# ---- bus_arbiter_rr ----
**src/rtl/bus_arbiter_pkg.sv**
```systemverilog
// bus_arbiter_pkg: shared state encoding and sizing for the round-robin bus arbiter.
package bus_arbiter_pkg;
  localparam int MAX_MASTERS = 8;
  localparam int IDX_W = 3;
  typedef enum logic [1:0] {
    IDLE       = 2'd0,
    GRANT      = 2'd1,
    WAIT_BEGIN = 2'd2,
    ACTIVE     = 2'd3
  } arbState_t;
endpackage

```
**src/rtl/rr_priority_select.sv**
```systemverilog
// rr_priority_select: picks the first requester scanning upward from lastIdx+1, wrapping at N.
module rr_priority_select
  import bus_arbiter_pkg::*;
#(
  parameter int N = 4
) (
  input  logic [N-1:0]     request,
  input  logic [IDX_W-1:0] lastIdx,
  output logic [IDX_W-1:0] winner,
  output logic             valid
);
  logic [MAX_MASTERS-1:0] reqPad;
  logic [IDX_W:0]         pos;
  always_comb begin
    reqPad = MAX_MASTERS'(request);
    pos    = '0;
    winner = '0;
    valid  = 1'b0;
    // Walk from farthest to nearest so the nearest hit overrides.
    for (int k = N; k >= 1; k--) begin
      pos = {1'b0, lastIdx} + (IDX_W + 1)'(k);
      if (pos >= (IDX_W + 1)'(N)) pos = pos - (IDX_W + 1)'(N);
      if (reqPad[pos[IDX_W-1:0]]) begin
        winner = pos[IDX_W-1:0];
        valid  = 1'b1;
      end
    end
  end
endmodule

```
**src/rtl/bus_arbiter_rr.sv**
```systemverilog
// bus_arbiter_rr: round-robin grant and begin/end tracking for the shared address/data bus.
// Optional transaction watchdog enabled by BUS_ARBITER_WATCHDOG_EN.
module bus_arbiter_rr
  import bus_arbiter_pkg::*;
#(
  parameter int NR_MASTERS      = 4,
  parameter int BEGIN_TIMEOUT   = 4,
  parameter int WATCHDOG_CYCLES = 255
) (
  input  logic                  clock,
  input  logic                  nReset,
  input  logic [NR_MASTERS-1:0] requestIn,
  output logic [NR_MASTERS-1:0] grantOut,
  input  logic                  beginTransactionIn,
  input  logic                  endTransactionIn,
  input  logic                  dataValidIn,
  input  logic                  busErrorIn,
  output logic                  endTransactionOut,
  output logic                  busErrorOut,
  output logic [IDX_W-1:0]      activeMasterOut,
  output logic                  busIdleOut
);
  arbState_t             state, stateNext;
  logic [3:0]            beginCnt, beginCntNext;
  logic [NR_MASTERS-1:0] grantNext;
  logic [IDX_W-1:0]      activeNext, winner;
  logic                  winValid;
  logic                  unusedIn;
  assign unusedIn = ^{busErrorIn, dataValidIn, 10'(WATCHDOG_CYCLES)};
`ifdef BUS_ARBITER_WATCHDOG_EN
  logic [9:0] wdCnt, wdCntNext;
  logic       fireNext;
`endif

  rr_priority_select #(.N(NR_MASTERS)) uSelect (
    .request(requestIn),
    .lastIdx(activeMasterOut),
    .winner (winner),
    .valid  (winValid)
  );

  always_comb begin
    stateNext    = state;
    beginCntNext = beginCnt;
    grantNext    = '0;
    activeNext   = activeMasterOut;
`ifdef BUS_ARBITER_WATCHDOG_EN
    wdCntNext    = wdCnt;
    fireNext     = 1'b0;
`endif
    case (state)
      IDLE: if (winValid) begin
        stateNext  = GRANT;
        grantNext  = NR_MASTERS'(1) << winner;
        activeNext = winner;
      end
      GRANT: begin
        stateNext    = WAIT_BEGIN;
        beginCntNext = 4'd1;
      end
      WAIT_BEGIN: begin
        // A silent timeout still leaves the turn consumed via activeMasterOut.
        if (beginTransactionIn) stateNext = endTransactionIn ? IDLE : ACTIVE;
        else if (beginCnt == 4'(BEGIN_TIMEOUT)) stateNext = IDLE;
        else beginCntNext = beginCnt + 4'd1;
`ifdef BUS_ARBITER_WATCHDOG_EN
        wdCntNext = '0;
`endif
      end
      ACTIVE: begin
`ifdef BUS_ARBITER_WATCHDOG_EN
        // The forced-end pulse cycle itself is the last ACTIVE cycle.
        if (endTransactionIn || endTransactionOut) stateNext = IDLE;
        else begin
          wdCntNext = dataValidIn ? '0 : wdCnt + 10'd1;
          fireNext  = !dataValidIn && wdCnt == 10'(WATCHDOG_CYCLES - 1);
        end
`else
        if (endTransactionIn) stateNext = IDLE;
`endif
      end
    endcase
  end

  always_ff @(posedge clock or negedge nReset) begin
    if (!nReset) begin
      state           <= IDLE;
      beginCnt        <= '0;
      grantOut        <= '0;
      activeMasterOut <= IDX_W'(NR_MASTERS - 1);
      busIdleOut      <= 1'b1;
    end else begin
      state           <= stateNext;
      beginCnt        <= beginCntNext;
      grantOut        <= grantNext;
      activeMasterOut <= activeNext;
      busIdleOut      <= stateNext == IDLE;
    end
  end

`ifdef BUS_ARBITER_WATCHDOG_EN
  always_ff @(posedge clock or negedge nReset) begin
    if (!nReset) begin
      wdCnt             <= '0;
      endTransactionOut <= 1'b0;
      busErrorOut       <= 1'b0;
    end else begin
      wdCnt             <= wdCntNext;
      endTransactionOut <= fireNext;
      busErrorOut       <= fireNext;
    end
  end
`else
  assign endTransactionOut = 1'b0;
  assign busErrorOut       = 1'b0;
`endif
endmodule
```
**config.mk**
```make
export PLATFORM = sky130hd
export DESIGN_NAME = bus_arbiter_rr
export DESIGN_NICKNAME = d
export VERILOG_FILES = /design/src/rtl/bus_arbiter_pkg.sv /design/src/rtl/rr_priority_select.sv /design/src/rtl/bus_arbiter_rr.sv
export SDC_FILE = /design/constraint.sdc
export NUM_CORES = 1
export LEC_CHECK = 0
export CORE_MARGIN = 1.5
export CORE_UTILIZATION = 44
export CTS_CLUSTER_SIZE = 40
export DETAILED_ROUTE_END_ITERATION = 7
export PLACE_DENSITY = 0.73
export SETUP_SLACK_MARGIN = 0.5
export SLEW_MARGIN = 20
export SYNTH_ARGS = -nofsm -noshare
export SYNTH_HDL_FRONTEND = slang
export SYNTH_SLANG_ARGS = --single-unit
```
**constraint.sdc**
```tcl
create_clock -name clock -period 3.06 [get_ports clock]
set_clock_uncertainty 0.15 [all_clocks]
set_input_delay 0.459 -clock clock [delete_from_list [all_inputs] [get_ports clock]]
set_output_delay 0.459 -clock clock [all_outputs]
set_load 0.01 [all_outputs]
```
==> out/qor.csv <==
metric;value;unit
clock-pin slew on the worst setup and hold paths;80;ps
Mux area share;0.115;
clk pwr;130;uW
top cells, area;dfrtp_1 (29%), dfstp_2 (8.4%), ha_1 (5.3%);
Static Leak;0.000522;uW
FP Util;0.472;
status;finished, final reports clean;
Int Pwr;765;uW
count of library flops with an enable pin;0;
dpl cell area;0.00112;mm2
crit path DAT;2550;ps
post-route setup slack;577;ps
Iter 0 DRT Violations;13;
DP Cell Count;136;
synthesized instance count;98;
CTS Root Cell;clkbuf_4;
most frequent cell after synthesis;dfrtp_1;
adder share;0.0535;
Biggest consumer;combinational logic;
share of layout cells above drive strength 1;0.174;
Tot GR Track Use;0.172;
DRT Wirelength;1740;um
Crit. End Element;flip-flop;
Slowest-stage cell, CP;dfstp_2;
DRC violations left;0;
number of logged tool warnings;31;
# H-tree levels;1;
share of flip-flops with an asynchronous set or reset;1.00;
Die X;49.1;um
cell family with most CP delay;multiplexers;
IO buf count;15;
Yosys Instances;98;
Hold Crit Class;flip-flop to flip-flop;
CTS sink count;14;
Switching Share;0.390;
DR WL/cell;12.3;um
stages on the worst setup path;7;
Commonest cells post-synth;dfrtp_1 (11), nor2_1 (9), inv_1 (7), o21ai_0 (7);
slowest stage delay, CP;620;ps
Tcrit/Tclk final;0.811;
XOR/XNOR Fraction of Synth Area;0.0374;
-- state kept, by name, summed over array words and instances, names as in the netlist --
name / cells
grantOut: 4
state: 2
busIdleOut: 1
activeMasterOut: 3
beginCnt: 4
-- layer usage --
layer	vias up	GRT usage	routed length [um]	share of wire
li1	377	-	-	-
met1	356	0.228	808	0.46
met2	26	0.279	846	0.49
met3	0	0.0552	87	0.050
met4	0	0.0286	0	0
met5	-	0	0	0
-- final cells by class --
cell class	instances	area (um2)
multi-input combinational	72	542
tap	27	33.8
timing repair buffer	18	198
sequential	14	354
inverter	7	33.8
clock buffer	4	36.3
fill	160	785
-- what timing repair did --
action,4_1_cts,5_1_grt
resized,0,5
endpoints found under the setup margin,1,5
pin swaps,0,1
cloned,0,0
setup buffers,1,1
-- how the worst min path moves through the flow --
stage	start	end	slack [ps]
floorplan	nReset	activeMasterOut[2]	10
global placement	activeMasterOut[0]	activeMasterOut[0]	370
detailed placement	activeMasterOut[0]	activeMasterOut[0]	370
CTS	activeMasterOut[0]	activeMasterOut[0]	380
global route	nReset	state[0]	430
finish	beginCnt[3]	beginCnt[3]	390
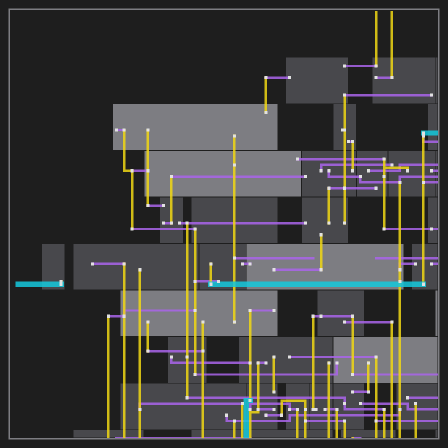
(bus_arbiter_rr/detail.png)
Window x 0 to 25, y 24 to 49 um. Cells in gray, sequential cells in the stronger gray; small squares are vias.
metal 1: drawn in purple. metal 2: drawn in yellow. metal 3: drawn in cyan.
Netlist names of flops here include activeMasterOut (2), state (2). Most frequent: dfrtp_1 (3). Sequential cells in the window: 5. 27 logic cells have their middle in the window.

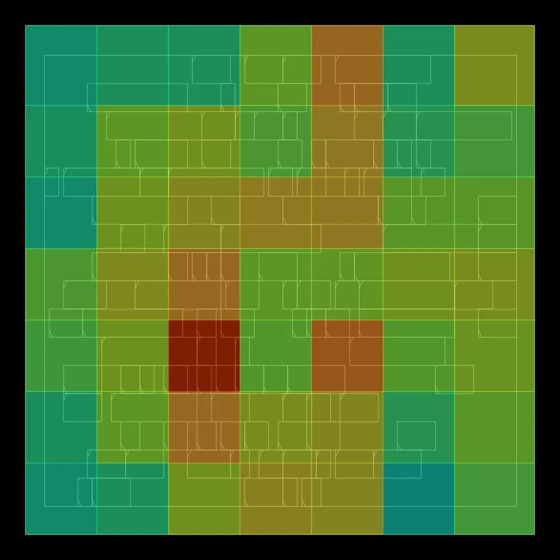
(bus_arbiter_rr/congestion.png)
routing usage on met1: 0.228
gr busiest metal: met2
global routing usage on met2: 0.279

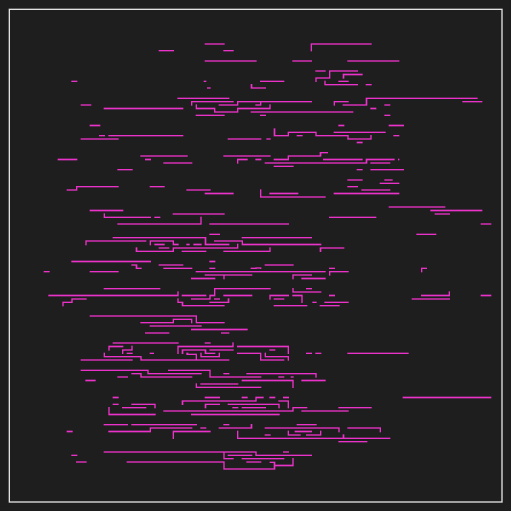
(bus_arbiter_rr/layer_met1.png)
Drawn at 10 px/um.
The layer holds 46% of the routed length. The layer carries 809 um of wire. 110 nets have wire on it. The longest straight run is 15.2 um. The wires run mostly horizontal.


# ---- uart_boot_loader ----
==> uart_boot_loader/congestion.png <==
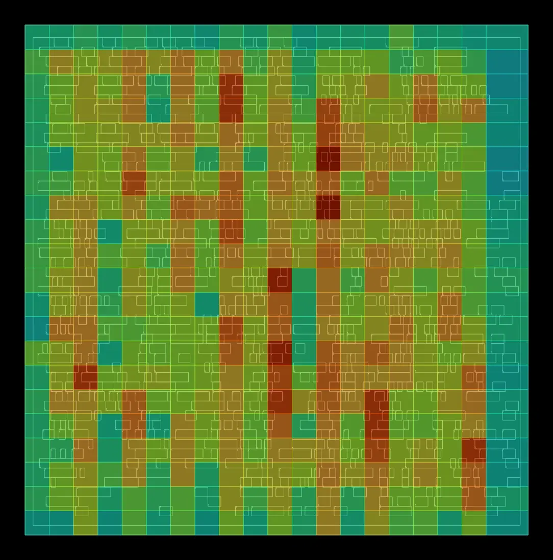
## config.mk

```make
export PLATFORM = sky130hd
export DESIGN_NAME = uart_boot_loader
export DESIGN_NICKNAME = d
export VERILOG_FILES = /design/src/rtl/uart_boot_pkg.sv /design/src/rtl/uart_boot_loader_rx.sv /design/src/rtl/uart_boot_loader.sv
export SDC_FILE = /design/constraint.sdc
export NUM_CORES = 1
export LEC_CHECK = 0
export CELL_PAD_IN_SITES_DETAIL_PLACEMENT = 1
export CELL_PAD_IN_SITES_GLOBAL_PLACEMENT = 2
export CORE_AREA = 2 2 141 143
export CTS_CLUSTER_DIAMETER = 200
export DETAILED_ROUTE_END_ITERATION = 10
export DIE_AREA = 0 0 143 145
export PLACE_DENSITY_LB_ADDON = 0.1
export SKIP_CTS_REPAIR_TIMING = 1
export SLEW_MARGIN = 20
export SYNTH_ARGS = -nofsm -noshare
export SYNTH_HDL_FRONTEND = slang
export SYNTH_SLANG_ARGS = --single-unit
```

## constraint.sdc

```tcl
create_clock -name clk -period 2.8 [get_ports clk]
set_input_delay 0.42 -clock clk [delete_from_list [all_inputs] [get_ports clk]]
set_output_delay 0.42 -clock clk [all_outputs]
set_load 0.02 [all_outputs]
```

## src/rtl/uart_boot_pkg.sv

```systemverilog
// uart_boot_pkg: shared state type, frame field sizes and default sync marker for the UART boot loader
package uart_boot_pkg;

    typedef enum logic [2:0] {
        BOOT_IDLE  = 3'd0,
        BOOT_ADDR  = 3'd1,
        BOOT_COUNT = 3'd2,
        BOOT_DATA  = 3'd3,
        BOOT_WRITE = 3'd4,
        BOOT_CHECK = 3'd5,
        BOOT_DONE  = 3'd6,
        BOOT_ERROR = 3'd7
    } boot_state_e;

    localparam int ADDR_BYTES  = 4;
    localparam int COUNT_BYTES = 2;
    localparam logic [7:0] DEFAULT_SYNC_BYTE = 8'hA5;

endpackage

```

## src/rtl/uart_boot_loader_rx.sv

```systemverilog
// uart_rx_byte: 8N1 receiver with two-flop synchronizer, mid-bit sampling, byte valid pulse and framing error
module uart_rx_byte #(
    parameter int CLK_DIV = 434
) (
    input  logic       clk,
    input  logic       reset_n_sync,
    input  logic       rx_i,
    output logic [7:0] byte_o,
    output logic       valid_o,
    output logic       frame_err_o
);

    localparam logic [1:0] RX_IDLE  = 2'd0;
    localparam logic [1:0] RX_START = 2'd1;
    localparam logic [1:0] RX_DATA  = 2'd2;
    localparam logic [1:0] RX_STOP  = 2'd3;
    localparam logic [15:0] BIT_END  = 16'(CLK_DIV - 1);
    localparam logic [15:0] HALF_END = 16'(CLK_DIV / 2 - 1);

    // sync_q[1] is the synchronized line, sync_q[2] its previous value for edge detection
    logic [2:0]  sync_q, sync_d;
    logic [1:0]  rx_state_q, rx_state_d;
    logic [15:0] cnt_q, cnt_d;
    logic [2:0]  bit_q, bit_d;
    logic [7:0]  shift_q, shift_d;
    logic        valid_q, valid_d;
    logic        ferr_q, ferr_d;

    assign byte_o      = shift_q;
    assign valid_o     = valid_q;
    assign frame_err_o = ferr_q;

    // bit timing: detect start edge, confirm it at half a bit, then sample each bit in its middle
    always_comb begin
        sync_d     = {sync_q[1:0], rx_i};
        rx_state_d = rx_state_q;
        cnt_d      = cnt_q + 16'd1;
        bit_d      = bit_q;
        shift_d    = shift_q;
        valid_d    = 1'b0;
        ferr_d     = 1'b0;
        case (rx_state_q)
            RX_IDLE: begin
                cnt_d = '0;
                if (sync_q[2] && !sync_q[1]) rx_state_d = RX_START;
            end
            RX_START: if (cnt_q == HALF_END) begin
                cnt_d      = '0;
                bit_d      = '0;
                rx_state_d = sync_q[1] ? RX_IDLE : RX_DATA;
            end
            RX_DATA: if (cnt_q == BIT_END) begin
                cnt_d   = '0;
                shift_d = {sync_q[1], shift_q[7:1]};
                bit_d   = bit_q + 3'd1;
                if (bit_q == 3'd7) rx_state_d = RX_STOP;
            end
            default: if (cnt_q == BIT_END) begin
                rx_state_d = RX_IDLE;
                valid_d    = sync_q[1];
                ferr_d     = !sync_q[1];
            end
        endcase
    end

    // receiver registers; the synchronizer resets to the idle-high line level
    always_ff @(posedge clk or negedge reset_n_sync) begin
        if (!reset_n_sync) begin
            sync_q     <= 3'b111;
            rx_state_q <= RX_IDLE;
            cnt_q      <= '0;
            bit_q      <= '0;
            shift_q    <= '0;
            valid_q    <= 1'b0;
            ferr_q     <= 1'b0;
        end else begin
            sync_q     <= sync_d;
            rx_state_q <= rx_state_d;
            cnt_q      <= cnt_d;
            bit_q      <= bit_d;
            shift_q    <= shift_d;
            valid_q    <= valid_d;
            ferr_q     <= ferr_d;
        end
    end

endmodule

```

## src/rtl/uart_boot_loader.sv

```systemverilog
// uart_boot_loader: loads a framed UART image into instruction RAM, then raises the core fetch enable
// Optional feature: define BOOT_LOADER_CHECKSUM_EN to require a trailing XOR checksum byte per frame
module uart_boot_loader
    import uart_boot_pkg::*;
#(
    parameter int         CLK_DIV   = 434,
    parameter logic [7:0] SYNC_BYTE = DEFAULT_SYNC_BYTE
) (
    input  logic        clk,
    input  logic        reset_n_sync,
    input  logic        uart_rx_input,
    output logic        mem_req_o,
    output logic        mem_we_o,
    output logic [3:0]  mem_be_o,
    output logic [31:0] mem_addr_o,
    output logic [31:0] mem_wdata_o,
    input  logic        mem_gnt_i,
    output logic        fetch_enable_o,
    output logic        boot_busy_o,
    output logic        boot_error_o
);

    logic [7:0]  rx_byte;
    logic        rx_valid;
    logic        rx_ferr;

    boot_state_e state_q, state_d;
    logic [31:0] addr_q, addr_d;
    logic [15:0] cnt_q, cnt_d;
    logic [31:0] word_q, word_d;
    logic [1:0]  idx_q, idx_d;
    logic [7:0]  buf_q, buf_d;
    logic        buf_full_q, buf_full_d;
    logic        pend_q, pend_d;
    logic        err_q, err_d;
`ifdef BOOT_LOADER_CHECKSUM_EN
    logic [7:0]  chk_q, chk_d;
    logic        chk_got_q, chk_got_d;
`endif

    logic        in_valid;
    logic [7:0]  in_byte;
    logic        take;
    logic        pend_now;

    uart_rx_byte #(.CLK_DIV(CLK_DIV)) u_rx (
        .clk         (clk),
        .reset_n_sync(reset_n_sync),
        .rx_i        (uart_rx_input),
        .byte_o      (rx_byte),
        .valid_o     (rx_valid),
        .frame_err_o (rx_ferr)
    );

    assign mem_req_o      = state_q == BOOT_WRITE;
    assign mem_we_o       = mem_req_o;
    assign mem_be_o       = {4{mem_req_o}};
    assign mem_addr_o     = addr_q;
    assign mem_wdata_o    = word_q;
    assign fetch_enable_o = state_q == BOOT_DONE;
    assign boot_busy_o    = !(state_q inside {BOOT_IDLE, BOOT_DONE, BOOT_ERROR});
    assign boot_error_o   = err_q;

    // frame parser: bytes bypass the buffer unless a write is pending, in which case one is held
    always_comb begin
        in_valid   = rx_valid || buf_full_q;
        in_byte    = buf_full_q ? buf_q : rx_byte;
        take       = in_valid && state_q != BOOT_WRITE;
        buf_full_d = state_q == BOOT_WRITE && (buf_full_q || rx_valid);
        buf_d      = (state_q == BOOT_WRITE && rx_valid && !buf_full_q) ? rx_byte : buf_q;
        pend_now   = pend_q || (state_q == BOOT_WRITE && (rx_ferr || (rx_valid && buf_full_q)));
        pend_d     = pend_now;
        state_d    = state_q;
        addr_d     = addr_q;
        cnt_d      = cnt_q;
        word_d     = word_q;
        idx_d      = idx_q;
        case (state_q)
            BOOT_IDLE, BOOT_ERROR: if (take && in_byte == SYNC_BYTE) begin
                state_d = BOOT_ADDR;
                idx_d   = '0;
            end
            BOOT_ADDR: if (take) begin
                addr_d = {in_byte, addr_q[31:8]};
                idx_d  = idx_q + 2'd1;
                if (idx_q == 2'(ADDR_BYTES - 1)) begin
                    addr_d[1:0] = 2'b00;
                    idx_d       = '0;
                    state_d     = BOOT_COUNT;
                end
            end
            BOOT_COUNT: if (take) begin
                cnt_d = {in_byte, cnt_q[15:8]};
                idx_d = idx_q + 2'd1;
                if (idx_q == 2'(COUNT_BYTES - 1)) begin
                    idx_d   = '0;
                    state_d = (cnt_d == 16'd0) ? BOOT_CHECK : BOOT_DATA;
                end
            end
            BOOT_DATA: if (take) begin
                word_d = {in_byte, word_q[31:8]};
                idx_d  = idx_q + 2'd1;
                if (idx_q == 2'd3) state_d = BOOT_WRITE;
            end
            BOOT_WRITE: if (mem_gnt_i) begin
                addr_d  = addr_q + 32'd4;
                cnt_d   = cnt_q - 16'd1;
                pend_d  = 1'b0;
                state_d = pend_now ? BOOT_ERROR : (cnt_q == 16'd1) ? BOOT_CHECK : BOOT_DATA;
            end
            BOOT_CHECK: begin
`ifdef BOOT_LOADER_CHECKSUM_EN
                if (chk_got_q) state_d = (chk_q == 8'h00) ? BOOT_DONE : BOOT_ERROR;
`else
                state_d = BOOT_DONE;
`endif
            end
            default: ;
        endcase
        if (rx_ferr && state_q inside {BOOT_ADDR, BOOT_COUNT, BOOT_DATA, BOOT_CHECK, BOOT_ERROR})
            state_d = BOOT_ERROR;
        err_d = (state_d == BOOT_ERROR) ? 1'b1 : (state_d == BOOT_DONE) ? 1'b0 : err_q;
    end

`ifdef BOOT_LOADER_CHECKSUM_EN
    // running XOR over ADDR, COUNT, data and CHK bytes; a matching CHK leaves zero
    always_comb begin
        chk_d     = chk_q;
        chk_got_d = chk_got_q;
        if (state_d == BOOT_ADDR && state_q != BOOT_ADDR) begin
            chk_d     = '0;
            chk_got_d = 1'b0;
        end else if (take && state_q inside {BOOT_ADDR, BOOT_COUNT, BOOT_DATA}) begin
            chk_d = chk_q ^ in_byte;
        end else if (take && state_q == BOOT_CHECK && !chk_got_q) begin
            chk_d     = chk_q ^ in_byte;
            chk_got_d = 1'b1;
        end
    end

    // checksum registers
    always_ff @(posedge clk or negedge reset_n_sync) begin
        if (!reset_n_sync) begin
            chk_q     <= '0;
            chk_got_q <= 1'b0;
        end else begin
            chk_q     <= chk_d;
            chk_got_q <= chk_got_d;
        end
    end
`endif

    // loader state registers
    always_ff @(posedge clk or negedge reset_n_sync) begin
        if (!reset_n_sync) begin
            state_q    <= BOOT_IDLE;
            addr_q     <= '0;
            cnt_q      <= '0;
            word_q     <= '0;
            idx_q      <= '0;
            buf_q      <= '0;
            buf_full_q <= 1'b0;
            pend_q     <= 1'b0;
            err_q      <= 1'b0;
        end else begin
            state_q    <= state_d;
            addr_q     <= addr_d;
            cnt_q      <= cnt_d;
            word_q     <= word_d;
            idx_q      <= idx_d;
            buf_q      <= buf_d;
            buf_full_q <= buf_full_d;
            pend_q     <= pend_d;
            err_q      <= err_d;
        end
    end

endmodule
```

==> out/qor.csv <==
metric;value;unit
largest net degree at the start of global routing;64;
routing usage on met1;0.245;
Yosys Instances;692;
status;finished, final reports clean;
drt pass-1 iters;4;
WL met3;379;um
Iter 0 DRT Violations;230;
top_reg_cell synth;dfrtp_1;
CTS sink count;130;
crit path capture;mem_addr_o[21];
initial antenna violation count;0;
hold endpoint;u_rx.sync_q[1];
CTS Buf Count;17;
die height;145;um
aoi share;0.184;
global routing usage on met2;0.333;
adder share;0.0203;
core area;0.0192;mm2
CP startpoint;mem_addr_o[4];
Main logic family;AND-OR/OR-AND gates;
Final Wtd Congestion;0.822;
Inserted Diodes;0;
hpwl dp;13700;um
vias;5675;
Notes on uart_boot_loader/congestion.png above:
Tot GR Track Use: 0.191
gr busiest metal: met2
GR Util met3: 0.0327
DR WL/cell: 18.4 um

report_power, final:
part	total, uW	leakage (uW)	switching [uW]	internal [uW]
combinational	192	0.00177	112	80.2
sequential	2010	0.00173	79.5	1930
clock	2320	0.000303	961	1360
total	4520	0.00380	1150	3370
final cells by class:
type	instances	area, um2
flip-flops and latches	130	3260
fillers	2126	10700
repair buffers	101	992
clock inverters	15	183
clock buffers	17	425
multi-input cells	492	3240
inverters	25	93.8
well taps	265	332
worst max-delay path: stages, from the launching register on:
cell and delay [ps]:
dfrtp_1 490, nand3_2 180, or4_1 760, or4_4 600, o22ai_1 150, a21oi_1 90
flip-flops by register name, summed over array words and instances, names as in the netlist, 2 cells and up:
| name | count |
|---|---|
| mem_addr_o | 32 |
| mem_wdata_o | 32 |
| cnt_q | 16 |
| u_rx.cnt_q | 16 |
| buf_q | 8 |
| u_rx.byte_o | 8 |
| state_q | 3 |
| u_rx.bit_q | 3 |
| u_rx.sync_q | 3 |
| idx_q | 2 |
| u_rx.rx_state_q | 2 |

# ---- cpu_controller_p ----
==> cpu_controller_p/placement_by_type.png <==
Drawn at 8 px/um.
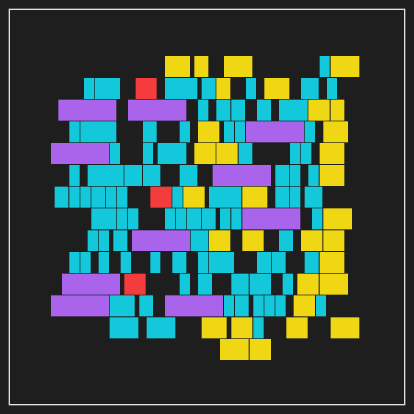
File: src/rtl/cpu_ctrl_pkg.sv
// cpu_ctrl_pkg: shared definitions for the accumulator CPU controller.
//   - opcode values of the instruction set
//   - controller state encoding
//   - helper that tells whether an opcode waits on the memory handshake
package cpu_ctrl_pkg;

  localparam int unsigned OP_NOP = 32'd0;
  localparam int unsigned OP_LDA = 32'd1;
  localparam int unsigned OP_STA = 32'd2;
  localparam int unsigned OP_ADD = 32'd3;
  localparam int unsigned OP_JMP = 32'd4;
  localparam int unsigned OP_JZ  = 32'd5;
  localparam int unsigned OP_HLT = 32'd6;

  typedef enum logic [1:0] {
    FETCH  = 2'd0,
    DECODE = 2'd1,
    EXEC   = 2'd2,
    HALT   = 2'd3
  } state_t;

  // LDA, ADD and STA are the only EXEC operations that wait for mem_ready.
  function automatic logic is_mem_op(input logic [31:0] opc);
    return (opc == OP_LDA) || (opc == OP_ADD) || (opc == OP_STA);
  endfunction

endpackage

File: src/rtl/cpu_controller_p_mem_wait_timer.sv
// mem_wait_timer: counts cycles spent waiting for mem_ready and flags a
// timeout on the cycle in which the count reaches WAIT_LIMIT.
// Ports:
//   clk      in  system clock, rising edge
//   reset    in  synchronous, active-high
//   clr      in  restart the count (controller changes state)
//   waiting  in  controller is waiting on mem_ready this cycle
//   expired  out this waiting cycle is the WAIT_LIMIT-th one (combinational)
// WAIT_LIMIT = 0 disables the timeout entirely.
module mem_wait_timer #(
  parameter int WAIT_LIMIT = 15,
  parameter int CNT_W      = 4
) (
  input  logic clk,
  input  logic reset,
  input  logic clr,
  input  logic waiting,
  output logic expired
);

  // Count value held during the last permitted waiting cycle.
  localparam logic [CNT_W-1:0] LAST = (WAIT_LIMIT > 0) ? CNT_W'(WAIT_LIMIT - 1) : '0;

  logic [CNT_W-1:0] cnt;

  // Wait-cycle counter; clear has priority so a state change always restarts it.
  always_ff @(posedge clk) begin
    if (reset) begin
      cnt <= '0;
    end else if (clr) begin
      cnt <= '0;
    end else if (waiting && (WAIT_LIMIT > 0)) begin
      cnt <= cnt + CNT_W'(1);
    end else begin
      cnt <= cnt;
    end
  end

  // waiting already implies mem_ready=0, so a late mem_ready wins over the limit.
  assign expired = (WAIT_LIMIT > 0) && waiting && (cnt == LAST);

endmodule

File: src/rtl/cpu_controller_p.sv
// cpu_controller_p: multi-cycle control unit for the accumulator CPU.
// Sequences FETCH -> DECODE -> EXEC and drives the datapath strobes.
// Ports:
//   clk, reset (sync, active-high)
//   ir [IR_W]     instruction register, opcode in the top OPC_W bits
//   zero          accumulator == 0
//   mem_ready     memory completes current read/write this cycle
//   rd_mem, wr_mem, ld_ac, ld_ir, ld_pc, inc_pc, pass, add : datapath strobes
//   halted        level, controller in HALT
//   illegal       one-cycle pulse on an undefined opcode in DECODE
//   bus_err       sticky, mem_ready timeout seen
import cpu_ctrl_pkg::*;

module cpu_controller_p #(
  parameter int IR_W       = 8,
  parameter int OPC_W      = 3,
  parameter int WAIT_LIMIT = 15
) (
  input  logic            clk,
  input  logic            reset,
  input  logic [IR_W-1:0] ir,
  input  logic            zero,
  input  logic            mem_ready,
  output logic            rd_mem,
  output logic            wr_mem,
  output logic            ld_ac,
  output logic            ld_ir,
  output logic            ld_pc,
  output logic            inc_pc,
  output logic            pass,
  output logic            add,
  output logic            halted,
  output logic            illegal,
  output logic            bus_err
);

  // At least one counter bit even when the timeout is disabled.
  localparam int CNT_W = (WAIT_LIMIT > 0) ? $clog2(WAIT_LIMIT + 1) : 1;

  state_t           state;
  state_t           state_nxt;
  logic [OPC_W-1:0] opc;
  logic [OPC_W-1:0] dec_opc;
  logic             bus_err_r;
  logic             mem_op;
  logic             waiting;
  logic             expired;
  logic             clr;
  logic             unused_ir_bits;

  assign dec_opc        = ir[IR_W-1 -: OPC_W];
  assign unused_ir_bits = ^ir;
  assign mem_op         = is_mem_op(32'(opc));
  assign waiting        = !mem_ready && ((state == FETCH) || ((state == EXEC) && mem_op));
  assign clr            = (state_nxt != state);

  mem_wait_timer #(
    .WAIT_LIMIT (WAIT_LIMIT),
    .CNT_W      (CNT_W)
  ) u_timer (
    .clk     (clk),
    .reset   (reset),
    .clr     (clr),
    .waiting (waiting),
    .expired (expired)
  );

  // Next-state decode.
  always_comb begin
    state_nxt = state;
    case (state)
      FETCH: begin
        if (mem_ready) begin
          state_nxt = DECODE;
        end else if (expired) begin
          state_nxt = HALT;
        end else begin
          state_nxt = FETCH;
        end
      end
      DECODE: begin
        if (dec_opc == OPC_W'(OP_NOP)) begin
          state_nxt = FETCH;
        end else if (dec_opc == OPC_W'(OP_HLT)) begin
          state_nxt = HALT;
        end else if (dec_opc > OPC_W'(OP_HLT)) begin
          state_nxt = FETCH;   // illegal: behaves as NOP
        end else begin
          state_nxt = EXEC;
        end
      end
      EXEC: begin
        if (!mem_op || mem_ready) begin
          state_nxt = FETCH;
        end else if (expired) begin
          state_nxt = HALT;
        end else begin
          state_nxt = EXEC;
        end
      end
      HALT:    state_nxt = HALT;
      default: state_nxt = FETCH;
    endcase
  end

  // State, latched opcode and sticky bus error.
  always_ff @(posedge clk) begin
    if (reset) begin
      state     <= FETCH;
      opc       <= '0;
      bus_err_r <= 1'b0;
    end else begin
      state <= state_nxt;
      if (state == DECODE) begin
        opc <= dec_opc;
      end else begin
        opc <= opc;
      end
      if (expired) begin
        bus_err_r <= 1'b1;
      end else begin
        bus_err_r <= bus_err_r;
      end
    end
  end

  // Output decode; reset forces every output low in the same cycle.
  always_comb begin
    rd_mem  = 1'b0;
    wr_mem  = 1'b0;
    ld_ac   = 1'b0;
    ld_ir   = 1'b0;
    ld_pc   = 1'b0;
    inc_pc  = 1'b0;
    pass    = 1'b0;
    add     = 1'b0;
    halted  = 1'b0;
    illegal = 1'b0;
    bus_err = 1'b0;
    if (!reset) begin
      bus_err = bus_err_r;
      case (state)
        FETCH: begin
          rd_mem = 1'b1;
          ld_ir  = mem_ready;
          inc_pc = mem_ready;
        end
        DECODE: begin
          illegal = (dec_opc > OPC_W'(OP_HLT));
        end
        EXEC: begin
          case (opc)
            OPC_W'(OP_LDA): begin
              rd_mem = 1'b1;
              pass   = 1'b1;
              ld_ac  = mem_ready;
            end
            OPC_W'(OP_ADD): begin
              rd_mem = 1'b1;
              add    = 1'b1;
              ld_ac  = mem_ready;
            end
            OPC_W'(OP_STA): wr_mem = 1'b1;
            OPC_W'(OP_JMP): ld_pc  = 1'b1;
            OPC_W'(OP_JZ):  ld_pc  = zero;
            default:        ld_pc  = 1'b0;
          endcase
        end
        HALT:    halted = 1'b1;
        default: halted = 1'b0;
      endcase
    end else begin
      bus_err = 1'b0;
    end
  end

endmodule

File: config.mk
export PLATFORM = sky130hd
export DESIGN_NAME = cpu_controller_p
export DESIGN_NICKNAME = d
export VERILOG_FILES = /design/src/rtl/cpu_ctrl_pkg.sv /design/src/rtl/cpu_controller_p_mem_wait_timer.sv /design/src/rtl/cpu_controller_p.sv
export SDC_FILE = /design/constraint.sdc
export NUM_CORES = 1
export LEC_CHECK = 0
export ABC_AREA = 1
export CORE_MARGIN = 5
export CORE_UTILIZATION = 43
export DETAILED_ROUTE_END_ITERATION = 16
export PLACE_DENSITY = 0.85
export SKIP_LAST_GASP = 1
export SYNTH_ARGS = -nofsm -noshare
export SYNTH_HDL_FRONTEND = slang
export SYNTH_SLANG_ARGS = --single-unit
File: constraint.sdc
create_clock -name clk -period 1.9 [get_ports clk]
set_clock_uncertainty 0.2 [all_clocks]
set_input_delay 0.19 -clock clk [delete_from_list [all_inputs] [get_ports clk]]
set_output_delay 0.19 -clock clk [all_outputs]
set_load 0.02 [all_outputs]
==> out/qor.csv <==
metric;value;unit
GR Util met3;0.0336;
IO buf count;17;
Antenna Nets Post-Route;0;
Unique cell types;23;
status;finished, final reports clean;
total of max-cap violations;0;
die height;49.2;um
CP startpoint kind;flip-flop;
hold endpoint;bus_err_r;
setup tns final;0;ps
Flops after synth;10;
Vias/cell;5.01;
adder share;0.0378;
Final min period;1810;ps
r2r setup slk;320;ps
Die X;49.2;um
routing usage on met1;0.160;
count of library flops with an enable pin;0;
global routing usage on met2;0.275;
pwr/cell area;772;mW/mm2
IO Pins;23;
worst r2r path cells;9;
Synth Cell Area;662;um2
Tcrit/Tclk final;0.952;
CTS Buf Count;3;
Mux area share;0;
Static Leak;0.000453;uW
most frequent cell after synthesis;nand2_1;
CTS tree;done;
Seq. pwr;260;uW
DRC violations left;0;
aoi share;0.113;
Notes on cpu_controller_p/placement_by_type.png above:
sequential cells: drawn in purple, cells 10, share of their area 22%. clock drivers: drawn in red, cells 3, share of their area 2.4%. combinational and other logic: drawn in cyan, cells 87, share of their area 49%. remaining buffers and delay cells: drawn in yellow, cells 31, share of their area 27%.

[critical path, stage by stage (launching register included)]
cell and delay (ps):
dfxtp_1 430, nand2_4 100, inv_2 60, nand3_1 120, nor2_1 110, dlygate4sd2_1 340
[stage by stage]
| step | setup WS (ps) | hold WS, ps | area (um2) | cells |
|---|---|---|---|---|
| 6_report | 90.3 | 257 | 945 | 147 |
| 5_1_grt | 5.23 | 289 | 945 | 147 |
| 3_3_place_gp | -171 | 241 | 947 | 144 |
| 2_1_floorplan | 171 | 177 | 663 | 99 |
| 4_1_cts | 10.4 | 259 | 956 | 147 |
| 3_5_place_dp | -225 | 249 | 947 | 144 |
[state kept, by name, indices dropped and copies added (netlist names)]
signal,count
opc,3
state,2
bus_err_r,1
u_timer.cnt,4
[worst max path at each step]
stage	from	to	slack [ps]	cells past startpoint
after floorplan	state[0]	ld_ir	170	4
after global placement	reset	ld_pc	-170	5
after detailed placement	reset	ld_ir	-220	4
after CTS	state[1]	ld_pc	10	3
after global routing	state[0]	pass	5	6
final	state[1]	pass	90	5
[final cells by class]
type	instances	area (um2)
fillers	154	544
repair buffers	31	250
multi-input cells	68	380
well taps	16	20.0
inverters	19	71.3
clock buffers	3	22.5
flip-flops and latches	10	200

# ---- divider ----
==> divider/congestion.png <==
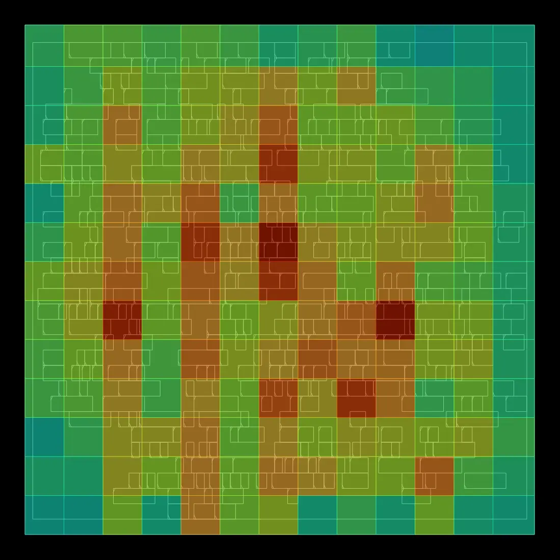
==> divider/placement_by_type.png <==
Drawn at 4 px/um.
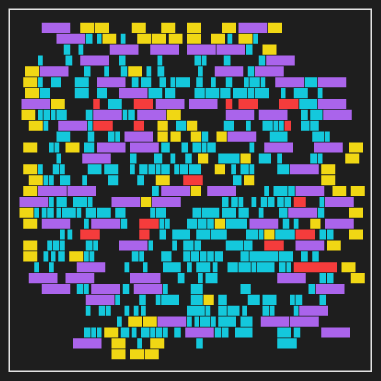
==> src/rtl/divider.sv <==
// Sequential restoring unsigned divider: one quotient bit per clock, level-style
// ready flag. A zero divisor short-circuits to an all-ones quotient one cycle later.
module divider #(
  parameter int DIVIDEND_W = 16,
  parameter int DIVISOR_W  = 8
) (
  input  logic                  clk,
  input  logic                  reset,
  input  logic                  start,
  input  logic [DIVIDEND_W-1:0] dividend,
  input  logic [DIVISOR_W-1:0]  divisor,
  output logic [DIVIDEND_W-1:0] quotient,
  output logic [DIVISOR_W-1:0]  remainder,
  output logic                  ready,
  output logic                  busy,
  output logic                  div_by_zero
);
  localparam int CNT_W = $clog2(DIVIDEND_W + 1);

  typedef enum logic [1:0] {IDLE, RUN, DONE} state_t;

  state_t                state, stateNxt;
  logic [DIVIDEND_W-1:0] dvdShift;
  logic [DIVISOR_W-1:0]  dvsReg;
  logic [DIVISOR_W:0]    partRem;
  logic [CNT_W-1:0]      iterCnt;
  logic                  dbzPend;

  logic                  accept, lastIter, geq;
  logic [DIVISOR_W:0]    shifted, remNxt;
  logic [DIVIDEND_W-1:0] quoNxt;

  // dbzPend marks the single cycle between a zero-divisor start and its result
  assign accept   = start && !dbzPend && (state == IDLE || state == DONE);
  assign lastIter = (state == RUN) && (iterCnt == CNT_W'(DIVIDEND_W - 1));

  always_comb begin
    shifted = {partRem[DIVISOR_W-1:0], dvdShift[DIVIDEND_W-1]};
    geq     = shifted >= {1'b0, dvsReg};
    remNxt  = geq ? shifted - {1'b0, dvsReg} : shifted;
    quoNxt  = {dvdShift[DIVIDEND_W-2:0], geq};
  end

  always_ff @(posedge clk) begin
    if (reset) state <= IDLE;
    else       state <= stateNxt;
  end

  always_comb begin
    stateNxt = state;
    case (state)
      IDLE, DONE: if (accept) stateNxt = (divisor == '0) ? DONE : RUN;
      RUN:        if (lastIter) stateNxt = DONE;
      default:    stateNxt = IDLE;
    endcase
  end

  always_ff @(posedge clk) begin
    if (reset) begin
      dvdShift    <= '0;
      dvsReg      <= '0;
      partRem     <= '0;
      iterCnt     <= '0;
      dbzPend     <= 1'b0;
      quotient    <= '0;
      remainder   <= '0;
      ready       <= 1'b0;
      busy        <= 1'b0;
      div_by_zero <= 1'b0;
    end else if (dbzPend) begin
      dbzPend     <= 1'b0;
      quotient    <= '1;
      remainder   <= '0;
      div_by_zero <= 1'b1;
      ready       <= 1'b1;
    end else if (accept) begin
      dvdShift    <= dividend;
      dvsReg      <= divisor;
      partRem     <= '0;
      iterCnt     <= '0;
      dbzPend     <= (divisor == '0);
      busy        <= (divisor != '0);
      quotient    <= '0;
      remainder   <= '0;
      ready       <= 1'b0;
      div_by_zero <= 1'b0;
    end else if (state == RUN) begin
      partRem  <= remNxt;
      dvdShift <= quoNxt;
      iterCnt  <= iterCnt + 1'b1;
      if (lastIter) begin
        quotient    <= quoNxt;
        remainder   <= remNxt[DIVISOR_W-1:0];
        ready       <= 1'b1;
        busy        <= 1'b0;
        div_by_zero <= 1'b0;
      end
    end
  end
endmodule

==> config.mk <==
export PLATFORM = sky130hd
export DESIGN_NAME = divider
export DESIGN_NICKNAME = d
export VERILOG_FILES = /design/src/rtl/divider.sv
export SDC_FILE = /design/constraint.sdc
export NUM_CORES = 1
export LEC_CHECK = 0
export CORE_MARGIN = 1
export CORE_UTILIZATION = 40
export DETAILED_ROUTE_END_ITERATION = 7
export PLACE_DENSITY = 0.62
export SETUP_SLACK_MARGIN = 0.15
export SLEW_MARGIN = 20
export SYNTH_ARGS = -nofsm -noshare
export SYNTH_HDL_FRONTEND = slang
export SYNTH_SLANG_ARGS = --single-unit
==> constraint.sdc <==
create_clock -name clk -period 2.5 [get_ports clk]
set_input_delay 0.375 -clock clk [delete_from_list [all_inputs] [get_ports clk]]
set_output_delay 0.375 -clock clk [all_outputs]
set_load 0.005 [all_outputs]
==> out/qor.csv <==
metric;value;unit
Hold Crit Start;dvsReg[5];
Worst R2R End;remainder[3];
Avg Synthesized Cell Area;8.31;um2
Clock buf/inv share;0.0482;
most frequent cell after synthesis;dfxtp_1;
initial antenna violation count;0;
status;finished, final reports clean;
invs w/o clock;15;
Area Overhead vs Synth;28.6;%
hold_ws;456;ps
post-route setup slack;284;ps
r2r setup slk;280;ps
CTS Root Cell;clkbuf_8;
pins over their slew limit;0;
aoi share;0.173;
syn nets;412;
Yosys Instances;374;
Crit. End Element;flip-flop;
XOR/XNOR Fraction of Synth Area;0.0169;
Iter 0 DRT Violations;140;
stages on the worst setup path;9;
share of flip-flops with an asynchronous set or reset;0;
final setup vio count;0;
Synth area leader;dfxtp_1;
pre-CTS worst setup slack;188;ps
dpl cell area;0.00379;mm2
crit-path cells;inv_1, ha_1, nand2b_1, a21oi_2, o22ai_2, or3_4, buf_4, mux2i_1, a21oi_1;
global-route wire length before repair;12800;um
crit path max fanout;6;
fillers;736;
largest net degree at the start of global routing;48;
simple share;0.208;
Unique cell types;44;
CTS tree;done;
Antenna Nets Post-Route;0;
Main logic family;simple AND/OR/NAND/NOR gates;
vias;2748;
CTS Buf Count;9;
Final Wtd Congestion;0.850;
Tot GR Track Use;0.196;
FFs & Latches;67;
CP required;2720;ps
synthesized instance count;374;
Hold Crit Class;flip-flop to flip-flop;
About divider/congestion.png:
fin util: 0.542
routing usage on met1: 0.266
GR Util met3: 0.0499
gr busiest metal: met2

About divider/placement_by_type.png:
clock drivers and dummy loads: drawn in red, cells 16, share of their area 5.0%. combinational and other logic: drawn in cyan, cells 285, share of their area 44%. sequential cells: drawn in purple, cells 67, share of their area 35%. remaining buffers and delay cells: drawn in yellow, cells 69, share of their area 17%.

==> worst min-delay path, stage by stage, from the launching register on <==
cell and delay [ps]:
dfxtp_1 310, nand2_1 50, a21oi_1 50
==> through the flow <==
step / util / power, uW / std cells
after detailed placement: 0.514 / 1910 / 520
after global placement: 0.514 / 1900 / 520
after floorplan: - / 1690 / 374
after global routing: 0.542 / 2950 / 536
after CTS: 0.541 / 2800 / 536
final: 0.542 / 2800 / 536
==> per-layer routing <==
metal	part of all wire	up-vias	track usage
li1	-	1414	-
met1	0.50	1266	0.266
met2	0.44	59	0.299
met3	0.046	9	0.0499
met4	0.013	0	0.0672
met5	0	-	0
==> state kept, by name, summed over array words and instances (netlist names) <==
signal,flops
partRem,8
busy,1
dbzPend,1
quotient,16
div_by_zero,1
state,2
ready,1
remainder,8
iterCnt,5
dvsReg,8
dvdShift,16
==> repair_timing <==
action,4_1_cts,5_1_grt
setup endpoints to repair,2,9
pin swaps,0,1
hold endpoints to repair,0,0
resized,1,3
==> report_power, final <==
group / internal, uW / switching [uW]
registers: 1140 / 53.1
clock network: 456 / 425
logic: 360 / 368
total: 1950 / 847

# ---- traffic_request_latch ----
==> traffic_request_latch/detail.png <==
Window x 31 to 56, y 56 to 81 um. Cells in gray, sequential cells in the stronger gray; small squares are vias.
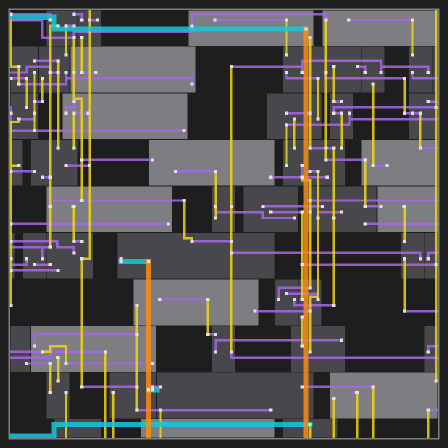
==> traffic_request_latch/sizes.png <==
Drawn at 3 px/um.
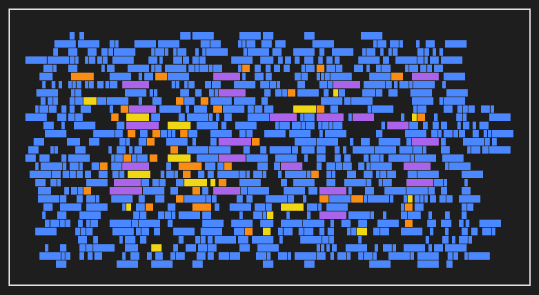
$ cat config.mk
export PLATFORM = sky130hd
export DESIGN_NAME = traffic_request_latch
export DESIGN_NICKNAME = d
export VERILOG_FILES = /design/src/rtl/traffic_request_latch.sv
export SDC_FILE = /design/constraint.sdc
export NUM_CORES = 1
export LEC_CHECK = 0
export CELL_PAD_IN_SITES_DETAIL_PLACEMENT = 0
export CELL_PAD_IN_SITES_GLOBAL_PLACEMENT = 1
export CORE_ASPECT_RATIO = 0.5
export CORE_MARGIN = 5
export CORE_UTILIZATION = 47
export CTS_BUF_LIST = sky130_fd_sc_hd__clkbuf_16
export CTS_CLUSTER_SIZE = 20
export DETAILED_ROUTE_END_ITERATION = 10
export PLACE_DENSITY = 0.77
export SLEW_MARGIN = 20
export SYNTH_ARGS = -nofsm -noshare
export SYNTH_HDL_FRONTEND = slang
export SYNTH_SLANG_ARGS = --single-unit
$ cat constraint.sdc
create_clock -name clk -period 2.09 [get_ports clk]
set_input_delay 0.627 -clock clk [delete_from_list [all_inputs] [get_ports clk]]
set_output_delay 0.627 -clock clk [all_outputs]
set_load 0.01 [all_outputs]
$ cat src/rtl/traffic_request_latch.sv
// Intersection input front end: sync, debounce and car dwell
// qualification; latches requests until their phase is green.
//
// Ports:
//   clk          system clock
//   reset        synchronous, active-high reset
//   raw_in[5:0]  async buttons (0,1) and car sensors (2..5)
//   phase[1:0]   controller's current phase
//   phase_green  high while current phase green/walk is lit
//   pending[5:0] latched requests
//   pending_any  OR of pending
//   new_req      one-cycle pulse when any pending bit sets
//   debounced    debounced input levels
module traffic_request_latch #(
  parameter int DEBOUNCE_CYCLES  = 20,
  parameter int CAR_DWELL_CYCLES = 2000,
  parameter int CNT_W            = 12
) (
  input  logic       clk,
  input  logic       reset,
  input  logic [5:0] raw_in,
  input  logic [1:0] phase,
  input  logic       phase_green,
  output logic [5:0] pending,
  output logic       pending_any,
  output logic       new_req,
  output logic [5:0] debounced
);

  localparam logic [CNT_W-1:0] DB_LAST =
    CNT_W'(DEBOUNCE_CYCLES - 1);
  localparam logic [CNT_W-1:0] DW_LAST =
    CNT_W'(CAR_DWELL_CYCLES - 1);
  localparam logic [CNT_W-1:0] DW_MAX = '1;

  // Serving phase of each request, index 5 in the top pair.
  localparam logic [11:0] PHASE_MAP =
    {2'd3, 2'd2, 2'd1, 2'd0, 2'd2, 2'd0};

  logic [5:0]       s1_q, s1_d;
  logic [5:0]       s2_q, s2_d;
  logic [5:0]       db_q, db_d;
  logic [5:0]       dbp_q, dbp_d;
  logic [5:0]       pend_q, pend_d;
  logic             nreq_q, nreq_d;
  logic [CNT_W-1:0] cnt_q [6];
  logic [CNT_W-1:0] cnt_d [6];
  logic [CNT_W-1:0] dwell_q [4];
  logic [CNT_W-1:0] dwell_d [4];
  logic [5:0]       served;

  always_comb begin
    served = '0;
    for (int i = 0; i < 6; i++) begin
      served[i] = phase_green &&
        (phase == PHASE_MAP[2*i +: 2]);
    end
  end

  always_comb begin
    s1_d   = raw_in;
    s2_d   = s1_q;
    db_d   = db_q;
    dbp_d  = db_q;
    pend_d = pend_q;

    for (int i = 0; i < 6; i++) begin
      cnt_d[i] = cnt_q[i];
      if (s2_q[i] == db_q[i]) begin
        cnt_d[i] = '0;
      end else if (cnt_q[i] == DB_LAST) begin
        db_d[i]  = s2_q[i];
        cnt_d[i] = '0;
      end else begin
        cnt_d[i] = cnt_q[i] + CNT_W'(1);
      end
    end

    // Buttons latch on the debounced rising edge only.
    for (int i = 0; i < 2; i++) begin
      if (served[i]) begin
        pend_d[i] = 1'b0;
      end else if (db_q[i] && !dbp_q[i]) begin
        pend_d[i] = 1'b1;
      end
    end

    // Cars need a sustained presence; the dwell timer
    // idles while served or already pending.
    for (int j = 0; j < 4; j++) begin
      dwell_d[j] = dwell_q[j];
      if (!db_q[j+2] || served[j+2] || pend_q[j+2]) begin
        dwell_d[j] = '0;
      end else if (dwell_q[j] != DW_MAX) begin
        dwell_d[j] = dwell_q[j] + CNT_W'(1);
      end
      if (served[j+2]) begin
        pend_d[j+2] = 1'b0;
      end else if (db_q[j+2] && dwell_q[j] == DW_LAST) begin
        pend_d[j+2] = 1'b1;
      end
    end

    nreq_d = |(pend_d & ~pend_q);
  end

  always_ff @(posedge clk) begin
    if (reset) begin
      s1_q   <= '0;
      s2_q   <= '0;
      db_q   <= '0;
      dbp_q  <= '0;
      pend_q <= '0;
      nreq_q <= 1'b0;
      for (int i = 0; i < 6; i++) cnt_q[i] <= '0;
      for (int j = 0; j < 4; j++) dwell_q[j] <= '0;
    end else begin
      s1_q   <= s1_d;
      s2_q   <= s2_d;
      db_q   <= db_d;
      dbp_q  <= dbp_d;
      pend_q <= pend_d;
      nreq_q <= nreq_d;
      for (int i = 0; i < 6; i++) cnt_q[i] <= cnt_d[i];
      for (int j = 0; j < 4; j++) dwell_q[j] <= dwell_d[j];
    end
  end

  assign pending     = pend_q;
  assign pending_any = |pend_q;
  assign new_req     = nreq_q;
  assign debounced   = db_q;

endmodule

==> out/qor.csv <==
metric;value;unit
hold_ws;436;ps
top cells, area;dfxtp_1 (47%), nor2_1 (7.0%), xor2_1 (6.9%);
initial antenna violation count;0;
Crit. End Element;output port;
worst r2r path cells;6;
top_reg_cell synth;dfxtp_1;
Synth Seq Share;0.471;
hold endpoint;s2_q[2];
# nets final;758;
Area Overhead vs Synth;19.3;%
XOR/XNOR Fraction of Synth Area;0.123;
Die X;173;um
Unique cell types;46;
Flops after synth;147;
invs w/o clock;8;
total of max-cap violations;0;
status;finished, final reports clean;
Tcrit/Tclk final;0.975;
num tapcells;170;
clk latency late pin;410;ps
syn nets;709;
post-route setup slack;51.5;ps
register area;0.00295;mm2
Notes on traffic_request_latch/detail.png above:
metal 4: drawn in orange. metal 1: drawn in purple. metal 2: drawn in yellow. metal 3: drawn in cyan.
Sequential cells in the window: 10. Netlist names of flops here include cnt_q (5), dwell_q (4). Most frequent: nor2_1 (11), dfxtp_1 (10), nand2_1 (4). 41 logic cells have their middle in the window.

Notes on traffic_request_latch/sizes.png above:
_3 and _4 cells: drawn in orange, cells 37, share 4.9%. _6 and larger: drawn in purple, cells 23, share 3.1%. _2 cells: drawn in yellow, cells 17, share 2.3%. _0 and _1 cells: drawn in blue, cells 673, share 90%.

## metal layers
metal	track usage	up-vias	share of wire
li1	-	2505	-
met1	0.219	2242	0.54
met2	0.230	48	0.42
met3	0.0415	15	0.032
met4	0.0577	0	0.013
met5	0	-	0
## registers in the layout, indices dropped and copies added (netlist names)
name	count
s2_q	6
s1_q	6
pending	6
debounced	6
dbp_q	2
new_req	1
cnt_q	72
dwell_q	48
## worst max-delay path, stage by stage (launching register included)
cell	delay, ps
dfxtp_2	350
buf_4	130
clkdlybuf4s50_1	530
## metrics by stage
stage	total power (uW)	setup TNS, ps	area (um2)
4_1_cts	5990	0	7450
6_report	5920	0	7460
3_3_place_gp	2970	-1220	6840
3_5_place_dp	2970	-1280	6840
5_1_grt	6150	0	7460
2_1_floorplan	2920	0	6250
## power breakdown
group          leakage (uW)  internal [uW]  switching [uW]
Sequential          0.00119           2820            7.91
Combinational       0.00131           46.1            39.8
Clock              0.000282           1860            1150
Total               0.00279           4730            1200
## repair_timing
item	CTS	global route
gates resized	8	5
setup endpoints to repair	2	5
buffers inserted	0	0
hold buffers	0	0
pin swaps	0	2
gates cloned	0	0

# ---- fifo_wr_ctrl_flat ----
==> fifo_wr_ctrl_flat/sizes.png <==
Drawn at 6 px/um.
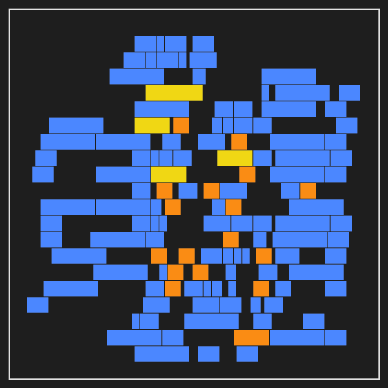
==> fifo_wr_ctrl_flat/detail.png <==
Window x 3 to 28, y 34 to 59 um. Cells in gray, sequential cells in the stronger gray; small squares are vias.
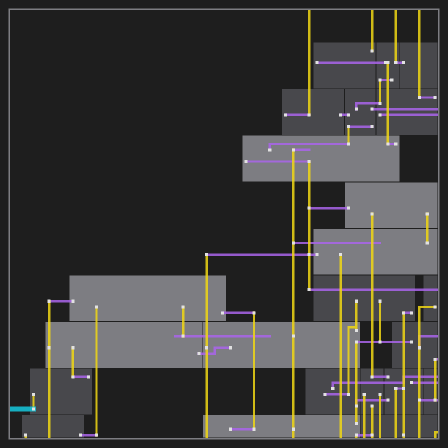
==> fifo_wr_ctrl_flat/layer_met1.png <==
Drawn at 8 px/um.
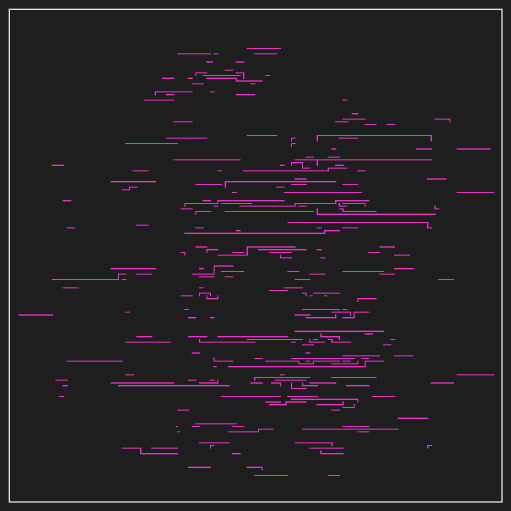
## src/rtl/fifo_wr_ctrl_if.sv

```systemverilog
// Write-side bundle of the async FIFO: producer handshake, status flags, and the
// Gray pointers exchanged with the read domain.
interface fifo_wr_ctrl_if #(
    parameter int P_SIZE = 5
);
    logic                w_inc;
    logic                w_ovf_clr;
    logic [P_SIZE-1:0]   r_gptr;
    logic [P_SIZE-2:0]   w_addr;
    logic [P_SIZE-1:0]   w_gptr;
    logic                w_full;
    logic                w_almost_full;
    logic [P_SIZE-1:0]   w_level;
    logic                w_overflow;

    // master: producer plus read-domain pointer source; slave: the write controller
    modport master (
        output w_inc, w_ovf_clr, r_gptr,
        input  w_addr, w_gptr, w_full, w_almost_full, w_level, w_overflow
    );

    modport slave (
        input  w_inc, w_ovf_clr, r_gptr,
        output w_addr, w_gptr, w_full, w_almost_full, w_level, w_overflow
    );
endinterface

```

## src/rtl/fifo_wr_ctrl.sv

```systemverilog
// Write-domain pointer and flag logic of an asynchronous FIFO: binary/Gray write
// pointer, two-flop read-pointer synchronizer, full/almost-full/level and sticky overflow.
module fifo_wr_ctrl #(
    parameter int P_SIZE   = 5,
    parameter int AF_LEVEL = 12
) (
    input  logic          w_clk,
    input  logic          w_rstn,
    fifo_wr_ctrl_if.slave bus
);
    localparam logic [P_SIZE-1:0] AF_THRESH = P_SIZE'(AF_LEVEL);

    logic [P_SIZE-1:0] wbin;
    logic [P_SIZE-1:0] wbin_next;
    logic [P_SIZE-1:0] wgray_next;
    logic [P_SIZE-1:0] rq1;
    logic [P_SIZE-1:0] rq2;
    logic [P_SIZE-1:0] rbin_s;
    logic [P_SIZE-1:0] level_next;
    logic              accept;
    logic              full_next;
    logic              af_next;

    assign accept     = bus.w_inc & ~bus.w_full;
    assign wbin_next  = wbin + {{(P_SIZE-1){1'b0}}, accept};
    assign wgray_next = wbin_next ^ (wbin_next >> 1);
    assign bus.w_addr = wbin[P_SIZE-2:0];

    // Full when the write pointer has lapped the synchronized read pointer exactly once.
    assign full_next  = (wgray_next == {~rq2[P_SIZE-1:P_SIZE-2], rq2[P_SIZE-3:0]});
    assign level_next = wbin_next - rbin_s;
    assign af_next    = (level_next >= AF_THRESH);

    // Bit i of the binary pointer is the XOR of all Gray bits from the MSB down to i.
    always_comb begin
        // NOTE: default assignment first so no path leaves rbin_s unassigned (no latch).
        rbin_s = '0;
        for (int i = 0; i < P_SIZE; i++) begin
            rbin_s[i] = ^(rq2 >> i);
        end
    end

    // Plain two-flop synchronizer; nothing may sit between rq1 and rq2.
    always_ff @(posedge w_clk or negedge w_rstn) begin
        // NOTE: every state flop uses non-blocking assignment and the asynchronous
        // active-low reset, so all registers update together on the edge.
        if (!w_rstn) begin
            rq1 <= '0;
            rq2 <= '0;
        end else begin
            rq1 <= bus.r_gptr;
            rq2 <= rq1;
        end
    end

    // Flags are registered from wbin_next so they never lag the producer's own writes.
    always_ff @(posedge w_clk or negedge w_rstn) begin
        if (!w_rstn) begin
            wbin              <= '0;
            bus.w_gptr        <= '0;
            bus.w_full        <= 1'b0;
            bus.w_almost_full <= 1'b0;
            bus.w_level       <= '0;
        end else begin
            wbin              <= wbin_next;
            bus.w_gptr        <= wgray_next;
            bus.w_full        <= full_next;
            bus.w_almost_full <= af_next;
            bus.w_level       <= level_next;
        end
    end

    // Set has priority over clear so a rejected write is never lost.
    always_ff @(posedge w_clk or negedge w_rstn) begin
        if (!w_rstn) begin
            bus.w_overflow <= 1'b0;
        end else if (bus.w_inc && bus.w_full) begin
            bus.w_overflow <= 1'b1;
        end else if (bus.w_ovf_clr) begin
            bus.w_overflow <= 1'b0;
        end
    end
endmodule

```

## src/flat_wrapper.sv

```systemverilog
// flat-port wrapper written by rule: the top's interface ports become plain ports
module fifo_wr_ctrl_flat 
#(
    parameter int P_SIZE   = 5,
    parameter int AF_LEVEL = 12
)
  (w_clk, w_rstn, bus_w_inc, bus_w_ovf_clr, bus_r_gptr, bus_w_addr, bus_w_gptr, bus_w_full, bus_w_almost_full, bus_w_level, bus_w_overflow);
  fifo_wr_ctrl_if #(.P_SIZE(P_SIZE)) bus_i ();
  input  logic w_clk;
  input  logic w_rstn;
  input wire logic [$bits(bus_i.w_inc)-1:0] bus_w_inc;
  input wire logic [$bits(bus_i.w_ovf_clr)-1:0] bus_w_ovf_clr;
  input wire logic [$bits(bus_i.r_gptr)-1:0] bus_r_gptr;
  output wire logic [$bits(bus_i.w_addr)-1:0] bus_w_addr;
  output wire logic [$bits(bus_i.w_gptr)-1:0] bus_w_gptr;
  output wire logic [$bits(bus_i.w_full)-1:0] bus_w_full;
  output wire logic [$bits(bus_i.w_almost_full)-1:0] bus_w_almost_full;
  output wire logic [$bits(bus_i.w_level)-1:0] bus_w_level;
  output wire logic [$bits(bus_i.w_overflow)-1:0] bus_w_overflow;
  assign bus_i.w_inc = bus_w_inc;
  assign bus_i.w_ovf_clr = bus_w_ovf_clr;
  assign bus_i.r_gptr = bus_r_gptr;
  assign bus_w_addr = bus_i.w_addr;
  assign bus_w_gptr = bus_i.w_gptr;
  assign bus_w_full = bus_i.w_full;
  assign bus_w_almost_full = bus_i.w_almost_full;
  assign bus_w_level = bus_i.w_level;
  assign bus_w_overflow = bus_i.w_overflow;
  fifo_wr_ctrl #(.P_SIZE(P_SIZE), .AF_LEVEL(AF_LEVEL)) u_core (.w_clk(w_clk), .w_rstn(w_rstn), .bus(bus_i));
endmodule
```

## config.mk

```make
export PLATFORM = sky130hd
export DESIGN_NAME = fifo_wr_ctrl_flat
export DESIGN_NICKNAME = d
export VERILOG_FILES = /design/src/rtl/fifo_wr_ctrl_if.sv /design/src/rtl/fifo_wr_ctrl.sv /design/src/flat_wrapper.sv
export SDC_FILE = /design/constraint.sdc
export NUM_CORES = 1
export LEC_CHECK = 0
export CELL_PAD_IN_SITES_DETAIL_PLACEMENT = 0
export CELL_PAD_IN_SITES_GLOBAL_PLACEMENT = 1
export CORE_MARGIN = 2
export CORE_UTILIZATION = 35
export CTS_CLUSTER_SIZE = 28
export DETAILED_ROUTE_END_ITERATION = 16
export PLACE_DENSITY = 0.79
export SLEW_MARGIN = 20
export SYNTH_ARGS = -nofsm -noshare
export SYNTH_HDL_FRONTEND = slang
export SYNTH_SLANG_ARGS = --single-unit
```

## constraint.sdc

```tcl
create_clock -name w_clk -period 2.81 [get_ports w_clk]
set_clock_uncertainty 0.1 [all_clocks]
set_input_delay 0.281 -clock w_clk [delete_from_list [all_inputs] [get_ports w_clk]]
set_output_delay 0.281 -clock w_clk [all_outputs]
set_load 0.03 [all_outputs]
```

==> out/qor.csv <==
metric;value;unit
status;finished, final reports clean;
CP required;2930;ps
register area;677;um2
most frequent cell after synthesis;dfrtp_1;
total power;2180;uW
final setup vio count;0;
crit path max fanout;2;
Crit. End Element;flip-flop;
Tot GR Track Use;0.114;
Slowest-stage cell, CP;clkdlybuf4s50_1;
simple share;0.0618;
invs w/o clock;5;
Main logic family;XOR/XNOR gates;
DRC violations left;0;
Final Instance Count excl. Fillers;171;
dpl cell area;0.00154;mm2
setup tns final;0;ps
Static Leak;0.000684;uW
top cells, area;dfrtp_1 (59%), xnor2_1 (7.6%), xor2_1 (7.6%);
vias;740;
# nets final;143;
Iter 0 DRT Violations;7;
hold_ws;266;ps
num tapcells;44;
crit path kind;primary input to flip-flop;
FFs & Latches;27;
CTS Buffer Depth;2;
global-route wire length before repair;2990;um
cell family with most CP delay;AND-OR/OR-AND gates;
About fifo_wr_ctrl_flat/sizes.png:
_3 and _4 cells: drawn in orange, cells 17, share 13%. _0 and _1 cells: drawn in blue, cells 106, share 83%. _2 cells: drawn in yellow, cells 4, share 3.1%.

About fifo_wr_ctrl_flat/detail.png:
metal 1: drawn in purple. metal 2: drawn in yellow. metal 3: drawn in cyan.
21 logic cells have their middle in the window. Sequential cells in the window: 7. Most frequent: clkdlybuf4s50_1 (6), dfrtp_1 (6), xnor2_2 (2). Netlist names of flops here include u_core.rq1 (2), u_core.rq2 (2).

About fifo_wr_ctrl_flat/layer_met1.png:
119 nets have wire on it. The longest straight run is 17.5 um. The layer holds 41% of the routed length. The layer carries 737 um of wire. The wires run mostly horizontal.

path summary, 6_finish.rpt:
path | start | to | slack, ps | depth (start not counted)
worst max-delay path | bus_w_inc | u_core.bus.w_almost_full | 170 | 11
worst min-delay path | u_core.rq1[3] | u_core.rq2[3] | 270 | 0
worst max register to register | u_core.rq2[2] | u_core.bus.w_almost_full | 210 | 10
worst min register to register | u_core.rq1[3] | u_core.rq2[3] | 270 | 0
max in group asynchronous | w_rstn | u_core.bus.w_level[2] | 1700 | 2
min in group asynchronous | w_rstn | u_core.bus.w_level[3] | 300 | 1
worst register-to-register path: stages, from the launching register on:
cell and delay (ps):
dfrtp_1 450, xnor2_1 270, xnor2_2 170, xnor2_1 140
ha_1 180, inv_1 70, ha_1 250, a221o_1 310
a31oi_1 170, xnor2_1 110, a2111o_1 280
power by group through the flow:
stage          clock, uW  combinational (uW)  sequential [uW]
6_report             167                1410              596
5_1_grt              198                1540              611
4_1_cts              177                1430              599
3_5_place_dp           0                1430              609
3_3_place_gp           0                1410              605
2_1_floorplan          0                 693              848
layer usage:
metal	share of wire	vias to the layer above
met5	0	-
met4	0.015	0
li1	-	364
met3	0.047	2
met1	0.40	355
met2	0.53	19

# ---- dot_product_acc ----
==> dot_product_acc/placement_by_type.png <==
Drawn at 3 px/um.
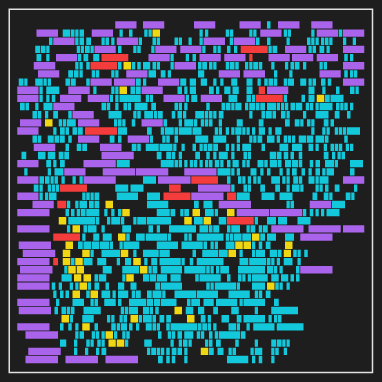
==> dot_product_acc/sizes.png <==
Drawn at 3 px/um.
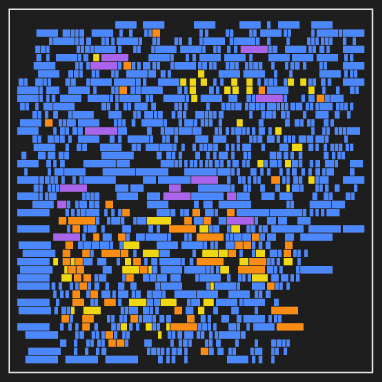
[src/rtl/dot_product_acc.sv]
// -----------------------------------------------------------------------------
// dot_product_acc
//
// Streaming signed dot-product engine. Operand pairs arrive over a valid/ready
// handshake, are multiplied by a combinational radix-4 Booth multiplier, and
// the 16-bit products are summed into a saturating signed accumulator. One
// result is produced per vector; a vector ends on in_last or when MAX_TERMS
// pairs have been accepted.
//
// Pipeline for a pair accepted at edge k:
//   k   : operands + effective-last registered (p1)
//   k+1 : product registered (p2)
//   k+2 : product added into the accumulator; on the last term the result
//         is published and out_valid rises
//
// Ports:
//   clk          rising-edge clock
//   rst          synchronous active-high reset
//   in_valid     operand pair valid
//   in_ready     block can accept a pair this cycle (registered)
//   in_a, in_b   signed 8-bit operands
//   in_last      pair is the final term of the vector
//   out_valid    result valid (registered)
//   out_ready    consumer accepts the result
//   out_sum      signed ACC_W-bit dot-product result
//   out_count    number of terms accumulated into out_sum
//   out_overflow saturation occurred at least once during this vector
//
// Parameters:
//   ACC_W      accumulator/result width, 16..32
//   MAX_TERMS  maximum terms per vector, 1..255
// -----------------------------------------------------------------------------

// -----------------------------------------------------------------------------
// booth_multiplier
//
// Combinational 8x8 signed multiplier using radix-4 Booth recoding. Four
// partial products, each selected from {0, +-a, +-2a} by an overlapping
// 3-bit window of b, are summed modulo 2^16; the full signed product range
// (-16256..16384) fits in 16 bits so the modular sum is exact.
//
// Ports:
//   a  signed multiplicand
//   b  signed multiplier
//   p  signed 16-bit product
// -----------------------------------------------------------------------------
module booth_multiplier (
  input  logic signed [7:0]  a,
  input  logic signed [7:0]  b,
  output logic signed [15:0] p
);

  // Partial product for one Booth digit, before positional shifting.
  function automatic logic signed [15:0] booth_pp(
    input logic [2:0]         code,
    input logic signed [15:0] mcand
  );
    logic signed [15:0] pp;
    pp = '0;
    case (code)
      3'b001, 3'b010: pp = mcand;
      3'b011:         pp = mcand <<< 1;
      3'b100:         pp = -(mcand <<< 1);
      3'b101, 3'b110: pp = -mcand;
      default:        pp = '0;
    endcase
    return pp;
  endfunction

  logic [8:0]         b_ext;   // b with the implicit b[-1] = 0 appended
  logic signed [15:0] a_ext;

  // NOTE: every variable written in always_comb gets a value on every path
  // (here unconditionally) so no latch is inferred.
  always_comb begin
    b_ext = {b, 1'b0};
    a_ext = {{8{a[7]}}, a};
    p     = booth_pp(b_ext[2:0], a_ext)
          + (booth_pp(b_ext[4:2], a_ext) <<< 2)
          + (booth_pp(b_ext[6:4], a_ext) <<< 4)
          + (booth_pp(b_ext[8:6], a_ext) <<< 6);
  end

endmodule

module dot_product_acc #(
  parameter int ACC_W     = 20,
  parameter int MAX_TERMS = 16
) (
  input  logic                    clk,
  input  logic                    rst,
  input  logic                    in_valid,
  output logic                    in_ready,
  input  logic signed [7:0]       in_a,
  input  logic signed [7:0]       in_b,
  input  logic                    in_last,
  output logic                    out_valid,
  input  logic                    out_ready,
  output logic signed [ACC_W-1:0] out_sum,
  output logic [7:0]              out_count,
  output logic                    out_overflow
);

  typedef enum logic [1:0] {
    ACCUM = 2'd0,  // accepting operand pairs
    FLUSH = 2'd1,  // last pair accepted, pipeline draining
    OUT   = 2'd2   // result presented, waiting for out_ready
  } state_t;

  localparam logic signed [ACC_W-1:0] SAT_MAX = {1'b0, {(ACC_W-1){1'b1}}};
  localparam logic signed [ACC_W-1:0] SAT_MIN = {1'b1, {(ACC_W-1){1'b0}}};
  localparam logic [7:0]              TERM_LIMIT = 8'(MAX_TERMS);

  state_t state;

  // Stage 1: registered operands
  logic               p1_valid;
  logic               p1_last;
  logic signed [7:0]  p1_a;
  logic signed [7:0]  p1_b;

  // Stage 2: registered product
  logic               p2_valid;
  logic               p2_last;
  logic signed [15:0] p2_prod;

  // Accumulation state for the vector in progress
  logic signed [ACC_W-1:0] acc;
  logic [7:0]              term_cnt;
  logic                    ovf_sticky;

  // Combinational helpers
  logic                    accept;
  logic [7:0]              cnt_next;
  logic                    eff_last;
  logic signed [15:0]      mult_p;
  logic [ACC_W:0]          sum_wide;
  logic                    clamp;
  logic signed [ACC_W-1:0] sum_sat;

  booth_multiplier u_mult (
    .a (p1_a),
    .b (p1_b),
    .p (mult_p)
  );

  always_comb begin
    accept   = in_valid && in_ready;
    cnt_next = term_cnt + 8'd1;
    // Reaching the term limit closes the vector even without in_last.
    eff_last = in_last || (cnt_next == TERM_LIMIT);

    // One guard bit: the two top bits disagree exactly when the true sum
    // left the ACC_W-bit signed range; the guard bit gives the direction.
    sum_wide = {acc[ACC_W-1], acc} + {{(ACC_W-15){p2_prod[15]}}, p2_prod};
    clamp    = sum_wide[ACC_W] != sum_wide[ACC_W-1];
    sum_sat  = sum_wide[ACC_W-1:0];
    if (clamp) begin
      sum_sat = sum_wide[ACC_W] ? SAT_MIN : SAT_MAX;
    end
  end

  // NOTE: operand and product registers carry no reset; they are only
  // consumed when the matching valid bit is set, and those bits are reset.
  always_ff @(posedge clk) begin
    if (accept) begin
      p1_a <= in_a;
      p1_b <= in_b;
    end
    if (p1_valid) begin
      p2_prod <= mult_p;
    end
  end

  // Control, accumulation and registered outputs.
  // NOTE: all state here is updated with non-blocking assignments so every
  // register samples the pre-edge values, independent of statement order.
  always_ff @(posedge clk) begin
    if (rst) begin
      state        <= ACCUM;
      in_ready     <= 1'b1;
      out_valid    <= 1'b0;
      out_sum      <= '0;
      out_count    <= '0;
      out_overflow <= 1'b0;
      p1_valid     <= 1'b0;
      p1_last      <= 1'b0;
      p2_valid     <= 1'b0;
      p2_last      <= 1'b0;
      acc          <= '0;
      term_cnt     <= '0;
      ovf_sticky   <= 1'b0;
    end else begin
      // Valid/last bits advance every cycle alongside the data.
      p1_valid <= accept;
      p1_last  <= accept && eff_last;
      p2_valid <= p1_valid;
      p2_last  <= p1_valid && p1_last;

      if (accept) begin
        term_cnt <= cnt_next;
      end

      if (p2_valid) begin
        if (p2_last) begin
          // Publish and start the next vector from a clean slate. No pair
          // can be accepted on this edge (FLUSH), so the clears are safe.
          out_sum      <= sum_sat;
          out_count    <= term_cnt;
          out_overflow <= ovf_sticky || clamp;
          acc          <= '0;
          term_cnt     <= '0;
          ovf_sticky   <= 1'b0;
        end else begin
          acc        <= sum_sat;
          ovf_sticky <= ovf_sticky || clamp;
        end
      end

      case (state)
        ACCUM: begin
          if (accept && eff_last) begin
            state    <= FLUSH;
            in_ready <= 1'b0;
          end
        end
        FLUSH: begin
          if (p2_valid && p2_last) begin
            state     <= OUT;
            out_valid <= 1'b1;
          end
        end
        OUT: begin
          if (out_ready) begin
            state     <= ACCUM;
            out_valid <= 1'b0;
            in_ready  <= 1'b1;
          end
        end
        default: begin
          state     <= ACCUM;
          out_valid <= 1'b0;
          in_ready  <= 1'b1;
        end
      endcase
    end
  end

endmodule

[config.mk]
export PLATFORM = sky130hd
export DESIGN_NAME = dot_product_acc
export DESIGN_NICKNAME = d
export VERILOG_FILES = /design/src/rtl/dot_product_acc.sv
export SDC_FILE = /design/constraint.sdc
export NUM_CORES = 1
export LEC_CHECK = 0
export ABC_AREA = 1
export CAP_MARGIN = 30
export CORE_MARGIN = 2
export CORE_UTILIZATION = 51
export CTS_CLUSTER_DIAMETER = 80
export CTS_CLUSTER_SIZE = 20
export DETAILED_ROUTE_END_ITERATION = 16
export DONT_BUFFER_PORTS = 1
export PLACE_DENSITY_LB_ADDON = 0.15
export RECOVER_POWER = 50
export SYNTH_ARGS = -nofsm -noshare
export SYNTH_HDL_FRONTEND = slang
export SYNTH_SLANG_ARGS = --single-unit
[constraint.sdc]
create_clock -name clk -period 4.4 [get_ports clk]
set_clock_uncertainty 0.15 [all_clocks]
set_input_delay 1.1 -clock clk [delete_from_list [all_inputs] [get_ports clk]]
set_output_delay 1.1 -clock clk [all_outputs]
set_load 0.05 [all_outputs]
==> out/qor.csv <==
metric;value;unit
Vias/cell;5.30;
Switch Pwr;1720;uW
Max-slew headroom;0.489;
status;finished, final reports clean;
Top cell area share;0.191;
initial antenna violation count;0;
IO Pins;52;
Slowest-stage cell, CP;fa_1;
cell family with most CP delay;adder cells;
XOR/XNOR Fraction of Synth Area;0.0354;
vias;6244;
share of layout cells above drive strength 1;0.127;
sequential share of power;0.275;
DRT Wirelength;16900;um
DRC violations left;0;
Avg Synthesized Cell Area;7.23;um2
crit path DAT;4170;ps
unrepaired setup endpoints after global routing;yes;
Synth Seq Share;0.329;
Yosys Instances;959;
CTS Buf Count;9;
About dot_product_acc/placement_by_type.png:
sequential cells: drawn in purple, cells 98, share of their area 30%. clock drivers and dummy loads: drawn in red, cells 16, share of their area 3.9%. combinational and other logic: drawn in cyan, cells 842, share of their area 62%. remaining buffers and delay cells: drawn in yellow, cells 46, share of their area 4.5%.

About dot_product_acc/sizes.png:
_2 cells: drawn in yellow, cells 52, share 5.2%. _3 and _4 cells: drawn in orange, cells 62, share 6.2%. _0 and _1 cells: drawn in blue, cells 875, share 87%. _6 and larger: drawn in purple, cells 13, share 1.3%.

through the flow:
step / std cells / worst slack (ps) / TNS [ps] / power, uW
2_1_floorplan: 959 / 11.1 / 0 / 2650
3_3_place_gp: 1152 / 57.0 / 0 / 3140
3_5_place_dp: 1152 / -37.2 / -62.1 / 3160
4_1_cts: 1170 / 9.55 / 0 / 3970
5_1_grt: 1178 / -42.8 / -85.8 / 4570
6_report: 1178 / 179 / 0 / 4200
final timing paths:
check                           slack, ps     endpoint    start  cells past startpoint
worst max-delay path                  180  p2_prod[15]  p1_a[1]                     21
worst max register to register        180  p2_prod[15]  p1_a[1]                     21
worst min-delay path                  270      p2_last  p1_last                      2
worst min register to register        270      p2_last  p1_last                      2
layout make-up:
class / instances / area [um2]
Sequential cell: 98 / 2280
Inverter: 127 / 479
Tap cell: 176 / 220
Fill cell: 1257 / 5330
Clock inverter: 6 / 70.1
Multi-Input combinational cell: 715 / 4290
Timing Repair Buffer: 46 / 345
Clock buffer: 10 / 229
routing by layer:
metal | global-route usage | vias up | wire length [um]
met5 | 0 | - | 0
met4 | 0.0945 | 0 | 421
met3 | 0.0425 | 32 | 777
met2 | 0.381 | 181 | 7800
met1 | 0.328 | 2819 | 7880
li1 | - | 3212 | -

# ---- ads1672_capture_ctrl_flat ----
File: src/rtl/ads1672_pkg.sv
// Shared types for the ADS1672 capture controller: FSM states and the
// default conversion word type.
package ads1672_pkg;

    localparam int unsigned ADS1672_DATA_WIDTH = 24;

    typedef logic [ADS1672_DATA_WIDTH-1:0] sample_t;

    typedef enum logic [2:0] {
        StIdle,
        StStart,
        StWaitDrdy,
        StShift,
        StDeliver
    } state_e;

endpackage

File: src/rtl/ads1672_capture_ctrl_if.sv
// Valid/ready sample stream between the capture controller (master) and the
// downstream FIFO or DSP chain (slave).
interface ads1672_capture_ctrl_if
    import ads1672_pkg::*;
#(
    parameter int unsigned DATA_WIDTH = ADS1672_DATA_WIDTH
) ();

    logic [DATA_WIDTH-1:0] sample_data;
    logic                  sample_valid;
    logic                  sample_ready;

    modport master (
        output sample_data,
        output sample_valid,
        input  sample_ready
    );

    modport slave (
        input  sample_data,
        input  sample_valid,
        output sample_ready
    );

endinterface

File: src/rtl/sync_2ff.sv
// Two-flop synchronizer for asynchronous inputs; both stages reset to
// ResetVal so an idle-high pin does not produce a false edge out of reset.
module sync_2ff
    import ads1672_pkg::*;
#(
    parameter int unsigned     Width    = 1,
    parameter logic [Width-1:0] ResetVal = '1
) (
    input  logic             clk_i,
    input  logic             rst_i,
    input  logic [Width-1:0] d_i,
    output logic [Width-1:0] q_o
);

    logic [Width-1:0] meta_q;
    logic [Width-1:0] sync_q;

    always_ff @(posedge clk_i) begin
        if (rst_i) begin
            meta_q <= ResetVal;
            sync_q <= ResetVal;
        end else begin
            meta_q <= d_i;
            sync_q <= meta_q;
        end
    end

    assign q_o = sync_q;

endmodule

File: src/rtl/ads1672_capture_ctrl.sv
// ADS1672 link sequencer: start pulse, data-ready wait, clkx/fsx generation,
// MSB-first serial capture and valid/ready delivery with burst control.
module ads1672_capture_ctrl
    import ads1672_pkg::*;
#(
    parameter int unsigned DATA_WIDTH     = ADS1672_DATA_WIDTH,
    parameter int unsigned CLK_DIV        = 4,
    parameter int unsigned START_CYCLES   = 8,
    parameter int unsigned TIMEOUT_CYCLES = 65535,
    parameter int unsigned CNT_W          = 16
) (
    input  logic                         clk,
    input  logic                         rst,
    input  logic                         enable,
    input  logic [CNT_W-1:0]             burst_len,
    output logic                         start,
    input  logic                         drdy_n,
    output logic                         clkx,
    output logic                         fsx,
    input  logic                         drr,
    ads1672_capture_ctrl_if.master       smp,
    output logic                         busy,
    output logic                         overrun,
    output logic                         timeout
);

    localparam int unsigned DivW = 9;
    localparam int unsigned BitW = 8;
    localparam int unsigned TmrW = 32;

    state_e                state_q, state_d;
    logic [TmrW-1:0]       tmr_q, tmr_d;
    logic [DivW-1:0]       div_q, div_d;
    logic [BitW-1:0]       bit_q, bit_d;
    logic [CNT_W-1:0]      cnt_q, cnt_d, burst_q, burst_d;
    logic [DATA_WIDTH-1:0] shreg_q, shreg_d, data_q, data_d;
    logic                  valid_q, valid_d, ovr_q, ovr_d, to_q, to_d;
    logic                  start_q, clkx_q, fsx_q;
    logic                  drdy_s, drr_s, drdy_prev_q, drdy_fall;

    sync_2ff #(.Width(1), .ResetVal(1'b1)) u_sync_drdy (
        .clk_i (clk),
        .rst_i (rst),
        .d_i   (drdy_n),
        .q_o   (drdy_s)
    );

    sync_2ff #(.Width(1), .ResetVal(1'b1)) u_sync_drr (
        .clk_i (clk),
        .rst_i (rst),
        .d_i   (drr),
        .q_o   (drr_s)
    );

    assign drdy_fall = drdy_prev_q & ~drdy_s;

    always_comb begin
        state_d = state_q;
        tmr_d   = tmr_q;
        div_d   = div_q;
        bit_d   = bit_q;
        cnt_d   = cnt_q;
        burst_d = burst_q;
        shreg_d = shreg_q;
        data_d  = data_q;
        valid_d = valid_q;
        ovr_d   = ovr_q;
        to_d    = to_q;

        if (valid_q && smp.sample_ready) valid_d = 1'b0;

        case (state_q)
            StIdle: begin
                if (enable) begin
                    state_d = StStart;
                    burst_d = burst_len;
                    ovr_d   = 1'b0;
                    to_d    = 1'b0;
                    cnt_d   = '0;
                    tmr_d   = '0;
                end
            end
            StStart: begin
                if (tmr_q == TmrW'(START_CYCLES - 1)) begin
                    state_d = StWaitDrdy;
                    tmr_d   = '0;
                end else begin
                    tmr_d = tmr_q + TmrW'(1);
                end
            end
            StWaitDrdy: begin
                if (drdy_fall) begin
                    state_d = StShift;
                    tmr_d   = '0;
                    div_d   = '0;
                    bit_d   = '0;
                end else if (tmr_q == TmrW'(TIMEOUT_CYCLES - 1)) begin
                    state_d = StIdle;
                    to_d    = 1'b1;
                    tmr_d   = '0;
                end else begin
                    tmr_d = tmr_q + TmrW'(1);
                end
            end
            StShift: begin
                // Sample at the end of the high phase, just before clkx falls.
                if (div_q == DivW'(2 * CLK_DIV - 1)) begin
                    shreg_d = {shreg_q[DATA_WIDTH-2:0], drr_s};
                    div_d   = '0;
                    if (bit_q == BitW'(DATA_WIDTH - 1)) state_d = StDeliver;
                    else                                bit_d   = bit_q + BitW'(1);
                end else begin
                    div_d = div_q + DivW'(1);
                end
            end
            StDeliver: begin
                cnt_d = cnt_q + CNT_W'(1);
                tmr_d = '0;
                if (valid_q && !smp.sample_ready) begin
                    ovr_d = 1'b1;
                end else begin
                    data_d  = shreg_q;
                    valid_d = 1'b1;
                end
                if (burst_q != '0 && cnt_d == burst_q) state_d = StIdle;
                else                                   state_d = StWaitDrdy;
            end
            default: state_d = StIdle;
        endcase

        // Abort wins over everything except reset; stream and sticky flags are kept.
        if (state_q != StIdle && !enable) begin
            state_d = StIdle;
            data_d  = data_q;
            valid_d = valid_q && !smp.sample_ready;
            ovr_d   = ovr_q;
            to_d    = to_q;
        end
    end

    always_ff @(posedge clk) begin
        if (rst) begin
            state_q     <= StIdle;
            tmr_q       <= '0;
            div_q       <= '0;
            bit_q       <= '0;
            cnt_q       <= '0;
            burst_q     <= '0;
            shreg_q     <= '0;
            data_q      <= '0;
            valid_q     <= 1'b0;
            ovr_q       <= 1'b0;
            to_q        <= 1'b0;
            start_q     <= 1'b0;
            clkx_q      <= 1'b0;
            fsx_q       <= 1'b0;
            drdy_prev_q <= 1'b1;
        end else begin
            state_q     <= state_d;
            tmr_q       <= tmr_d;
            div_q       <= div_d;
            bit_q       <= bit_d;
            cnt_q       <= cnt_d;
            burst_q     <= burst_d;
            shreg_q     <= shreg_d;
            data_q      <= data_d;
            valid_q     <= valid_d;
            ovr_q       <= ovr_d;
            to_q        <= to_d;
            start_q     <= (state_d == StStart);
            clkx_q      <= (state_d == StShift) && (div_d >= DivW'(CLK_DIV));
            fsx_q       <= (state_d == StShift) && (bit_d == '0);
            drdy_prev_q <= drdy_s;
        end
    end

    assign start            = start_q;
    assign clkx             = clkx_q;
    assign fsx              = fsx_q;
    assign smp.sample_data  = data_q;
    assign smp.sample_valid = valid_q;
    assign busy             = (state_q != StIdle);
    assign overrun          = ovr_q;
    assign timeout          = to_q;

endmodule

File: src/flat_wrapper.sv
// flat-port wrapper written by rule: the top's interface ports become plain ports
module ads1672_capture_ctrl_flat import ads1672_pkg::*;
#(
    parameter int unsigned DATA_WIDTH     = ADS1672_DATA_WIDTH,
    parameter int unsigned CLK_DIV        = 4,
    parameter int unsigned START_CYCLES   = 8,
    parameter int unsigned TIMEOUT_CYCLES = 65535,
    parameter int unsigned CNT_W          = 16
)
  (clk, rst, enable, burst_len, start, drdy_n, clkx, fsx, drr, busy, overrun, timeout, smp_sample_data, smp_sample_valid, smp_sample_ready);
  ads1672_capture_ctrl_if #(.DATA_WIDTH(DATA_WIDTH)) smp_i ();
  input  logic clk;
  input  logic rst;
  input  logic enable;
  input  logic [CNT_W-1:0] burst_len;
  output logic start;
  input  logic drdy_n;
  output logic clkx;
  output logic fsx;
  input  logic drr;
  output logic busy;
  output logic overrun;
  output logic timeout;
  output wire logic [$bits(smp_i.sample_data)-1:0] smp_sample_data;
  output wire logic [$bits(smp_i.sample_valid)-1:0] smp_sample_valid;
  input wire logic [$bits(smp_i.sample_ready)-1:0] smp_sample_ready;
  assign smp_sample_data = smp_i.sample_data;
  assign smp_sample_valid = smp_i.sample_valid;
  assign smp_i.sample_ready = smp_sample_ready;
  ads1672_capture_ctrl #(.DATA_WIDTH(DATA_WIDTH), .CLK_DIV(CLK_DIV), .START_CYCLES(START_CYCLES), .TIMEOUT_CYCLES(TIMEOUT_CYCLES), .CNT_W(CNT_W)) u_core (.clk(clk), .rst(rst), .enable(enable), .burst_len(burst_len), .start(start), .drdy_n(drdy_n), .clkx(clkx), .fsx(fsx), .drr(drr), .smp(smp_i), .busy(busy), .overrun(overrun), .timeout(timeout));
endmodule
File: config.mk
export PLATFORM = sky130hd
export DESIGN_NAME = ads1672_capture_ctrl_flat
export DESIGN_NICKNAME = d
export VERILOG_FILES = /design/src/rtl/ads1672_pkg.sv /design/src/rtl/ads1672_capture_ctrl_if.sv /design/src/rtl/sync_2ff.sv /design/src/rtl/ads1672_capture_ctrl.sv /design/src/flat_wrapper.sv
export SDC_FILE = /design/constraint.sdc
export NUM_CORES = 1
export LEC_CHECK = 0
export ABC_AREA = 0
export CAP_MARGIN = 10
export CORE_ASPECT_RATIO = 0.7
export CORE_MARGIN = 10
export CORE_UTILIZATION = 63
export CTS_CLUSTER_DIAMETER = 60
export DETAILED_ROUTE_END_ITERATION = 16
export PLACE_DENSITY = 0.85
export SLEW_MARGIN = 0
export SYNTH_ARGS = -nofsm -noshare
export SYNTH_HDL_FRONTEND = slang
export SYNTH_SLANG_ARGS = --single-unit
File: constraint.sdc
create_clock -name clk -period 4 [get_ports clk]
set_input_delay 0.4 -clock clk [delete_from_list [all_inputs] [get_ports clk]]
set_output_delay 0.4 -clock clk [all_outputs]
set_load 0.01 [all_outputs]
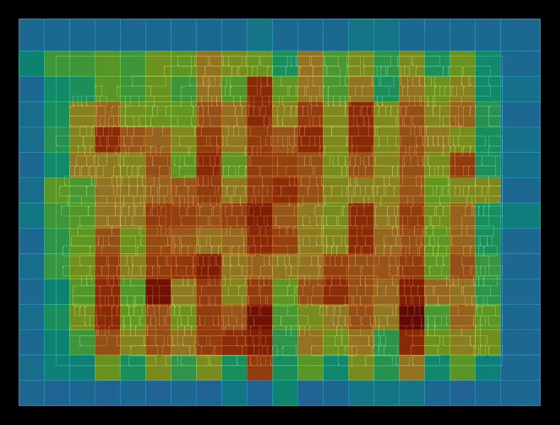
(ads1672_capture_ctrl_flat/congestion.png)
gr busiest metal: met2
GR Util met3: 0.0632
Tot GR Track Use: 0.216
routing usage on met1: 0.271
global routing usage on met2: 0.353

==> out/qor.csv <==
metric;value;unit
status;finished, final reports clean;
grt ovf;0;
DR WL/cell;16.1;um
DP Cell Count;980;
Final Wtd Congestion;0.903;
Int Pwr;2510;uW
pwr/cell area;419;mW/mm2
post-route setup slack;850;ps
Top cells excl fill/tap;nand2_1 (176), dfxtp_1 (143), a21oi_1 (102);
most numerous logic cell after layout;nand2_1;
register area;0.00286;mm2
Post-CTS Hold Fix Bufs;0;
hold endpoint;u_core.u_sync_drr.q_o;
core area;0.0102;mm2
Area Overhead vs Synth;17.4;%
total of max-cap violations;0;
IO Pins;53;
Iter 0 DRT Violations;544;
most frequent cell after synthesis;nand2_1;
Final min period;3150;ps
# nets final;894;
clock-pin slew on the worst setup and hold paths;60;ps
aoi share;0.142;
Worst-Margin Slew;1040;ps
adder share;0.0126;
Seq. pwr;1460;uW
die height;105;um
XOR/XNOR Fraction of Synth Area;0.0722;
clk latency late pin;420;ps
Biggest consumer;the clock network;
final instance area;0.00769;mm2
total power;3220;uW
crit path capture;u_core.state_q[1];
syn nets;865;
hpwl dp;10800;um
vias;6087;
VDD IR-drop max;0.385;mV
Synthesis Warnings;0;
CTS sink count;143;
drt pass-1 iters;5;
Setup Fix Bufs, Post-CTS;0;
Mux area share;0.00458;
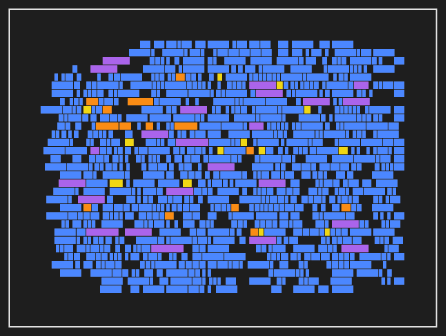
(ads1672_capture_ctrl_flat/sizes.png)
Drawn at 3 px/um.
_3 and _4 cells: drawn in orange, cells 14, share 1.6%. _0 and _1 cells: drawn in blue, cells 830, share 94%. _6 and larger: drawn in purple, cells 23, share 2.6%. _2 cells: drawn in yellow, cells 13, share 1.5%.

==> per-layer routing <==
layer  GRT usage  wire (um)
met4      0.0611        257
met2       0.353       7830
met3      0.0632       1100
met1       0.271       7100
met5           0          0
==> sequential cells by signal, indices dropped and copies added, names as in the netlist, 3 cells and up <==
register and cells:
u_core.bit_q 8, u_core.burst_q 16, u_core.cnt_q 16, u_core.div_q 9, u_core.shreg_q 24, u_core.smp.sample_data 24, u_core.state_q 3, u_core.tmr_q 32
==> critical path, cell delays in order (launching register included) <==
cell and delay [ps]:
dfxtp_1 450, nand4_1 390, nor3_1 560, nor4bb_1 450, o31ai_1 130, a2111oi_0 660, o21ai_0 210, nor2b_1 180
==> kinds of logic (layout without fill, tap and decap cells) <==
family,count (synthesis),count (layout)
AND-OR/OR-AND,163,163
XOR/XNOR,54,54
adder cells (fa/ha/maj),7,7
buffers and inverters,56,98
flip-flops,143,143
multiplexers,3,3
AND/OR/NAND/NOR,412,412
==> area by class of cell <==
cell class,count,share of cell area
inverter,11,0.00537
clock inverter,12,0.0207
clock buffer,20,0.0594
timing repair buffer,55,0.0700
sequential,143,0.372
tap,132,0.0215
multi-input combinational,639,0.451

# ---- bcd_display_mux ----
==> bcd_display_mux/congestion.png <==
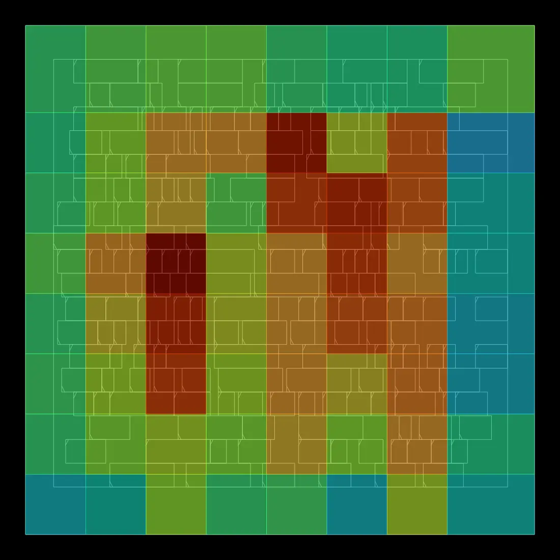
===== config.mk =====
export PLATFORM = sky130hd
export DESIGN_NAME = bcd_display_mux
export DESIGN_NICKNAME = d
export VERILOG_FILES = /design/src/rtl/bcd_display_mux.sv
export SDC_FILE = /design/constraint.sdc
export NUM_CORES = 1
export LEC_CHECK = 0
export CORE_MARGIN = 3
export CORE_UTILIZATION = 58
export DETAILED_ROUTE_END_ITERATION = 16
export GPL_ROUTABILITY_DRIVEN = 0
export PLACE_DENSITY = 0.84
export SETUP_SLACK_MARGIN = 0.15
export SYNTH_ARGS = -nofsm -noshare
export SYNTH_HDL_FRONTEND = slang
export SYNTH_SLANG_ARGS = --single-unit

===== constraint.sdc =====
create_clock -name clock -period 5.4 [get_ports clock]
set_clock_uncertainty 0.15 [all_clocks]
set_input_delay 1.08 -clock clock [delete_from_list [all_inputs] [get_ports clock]]
set_output_delay 1.08 -clock clock [all_outputs]
set_load 0.01 [all_outputs]

===== src/rtl/bcd_display_mux.sv =====
// Two-digit multiplexed seven-segment driver for the timer's BCD counter chain.
// Scans ones then tens, blanks a leading zero, dashes non-BCD codes, and blinks on tc.
module bcd_display_mux #(
    parameter int REFRESH_DIV = 4,
    parameter int BLINK_SCANS = 8
) (
    input  logic       clock,
    input  logic       clrn,
    input  logic       enable,
    input  logic [3:0] ones,
    input  logic [3:0] tens,
    input  logic       tc,
    output logic [6:0] seg,
    output logic [1:0] an,
    output logic       scan_done
);

    localparam int DW = (REFRESH_DIV > 2) ? $clog2(REFRESH_DIV) : 1;
    localparam int BW = (BLINK_SCANS > 2) ? $clog2(BLINK_SCANS) : 1;
    localparam logic [DW-1:0] DIV_LAST   = DW'(REFRESH_DIV - 1);
    localparam logic [BW-1:0] BLINK_LAST = BW'(BLINK_SCANS - 1);

    typedef enum logic [1:0] {IDLE, ONES, TENS} state_t;

    state_t        state;
    logic [DW-1:0] div;
    logic [3:0]    snap_ones;
    logic [3:0]    snap_tens;
    logic [BW-1:0] blink_count;
    logic          hidden;
    logic [BW-1:0] next_count;
    logic          next_hidden;

    function automatic logic [6:0] decode(input logic [3:0] v);
        case (v)
            4'd0:    decode = 7'h3F;
            4'd1:    decode = 7'h06;
            4'd2:    decode = 7'h5B;
            4'd3:    decode = 7'h4F;
            4'd4:    decode = 7'h66;
            4'd5:    decode = 7'h6D;
            4'd6:    decode = 7'h7D;
            4'd7:    decode = 7'h07;
            4'd8:    decode = 7'h7F;
            4'd9:    decode = 7'h6F;
            default: decode = 7'h40;
        endcase
    endfunction

    // Blink bookkeeping as it would look after a scan boundary sampling tc now.
    always_comb begin
        next_count  = blink_count;
        next_hidden = hidden;
        if (!tc) begin
            next_count  = '0;
            next_hidden = 1'b0;
        end else if (blink_count == BLINK_LAST) begin
            next_count  = '0;
            next_hidden = !hidden;
        end else begin
            next_count = blink_count + BW'(1);
        end
    end

    // Outputs are computed from the post-edge state so each slot shows from its first cycle.
    always_ff @(posedge clock) begin
        if (!clrn) begin
            state       <= IDLE;
            div         <= '0;
            snap_ones   <= '0;
            snap_tens   <= '0;
            blink_count <= '0;
            hidden      <= 1'b0;
            seg         <= '0;
            an          <= '0;
            scan_done   <= 1'b0;
        end else if (!enable) begin
            state       <= IDLE;
            div         <= '0;
            blink_count <= '0;
            hidden      <= 1'b0;
            seg         <= '0;
            an          <= '0;
            scan_done   <= 1'b0;
        end else begin
            case (state)
                IDLE: begin
                    state       <= ONES;
                    div         <= '0;
                    snap_ones   <= ones;
                    snap_tens   <= tens;
                    blink_count <= '0;
                    hidden      <= 1'b0;
                    an          <= 2'b01;
                    seg         <= decode(ones);
                    scan_done   <= 1'b0;
                end
                ONES: begin
                    scan_done <= 1'b0;
                    if (div == DIV_LAST) begin
                        state <= TENS;
                        div   <= '0;
                        if (hidden || snap_tens == 4'd0) begin
                            an  <= 2'b00;
                            seg <= '0;
                        end else begin
                            an  <= 2'b10;
                            seg <= decode(snap_tens);
                        end
                    end else begin
                        div <= div + DW'(1);
                    end
                end
                TENS: begin
                    if (div == DIV_LAST) begin
                        state       <= ONES;
                        div         <= '0;
                        snap_ones   <= ones;
                        snap_tens   <= tens;
                        blink_count <= next_count;
                        hidden      <= next_hidden;
                        scan_done   <= 1'b1;
                        if (next_hidden) begin
                            an  <= 2'b00;
                            seg <= '0;
                        end else begin
                            an  <= 2'b01;
                            seg <= decode(ones);
                        end
                    end else begin
                        div       <= div + DW'(1);
                        scan_done <= 1'b0;
                    end
                end
                default: begin
                    state     <= IDLE;
                    div       <= '0;
                    seg       <= '0;
                    an        <= '0;
                    scan_done <= 1'b0;
                end
            endcase
        end
    end

endmodule


==> out/qor.csv <==
metric;value;unit
status;finished, final reports clean;
crit path max fanout;8;
Worst-Margin Slew;715;ps
Avg Synthesized Cell Area;9.01;um2
CTS tree;done;
Max-slew headroom;0.523;
CP startpoint kind;primary input;
share of flip-flops with an asynchronous set or reset;0;
crit path DAT;2940;ps
top_reg_cell synth;dfxtp_1;
Static Leak;0.000760;uW
dpl cell area;0.00180;mm2
crit path kind;primary input to flip-flop;
IO buf count;21;
global-route wire length before repair;5730;um
Tcrit/Tclk final;0.535;
CTS sink count;29;
core area;0.00254;mm2
vias;1297;
DP Cell Count;221;
DRC violations left;0;
hpwl dp;2520;um
Worst R2R Start;state[0];
CP startpoint;enable;
initial antenna violation count;0;
Crit. End Element;flip-flop;
CTS Root Cell;clkbuf_4;
final instance area;0.00189;mm2
synthesized instance count;176;
## Picture notes: bcd_display_mux/congestion.png
routing usage on met1: 0.268
DR WL/cell: 14.9 um

-- worst max-delay path, cell delays in order --
cell and delay [ps]:
clkdlybuf4s50_1 540, inv_1 140, o21ai_0 150, a21oi_2 360
inv_1 150, ha_1 320, nor2b_1 130, o22ai_1 90
-- power by group --
group | switching [uW] | internal [uW] | leakage [uW]
Sequential | 6.30 | 226 | 0.000238
Combinational | 39.7 | 34.4 | 0.000478
Clock | 78.9 | 110 | 0.0000445
-- area by class of cell --
class | count | share of cell area
sequential | 29 | 0.307
clock inverter | 2 | 0.0199
tap | 30 | 0.0199
clock buffer | 6 | 0.0272
timing repair buffer | 21 | 0.111
inverter | 13 | 0.0258
multi-input combinational | 128 | 0.489
-- layer usage --
metal  global-route usage  share of wire
met3               0.0668          0.053
met2                0.362           0.49
met4                0.109          0.017
met1                0.268           0.44
met5                    0              0
-- cell families after synthesis --
family                   after synthesis  synth area share
AND-OR/OR-AND                         57             0.233
buffers and inverters                 19            0.0513
adder cells (fa/ha/maj)               19             0.150
multiplexers                           4            0.0339
AND/OR/NAND/NOR                       47             0.160
flip-flops                            29             0.366
XOR/XNOR                               1           0.00553

# ---- msdap_serial_receiver ----
==> msdap_serial_receiver/detail.png <==
Window x 14 to 39, y 67 to 92 um. Cells in gray, sequential cells in the stronger gray; small squares are vias.
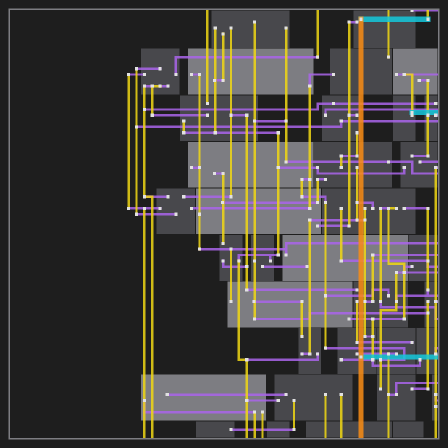
==> msdap_serial_receiver/congestion.png <==
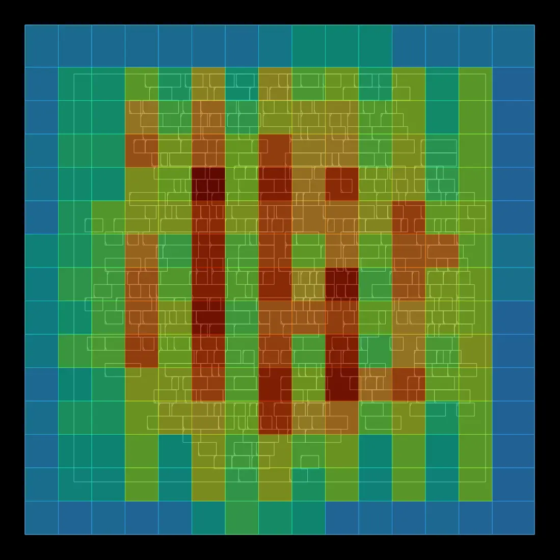
===== src/rtl/msdap_serial_receiver.sv =====
// Deserialises MSB-first InputL/InputR words framed by Frame into WORD_W-bit samples plus sign pads.
// Registered valid/ready output stage; 1-cycle latency from LSB capture. Optional sleep via ZERO_DETECT_EN.
// Backpressure: a word that completes while the output is held drops and sets the sticky overrun flag.
module msdap_serial_receiver #(
    parameter int WORD_W     = 16,
    parameter int ZERO_LIMIT = 800
) (
    input  logic              Dclk,
    input  logic              Reset,
    input  logic              enable,
    input  logic              Frame,
    input  logic              InputL,
    input  logic              InputR,
    input  logic              out_ready,
    output logic [WORD_W-1:0] dataL,
    output logic [WORD_W-1:0] dataR,
    output logic              padL,
    output logic              padR,
    output logic              out_valid,
    output logic              frame_err,
`ifdef ZERO_DETECT_EN
    output logic              sleep,
`endif
    output logic              overrun
);

    localparam int CNT_W = $clog2(WORD_W);
    localparam logic [CNT_W-1:0] LAST_BIT = CNT_W'(WORD_W - 1);

    typedef enum logic {IDLE, SHIFT} state_t;

    state_t            state, stateNext;
    logic [CNT_W-1:0]  bitCnt, bitCntNext;
    logic [WORD_W-1:0] shiftL, shiftR, shiftLNext, shiftRNext;
    logic              wordDone;
    logic              resync;
    logic              loadWord;

    always_comb begin
        stateNext  = state;
        bitCntNext = bitCnt;
        shiftLNext = shiftL;
        shiftRNext = shiftR;
        wordDone   = 1'b0;
        resync     = 1'b0;
        if (enable) begin
            case (state)
                IDLE: begin
                    if (Frame) begin
                        shiftLNext = {{(WORD_W-1){1'b0}}, InputL};
                        shiftRNext = {{(WORD_W-1){1'b0}}, InputR};
                        bitCntNext = CNT_W'(1);
                        stateNext  = SHIFT;
                    end
                end
                SHIFT: begin
                    if (Frame) begin
                        // Frame mid-word: drop the partial word and restart on this MSB
                        resync     = 1'b1;
                        shiftLNext = {{(WORD_W-1){1'b0}}, InputL};
                        shiftRNext = {{(WORD_W-1){1'b0}}, InputR};
                        bitCntNext = CNT_W'(1);
                    end else begin
                        shiftLNext = {shiftL[WORD_W-2:0], InputL};
                        shiftRNext = {shiftR[WORD_W-2:0], InputR};
                        if (bitCnt == LAST_BIT) begin
                            wordDone   = 1'b1;
                            bitCntNext = '0;
                            stateNext  = IDLE;
                        end else begin
                            bitCntNext = bitCnt + 1'b1;
                        end
                    end
                end
                default: stateNext = IDLE;
            endcase
        end
    end

    assign loadWord = wordDone && (!out_valid || out_ready);

    always_ff @(posedge Dclk) begin
        if (Reset) begin
            state <= IDLE;
        end else begin
            state <= stateNext;
        end
    end

    always_ff @(posedge Dclk) begin
        if (Reset) begin
            bitCnt    <= '0;
            shiftL    <= '0;
            shiftR    <= '0;
            dataL     <= '0;
            dataR     <= '0;
            padL      <= 1'b0;
            padR      <= 1'b0;
            out_valid <= 1'b0;
            frame_err <= 1'b0;
            overrun   <= 1'b0;
        end else begin
            bitCnt    <= bitCntNext;
            shiftL    <= shiftLNext;
            shiftR    <= shiftRNext;
            frame_err <= resync;
            if (enable) begin
                if (loadWord) begin
                    dataL     <= shiftLNext;
                    dataR     <= shiftRNext;
                    padL      <= shiftLNext[WORD_W-1];
                    padR      <= shiftRNext[WORD_W-1];
                    out_valid <= 1'b1;
                end else if (wordDone) begin
                    overrun <= 1'b1;
                end else if (out_valid && out_ready) begin
                    out_valid <= 1'b0;
                end
            end
        end
    end

`ifdef ZERO_DETECT_EN
    localparam int ZW = $clog2(ZERO_LIMIT + 1);
    localparam logic [ZW-1:0] ZLIM = ZW'(ZERO_LIMIT);

    logic [ZW-1:0] zeroCnt;
    logic          zeroWord;

    assign zeroWord = (shiftLNext == '0) && (shiftRNext == '0);

    // Only words actually loaded into the output stage count toward sleep
    always_ff @(posedge Dclk) begin
        if (Reset) begin
            zeroCnt <= '0;
            sleep   <= 1'b0;
        end else if (enable) begin
            if (loadWord && !zeroWord) begin
                zeroCnt <= '0;
                sleep   <= 1'b0;
            end else begin
                if (loadWord && zeroCnt != ZLIM) begin
                    zeroCnt <= zeroCnt + 1'b1;
                end
                if (zeroCnt == ZLIM) begin
                    sleep <= 1'b1;
                end
            end
        end
    end
`endif

endmodule

===== config.mk =====
export PLATFORM = sky130hd
export DESIGN_NAME = msdap_serial_receiver
export DESIGN_NICKNAME = d
export VERILOG_FILES = /design/src/rtl/msdap_serial_receiver.sv
export SDC_FILE = /design/constraint.sdc
export NUM_CORES = 1
export LEC_CHECK = 0
export ABC_AREA = 0
export CAP_MARGIN = 10
export CORE_MARGIN = 10
export CORE_UTILIZATION = 45
export CTS_CLUSTER_DIAMETER = 200
export DETAILED_ROUTE_END_ITERATION = 8
export HOLD_SLACK_MARGIN = 0.15
export PLACE_DENSITY = 0.75
export SLEW_MARGIN = 20
export SYNTH_ARGS = -nofsm -noshare
export SYNTH_HDL_FRONTEND = slang
export SYNTH_SLANG_ARGS = --single-unit

===== constraint.sdc =====
create_clock -name Dclk -period 3.26 [get_ports Dclk]
set_input_delay 0.489 -clock Dclk [delete_from_list [all_inputs] [get_ports Dclk]]
set_output_delay 0.489 -clock Dclk [all_outputs]
set_load 0.01 [all_outputs]

==> out/qor.csv <==
metric;value;unit
# nets final;366;
VDD IR-drop max;0.144;mV
vias in the first global route;2648;
global-route wire length before repair;12500;um
Worst R2R Start;bitCnt[0];
Clock Skews;8.34;ps
Crit. End Element;flip-flop;
aoi share;0.286;
final setup vio count;0;
status;finished, final reports clean;
CTS Buffer Depth;2;
grt ovf;0;
number of logged tool warnings;26;
Clock Power Share;0.416;
crit path DAT;2310;ps
Switch Pwr;378;uW
hold_ws;481;ps
die height;105;um
CTS Root Cell;clkbuf_8;
stages on the worst setup path;4;
Int Pwr;1270;uW
setup tns final;0;ps
Synth area leader;dfxtp_1;
CP required;3440;ps
Inserted Diodes;0;
count of library flops with an enable pin;0;
combinational share of power;0.046;
drt pass-1 iters;4;
crit path capture;dataR[1];
Final Wtd Congestion;0.743;
hold endpoint;overrun;
About msdap_serial_receiver/detail.png:
metal 3: drawn in cyan. metal 2: drawn in yellow. metal 4: drawn in orange. metal 1: drawn in purple.
Most frequent: nor2b_1 (6), dfxtp_1 (6), a211oi_2 (4). 27 logic cells have their middle in the window. Sequential cells in the window: 6. Netlist names of flops here include dataR (3), shiftR (3).

About msdap_serial_receiver/congestion.png:
global routing usage on met2: 0.231
DR WL/cell: 16.4 um
gr busiest metal: met2
Tot GR Track Use: 0.133

## layer usage
metal,part of all wire,track usage,vias up
li1,-,-,1279
met1,0.44,0.150,1285
met2,0.49,0.231,63
met3,0.052,0.0298,8
met4,0.013,0.0627,0
met5,0,0,-
## power groups by stage
stage,registers (uW),logic (uW),clock network (uW)
after floorplan,906,56.6,0
after global placement,907,73.5,0
after detailed placement,907,74.3,0
after CTS,887,74.5,698
after global routing,887,81.3,739
final,887,75.0,686
## layout make-up
class	count	area, um2
clock buffers	12	145
multi-input cells	222	1590
well taps	99	124
fillers	659	3350
clock inverters	3	42.5
flip-flops and latches	72	1440
repair buffers	50	478
inverters	3	11.3
## metrics by stage
step | cells | setup slack [ps] | area [um2] | total power (uW)
final | 461 | 1130 | 3830 | 1650
after global routing | 461 | 1010 | 3830 | 1710
after CTS | 461 | 1050 | 3820 | 1660
after detailed placement | 446 | 688 | 3640 | 981
after global placement | 446 | 763 | 3640 | 980
after floorplan | 337 | 1710 | 3280 | 962
## cells in the final DEF (no fill, tap or decap), drive strengths merged, types with 5 or more instances in the layout
cell type and count:
dfxtp 72, clkdlybuf4s50 42, buf 8, a211oi 32, nor2 37, clkbuf 12, a21oi 5, nor2b 60
a31oi 33, a221oi 30

# ---- alu_arbiter_flat ----
==> alu_arbiter_flat/detail.png <==
Window x 15 to 40, y 70 to 95 um. Cells in gray, sequential cells in the stronger gray; small squares are vias.
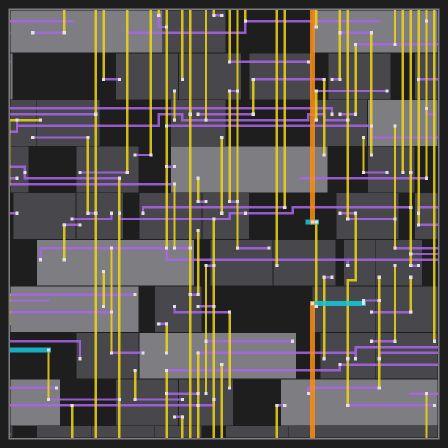
==> alu_arbiter_flat/layer_met1.png <==
Drawn at 4 px/um.
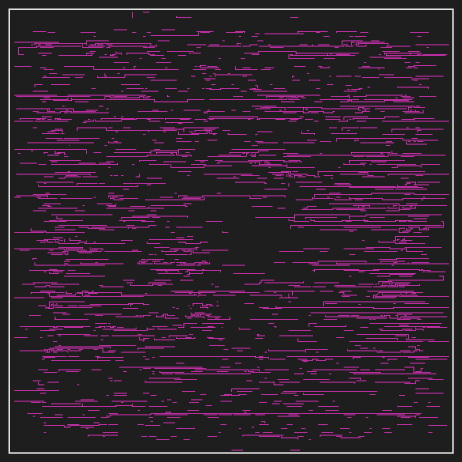
==> alu_arbiter_flat/sizes.png <==
Drawn at 3 px/um.
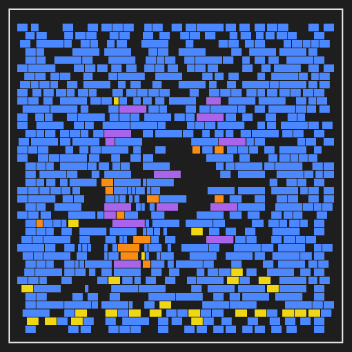
**config.mk**
```make
export PLATFORM = sky130hd
export DESIGN_NAME = alu_arbiter_flat
export DESIGN_NICKNAME = d
export VERILOG_FILES = /design/src/rtl/alu_arbiter_if.sv /design/src/rtl/alu_arbiter.sv /design/src/flat_wrapper.sv
export SDC_FILE = /design/constraint.sdc
export NUM_CORES = 1
export LEC_CHECK = 0
export CAP_MARGIN = 15
export CORE_MARGIN = 2
export CORE_UTILIZATION = 41
export DETAILED_ROUTE_END_ITERATION = 8
export PLACE_DENSITY_LB_ADDON = 0.08
export SYNTH_ARGS = -nofsm -noshare
export SYNTH_HDL_FRONTEND = slang
export SYNTH_SLANG_ARGS = --single-unit
```
**constraint.sdc**
```tcl
create_clock -name clk_i -period 6.9 [get_ports clk_i]
set_input_delay 1.38 -clock clk_i [delete_from_list [all_inputs] [get_ports clk_i]]
set_output_delay 1.38 -clock clk_i [all_outputs]
set_load 0.02 [all_outputs]
```
**src/rtl/alu_arbiter_if.sv**
```systemverilog
// Request, response and ALU-side signals of the shared-ALU arbiter.
// slave is the arbiter's view; master is the requester/consumer/ALU environment.
interface alu_arbiter_if;
  logic        req0_valid_i;
  logic        req0_ready_o;
  logic [2:0]  req0_op_i;
  logic [31:0] req0_a_i;
  logic [31:0] req0_b_i;

  logic        req1_valid_i;
  logic        req1_ready_o;
  logic [2:0]  req1_op_i;
  logic [31:0] req1_a_i;
  logic [31:0] req1_b_i;

  logic        rsp_valid_o;
  logic        rsp_ready_i;
  logic        rsp_id_o;
  logic [31:0] rsp_data_o;

  logic [31:0] alu_data1_o;
  logic [31:0] alu_data2_o;
  logic [2:0]  alu_ctrl_o;
  logic [31:0] alu_data_i;

  logic        busy_o;

  modport slave (
    input  req0_valid_i, req0_op_i, req0_a_i, req0_b_i,
    input  req1_valid_i, req1_op_i, req1_a_i, req1_b_i,
    input  rsp_ready_i, alu_data_i,
    output req0_ready_o, req1_ready_o,
    output rsp_valid_o, rsp_id_o, rsp_data_o,
    output alu_data1_o, alu_data2_o, alu_ctrl_o, busy_o
  );

  modport master (
    output req0_valid_i, req0_op_i, req0_a_i, req0_b_i,
    output req1_valid_i, req1_op_i, req1_a_i, req1_b_i,
    output rsp_ready_i, alu_data_i,
    input  req0_ready_o, req1_ready_o,
    input  rsp_valid_o, rsp_id_o, rsp_data_o,
    input  alu_data1_o, alu_data2_o, alu_ctrl_o, busy_o
  );
endinterface

```
**src/rtl/alu_arbiter.sv**
```systemverilog
// Round-robin arbiter sharing one 32-bit ALU between two requesters; multiply
// operands are held on the ALU inputs for MUL_CYCLES cycles (multicycle path).
module alu_arbiter #(
  parameter int MUL_CYCLES = 3
) (
  input  logic         clk_i,
  input  logic         rst_i,
  alu_arbiter_if.slave bus
);
  localparam int         DATA_W   = 32;
  localparam logic [3:0] MUL_LAST = 4'(MUL_CYCLES - 1);
  localparam logic [2:0] OP_MUL   = 3'b101;

  typedef enum logic [1:0] {IDLE, EXEC, RESP} state_t;

  state_t            state, state_nxt;
  logic              prio;
  logic              grant0, grant1, accept;
  logic [3:0]        cnt;
  logic [2:0]        req_op;
  logic [DATA_W-1:0] req_a, req_b;
  logic [2:0]        op_p0;
  logic [DATA_W-1:0] a_p0, b_p0;
  logic              id_p0;
  logic [DATA_W-1:0] rsp_data_p1;

  // prio only breaks ties; a lone valid requester is always granted
  assign grant0 = bus.req0_valid_i & (~bus.req1_valid_i | ~prio);
  assign grant1 = bus.req1_valid_i & (~bus.req0_valid_i | prio);
  assign accept = (state == IDLE) & (grant0 | grant1);

  assign req_op = grant1 ? bus.req1_op_i : bus.req0_op_i;
  assign req_a  = grant1 ? bus.req1_a_i  : bus.req0_a_i;
  assign req_b  = grant1 ? bus.req1_b_i  : bus.req0_b_i;

  always_ff @(posedge clk_i or posedge rst_i) begin
    if (rst_i) state <= IDLE;
    else       state <= state_nxt;
  end

  always_comb begin
    state_nxt = state;
    case (state)
      IDLE:    if (accept) state_nxt = EXEC;
      EXEC:    if (cnt == 4'd0) state_nxt = RESP;
      RESP:    if (bus.rsp_ready_i) state_nxt = IDLE;
      default: state_nxt = IDLE;
    endcase
  end

  always_comb begin
    bus.req0_ready_o = 1'b0;
    bus.req1_ready_o = 1'b0;
    bus.rsp_valid_o  = 1'b0;
    bus.busy_o       = 1'b0;
    bus.alu_ctrl_o   = 3'b000;
    case (state)
      IDLE: begin
        bus.req0_ready_o = grant0 & ~rst_i;
        bus.req1_ready_o = grant1 & ~rst_i;
      end
      EXEC: begin
        bus.busy_o     = 1'b1;
        bus.alu_ctrl_o = op_p0;
      end
      RESP: begin
        bus.busy_o      = 1'b1;
        bus.rsp_valid_o = 1'b1;
      end
      default: ;
    endcase
  end

  // p0: operands latched at grant; p1: ALU result captured on the last EXEC cycle
  always_ff @(posedge clk_i or posedge rst_i) begin
    if (rst_i) begin
      prio        <= 1'b0;
      cnt         <= 4'd0;
      op_p0       <= 3'b000;
      a_p0        <= '0;
      b_p0        <= '0;
      id_p0       <= 1'b0;
      rsp_data_p1 <= '0;
    end else if (accept) begin
      op_p0 <= req_op;
      a_p0  <= req_a;
      b_p0  <= req_b;
      id_p0 <= grant1;
      prio  <= ~grant1;
      cnt   <= (req_op == OP_MUL) ? MUL_LAST : 4'd0;
    end else if (state == EXEC) begin
      if (cnt == 4'd0) rsp_data_p1 <= bus.alu_data_i;
      else             cnt         <= cnt - 4'd1;
    end
  end

  assign bus.alu_data1_o = a_p0;
  assign bus.alu_data2_o = b_p0;
  assign bus.rsp_id_o    = id_p0;
  assign bus.rsp_data_o  = rsp_data_p1;
endmodule

```
**src/flat_wrapper.sv**
```systemverilog
// flat-port wrapper written by rule: the top's interface ports become plain ports
module alu_arbiter_flat 
#(
  parameter int MUL_CYCLES = 3
)
  (clk_i, rst_i, bus_req0_valid_i, bus_req0_op_i, bus_req0_a_i, bus_req0_b_i, bus_req1_valid_i, bus_req1_op_i, bus_req1_a_i, bus_req1_b_i, bus_rsp_ready_i, bus_alu_data_i, bus_req0_ready_o, bus_req1_ready_o, bus_rsp_valid_o, bus_rsp_id_o, bus_rsp_data_o, bus_alu_data1_o, bus_alu_data2_o, bus_alu_ctrl_o, bus_busy_o);
  alu_arbiter_if bus_i ();
  input  logic clk_i;
  input  logic rst_i;
  input wire logic [$bits(bus_i.req0_valid_i)-1:0] bus_req0_valid_i;
  input wire logic [$bits(bus_i.req0_op_i)-1:0] bus_req0_op_i;
  input wire logic [$bits(bus_i.req0_a_i)-1:0] bus_req0_a_i;
  input wire logic [$bits(bus_i.req0_b_i)-1:0] bus_req0_b_i;
  input wire logic [$bits(bus_i.req1_valid_i)-1:0] bus_req1_valid_i;
  input wire logic [$bits(bus_i.req1_op_i)-1:0] bus_req1_op_i;
  input wire logic [$bits(bus_i.req1_a_i)-1:0] bus_req1_a_i;
  input wire logic [$bits(bus_i.req1_b_i)-1:0] bus_req1_b_i;
  input wire logic [$bits(bus_i.rsp_ready_i)-1:0] bus_rsp_ready_i;
  input wire logic [$bits(bus_i.alu_data_i)-1:0] bus_alu_data_i;
  output wire logic [$bits(bus_i.req0_ready_o)-1:0] bus_req0_ready_o;
  output wire logic [$bits(bus_i.req1_ready_o)-1:0] bus_req1_ready_o;
  output wire logic [$bits(bus_i.rsp_valid_o)-1:0] bus_rsp_valid_o;
  output wire logic [$bits(bus_i.rsp_id_o)-1:0] bus_rsp_id_o;
  output wire logic [$bits(bus_i.rsp_data_o)-1:0] bus_rsp_data_o;
  output wire logic [$bits(bus_i.alu_data1_o)-1:0] bus_alu_data1_o;
  output wire logic [$bits(bus_i.alu_data2_o)-1:0] bus_alu_data2_o;
  output wire logic [$bits(bus_i.alu_ctrl_o)-1:0] bus_alu_ctrl_o;
  output wire logic [$bits(bus_i.busy_o)-1:0] bus_busy_o;
  assign bus_i.req0_valid_i = bus_req0_valid_i;
  assign bus_i.req0_op_i = bus_req0_op_i;
  assign bus_i.req0_a_i = bus_req0_a_i;
  assign bus_i.req0_b_i = bus_req0_b_i;
  assign bus_i.req1_valid_i = bus_req1_valid_i;
  assign bus_i.req1_op_i = bus_req1_op_i;
  assign bus_i.req1_a_i = bus_req1_a_i;
  assign bus_i.req1_b_i = bus_req1_b_i;
  assign bus_i.rsp_ready_i = bus_rsp_ready_i;
  assign bus_i.alu_data_i = bus_alu_data_i;
  assign bus_req0_ready_o = bus_i.req0_ready_o;
  assign bus_req1_ready_o = bus_i.req1_ready_o;
  assign bus_rsp_valid_o = bus_i.rsp_valid_o;
  assign bus_rsp_id_o = bus_i.rsp_id_o;
  assign bus_rsp_data_o = bus_i.rsp_data_o;
  assign bus_alu_data1_o = bus_i.alu_data1_o;
  assign bus_alu_data2_o = bus_i.alu_data2_o;
  assign bus_alu_ctrl_o = bus_i.alu_ctrl_o;
  assign bus_busy_o = bus_i.busy_o;
  alu_arbiter #(.MUL_CYCLES(MUL_CYCLES)) u_core (.clk_i(clk_i), .rst_i(rst_i), .bus(bus_i));
endmodule
```
==> out/qor.csv <==
metric;value;unit
status;finished, final reports clean;
f_max;219;MHz
Vias/cell;5.17;
crit path kind;primary input to output port;
IO Pins;275;
crit path DAT;3190;ps
IO buf count;274;
stages on the worst setup path;4;
total of max-cap violations;0;
Crit. End Element;output port;
M1 wire length;5810;um
Static Leak;0.00363;uW
grt ovf;0;
Worst R2R End;u_core.bus.alu_data2_o[26];
vias in the first global route;4245;
DRT Wirelength;14300;um
Cell Rows;38;
global routing usage on met2;0.404;
simple share;0.0315;
count of library flops with an enable pin;0;
Synth area leader;dfrtp_1;
core area;0.0109;mm2
synthesized instance count;354;
Die X;111;um
number of logged tool warnings;30;
routing usage on met1;0.286;
Setup Fix Bufs, Post-CTS;0;
VDD IR-drop max;0.231;mV
Final Instance Count excl. Fillers;764;
Slowest-stage cell, CP;clkdlybuf4s50_1;
CTS Buffer Depth;2;
Synth Cell Area;0.00465;mm2
slowest stage delay, CP;630;ps
Clock Skews;11.2;ps
hold path depth;1;
hpwl dp;10500;um
drt pass-1 iters;4;
Mux area share;0.0882;
Post-CTS Hold Fix Bufs;0;
total power;3650;uW
Yosys Instances;354;
gr busiest metal;met2;
Notes on alu_arbiter_flat/detail.png above:
metal 4: drawn in orange. metal 1: drawn in purple. metal 3: drawn in cyan. metal 2: drawn in yellow.
33 logic cells have their middle in the window. Sequential cells in the window: 7. Netlist names of flops here include u_core.bus.alu_data1_o (7). Most frequent: clkdlybuf4s50_1 (16), dfrtp_1 (7), a21o_1 (5).

Notes on alu_arbiter_flat/layer_met1.png above:
686 nets have wire on it. The layer carries 5,810 um of wire.

Notes on alu_arbiter_flat/sizes.png above:
_0 and _1 cells: drawn in blue, cells 573, share 92%. _2 cells: drawn in yellow, cells 25, share 4.0%. _6 and larger: drawn in purple, cells 14, share 2.2%. _3 and _4 cells: drawn in orange, cells 12, share 1.9%.

[layout make-up]
cell class | instances | area (um2) | area share
clock buffer | 10 | 239 | 0.0307
clock inverter | 6 | 72.6 | 0.00931
timing repair buffer | 278 | 2770 | 0.356
multi-input combinational | 214 | 1820 | 0.233
inverter | 9 | 36.3 | 0.00466
tap | 140 | 175 | 0.0225
sequential | 107 | 2680 | 0.344
[worst reg2reg max path, stage by stage, from the launching register on]
cell and delay, ps:
dfrtp_1 390, inv_1 120, ha_1 240, inv_1 180, nor2_4 530, buf_4 550, a21o_1 210
[state kept, by name (all words and copies together), names as in the netlist]
register                cells
u_core.cnt                  4
u_core.state                2
u_core.bus.alu_data1_o     32
u_core.bus.rsp_data_o      32
u_core.bus.rsp_id_o         1
u_core.prio                 1
u_core.op_p0                3
u_core.bus.alu_data2_o     32
[per-stage QoR]
step / hold slack, ps / cell area [um2] / setup WS [ps]
6_report: 489 / 7790 / 2330
3_3_place_gp: 459 / 7480 / 2290
2_1_floorplan: 442 / 4650 / 1460
5_1_grt: 502 / 7790 / 2160
4_1_cts: 495 / 7790 / 2260
3_5_place_dp: 478 / 7480 / 2270


==> layout pictures side by side <==
The metal 1 layer.
picture 1
Drawn at 4 px/um.
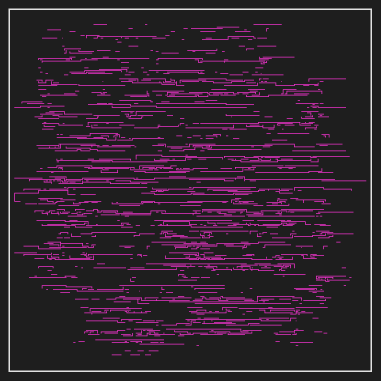
picture 2
Drawn at 3 px/um.
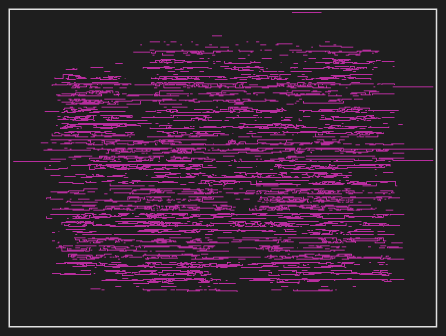
picture 3
Drawn at 4 px/um.
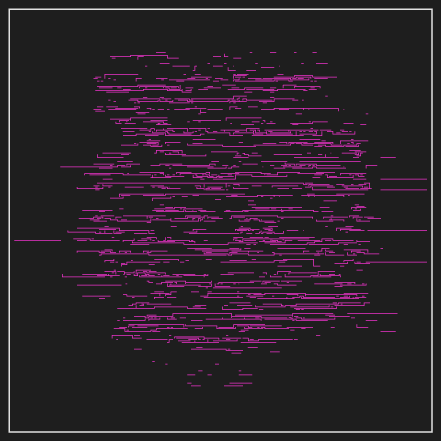
picture 4
Drawn at 4 px/um.
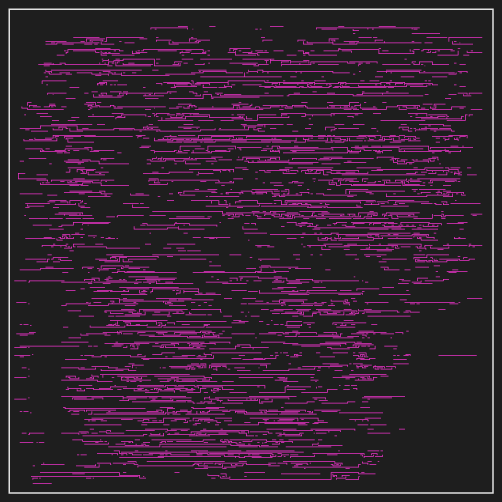
picture 5
Drawn at 3 px/um.
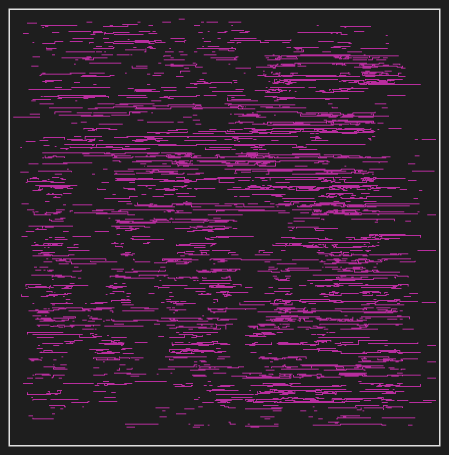
picture 6
Drawn at 4 px/um.
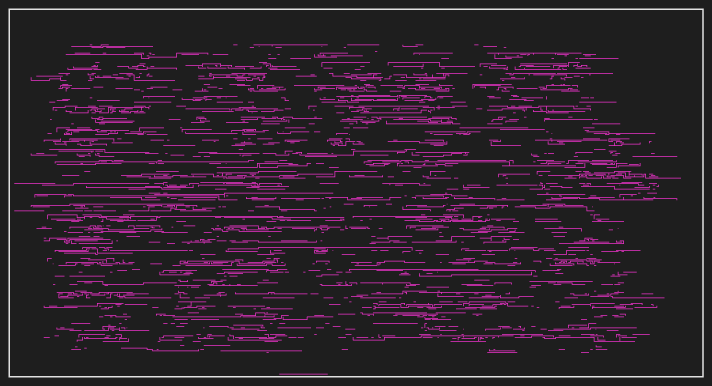
- largest die: picture 5
- smallest die: picture 1
For ads1672_capture_ctrl_flat, see picture 2.
For divider, see picture 1.
For dot_product_acc, see picture 4.
For msdap_serial_receiver, see picture 3.
For traffic_request_latch, see picture 6.
For uart_boot_loader, see picture 5.

Key to picture 2:
The wires run mostly horizontal. The layer holds 44% of the routed length. 834 nets have wire on it.


==> notes/layouts.md <==
Pictures saved along the way, in no particular order.

Routing congestion map.
image #1
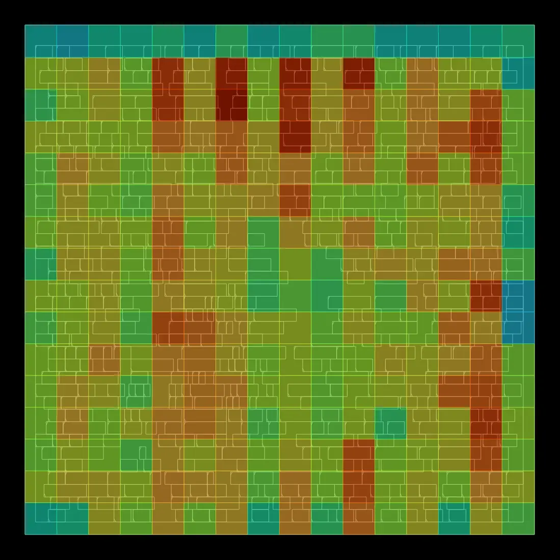
image #2
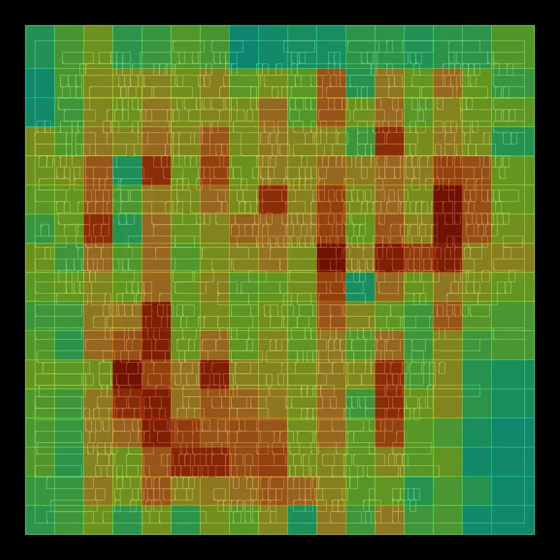
image #3
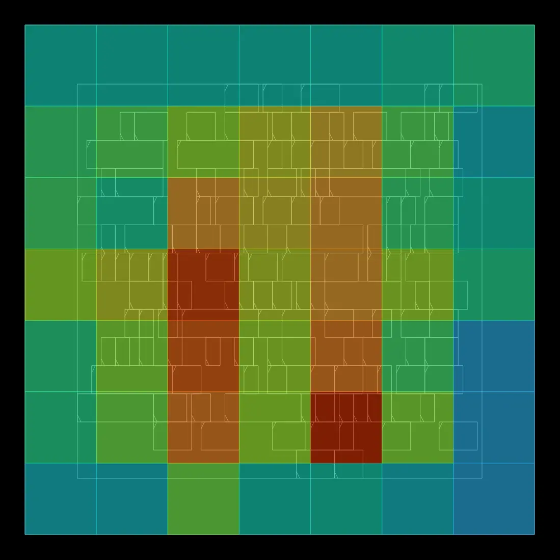
image #4
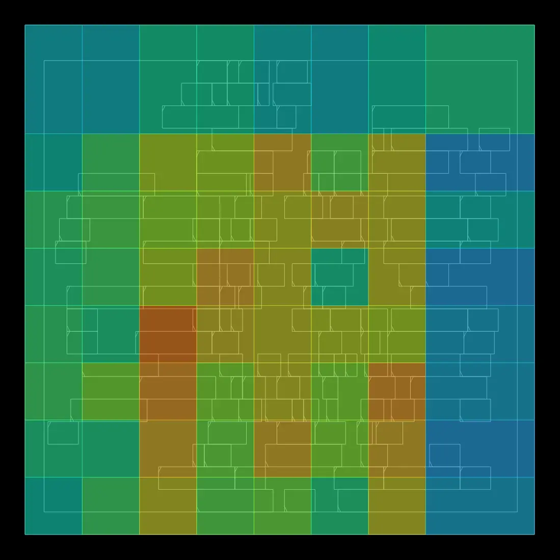
- most wire per cell: image #1
cpu_controller_p: image #3
alu_arbiter_flat: image #1
dot_product_acc: image #2
fifo_wr_ctrl_flat: image #4

Power figures rest on the tool's default switching activity, not on a simulated workload.
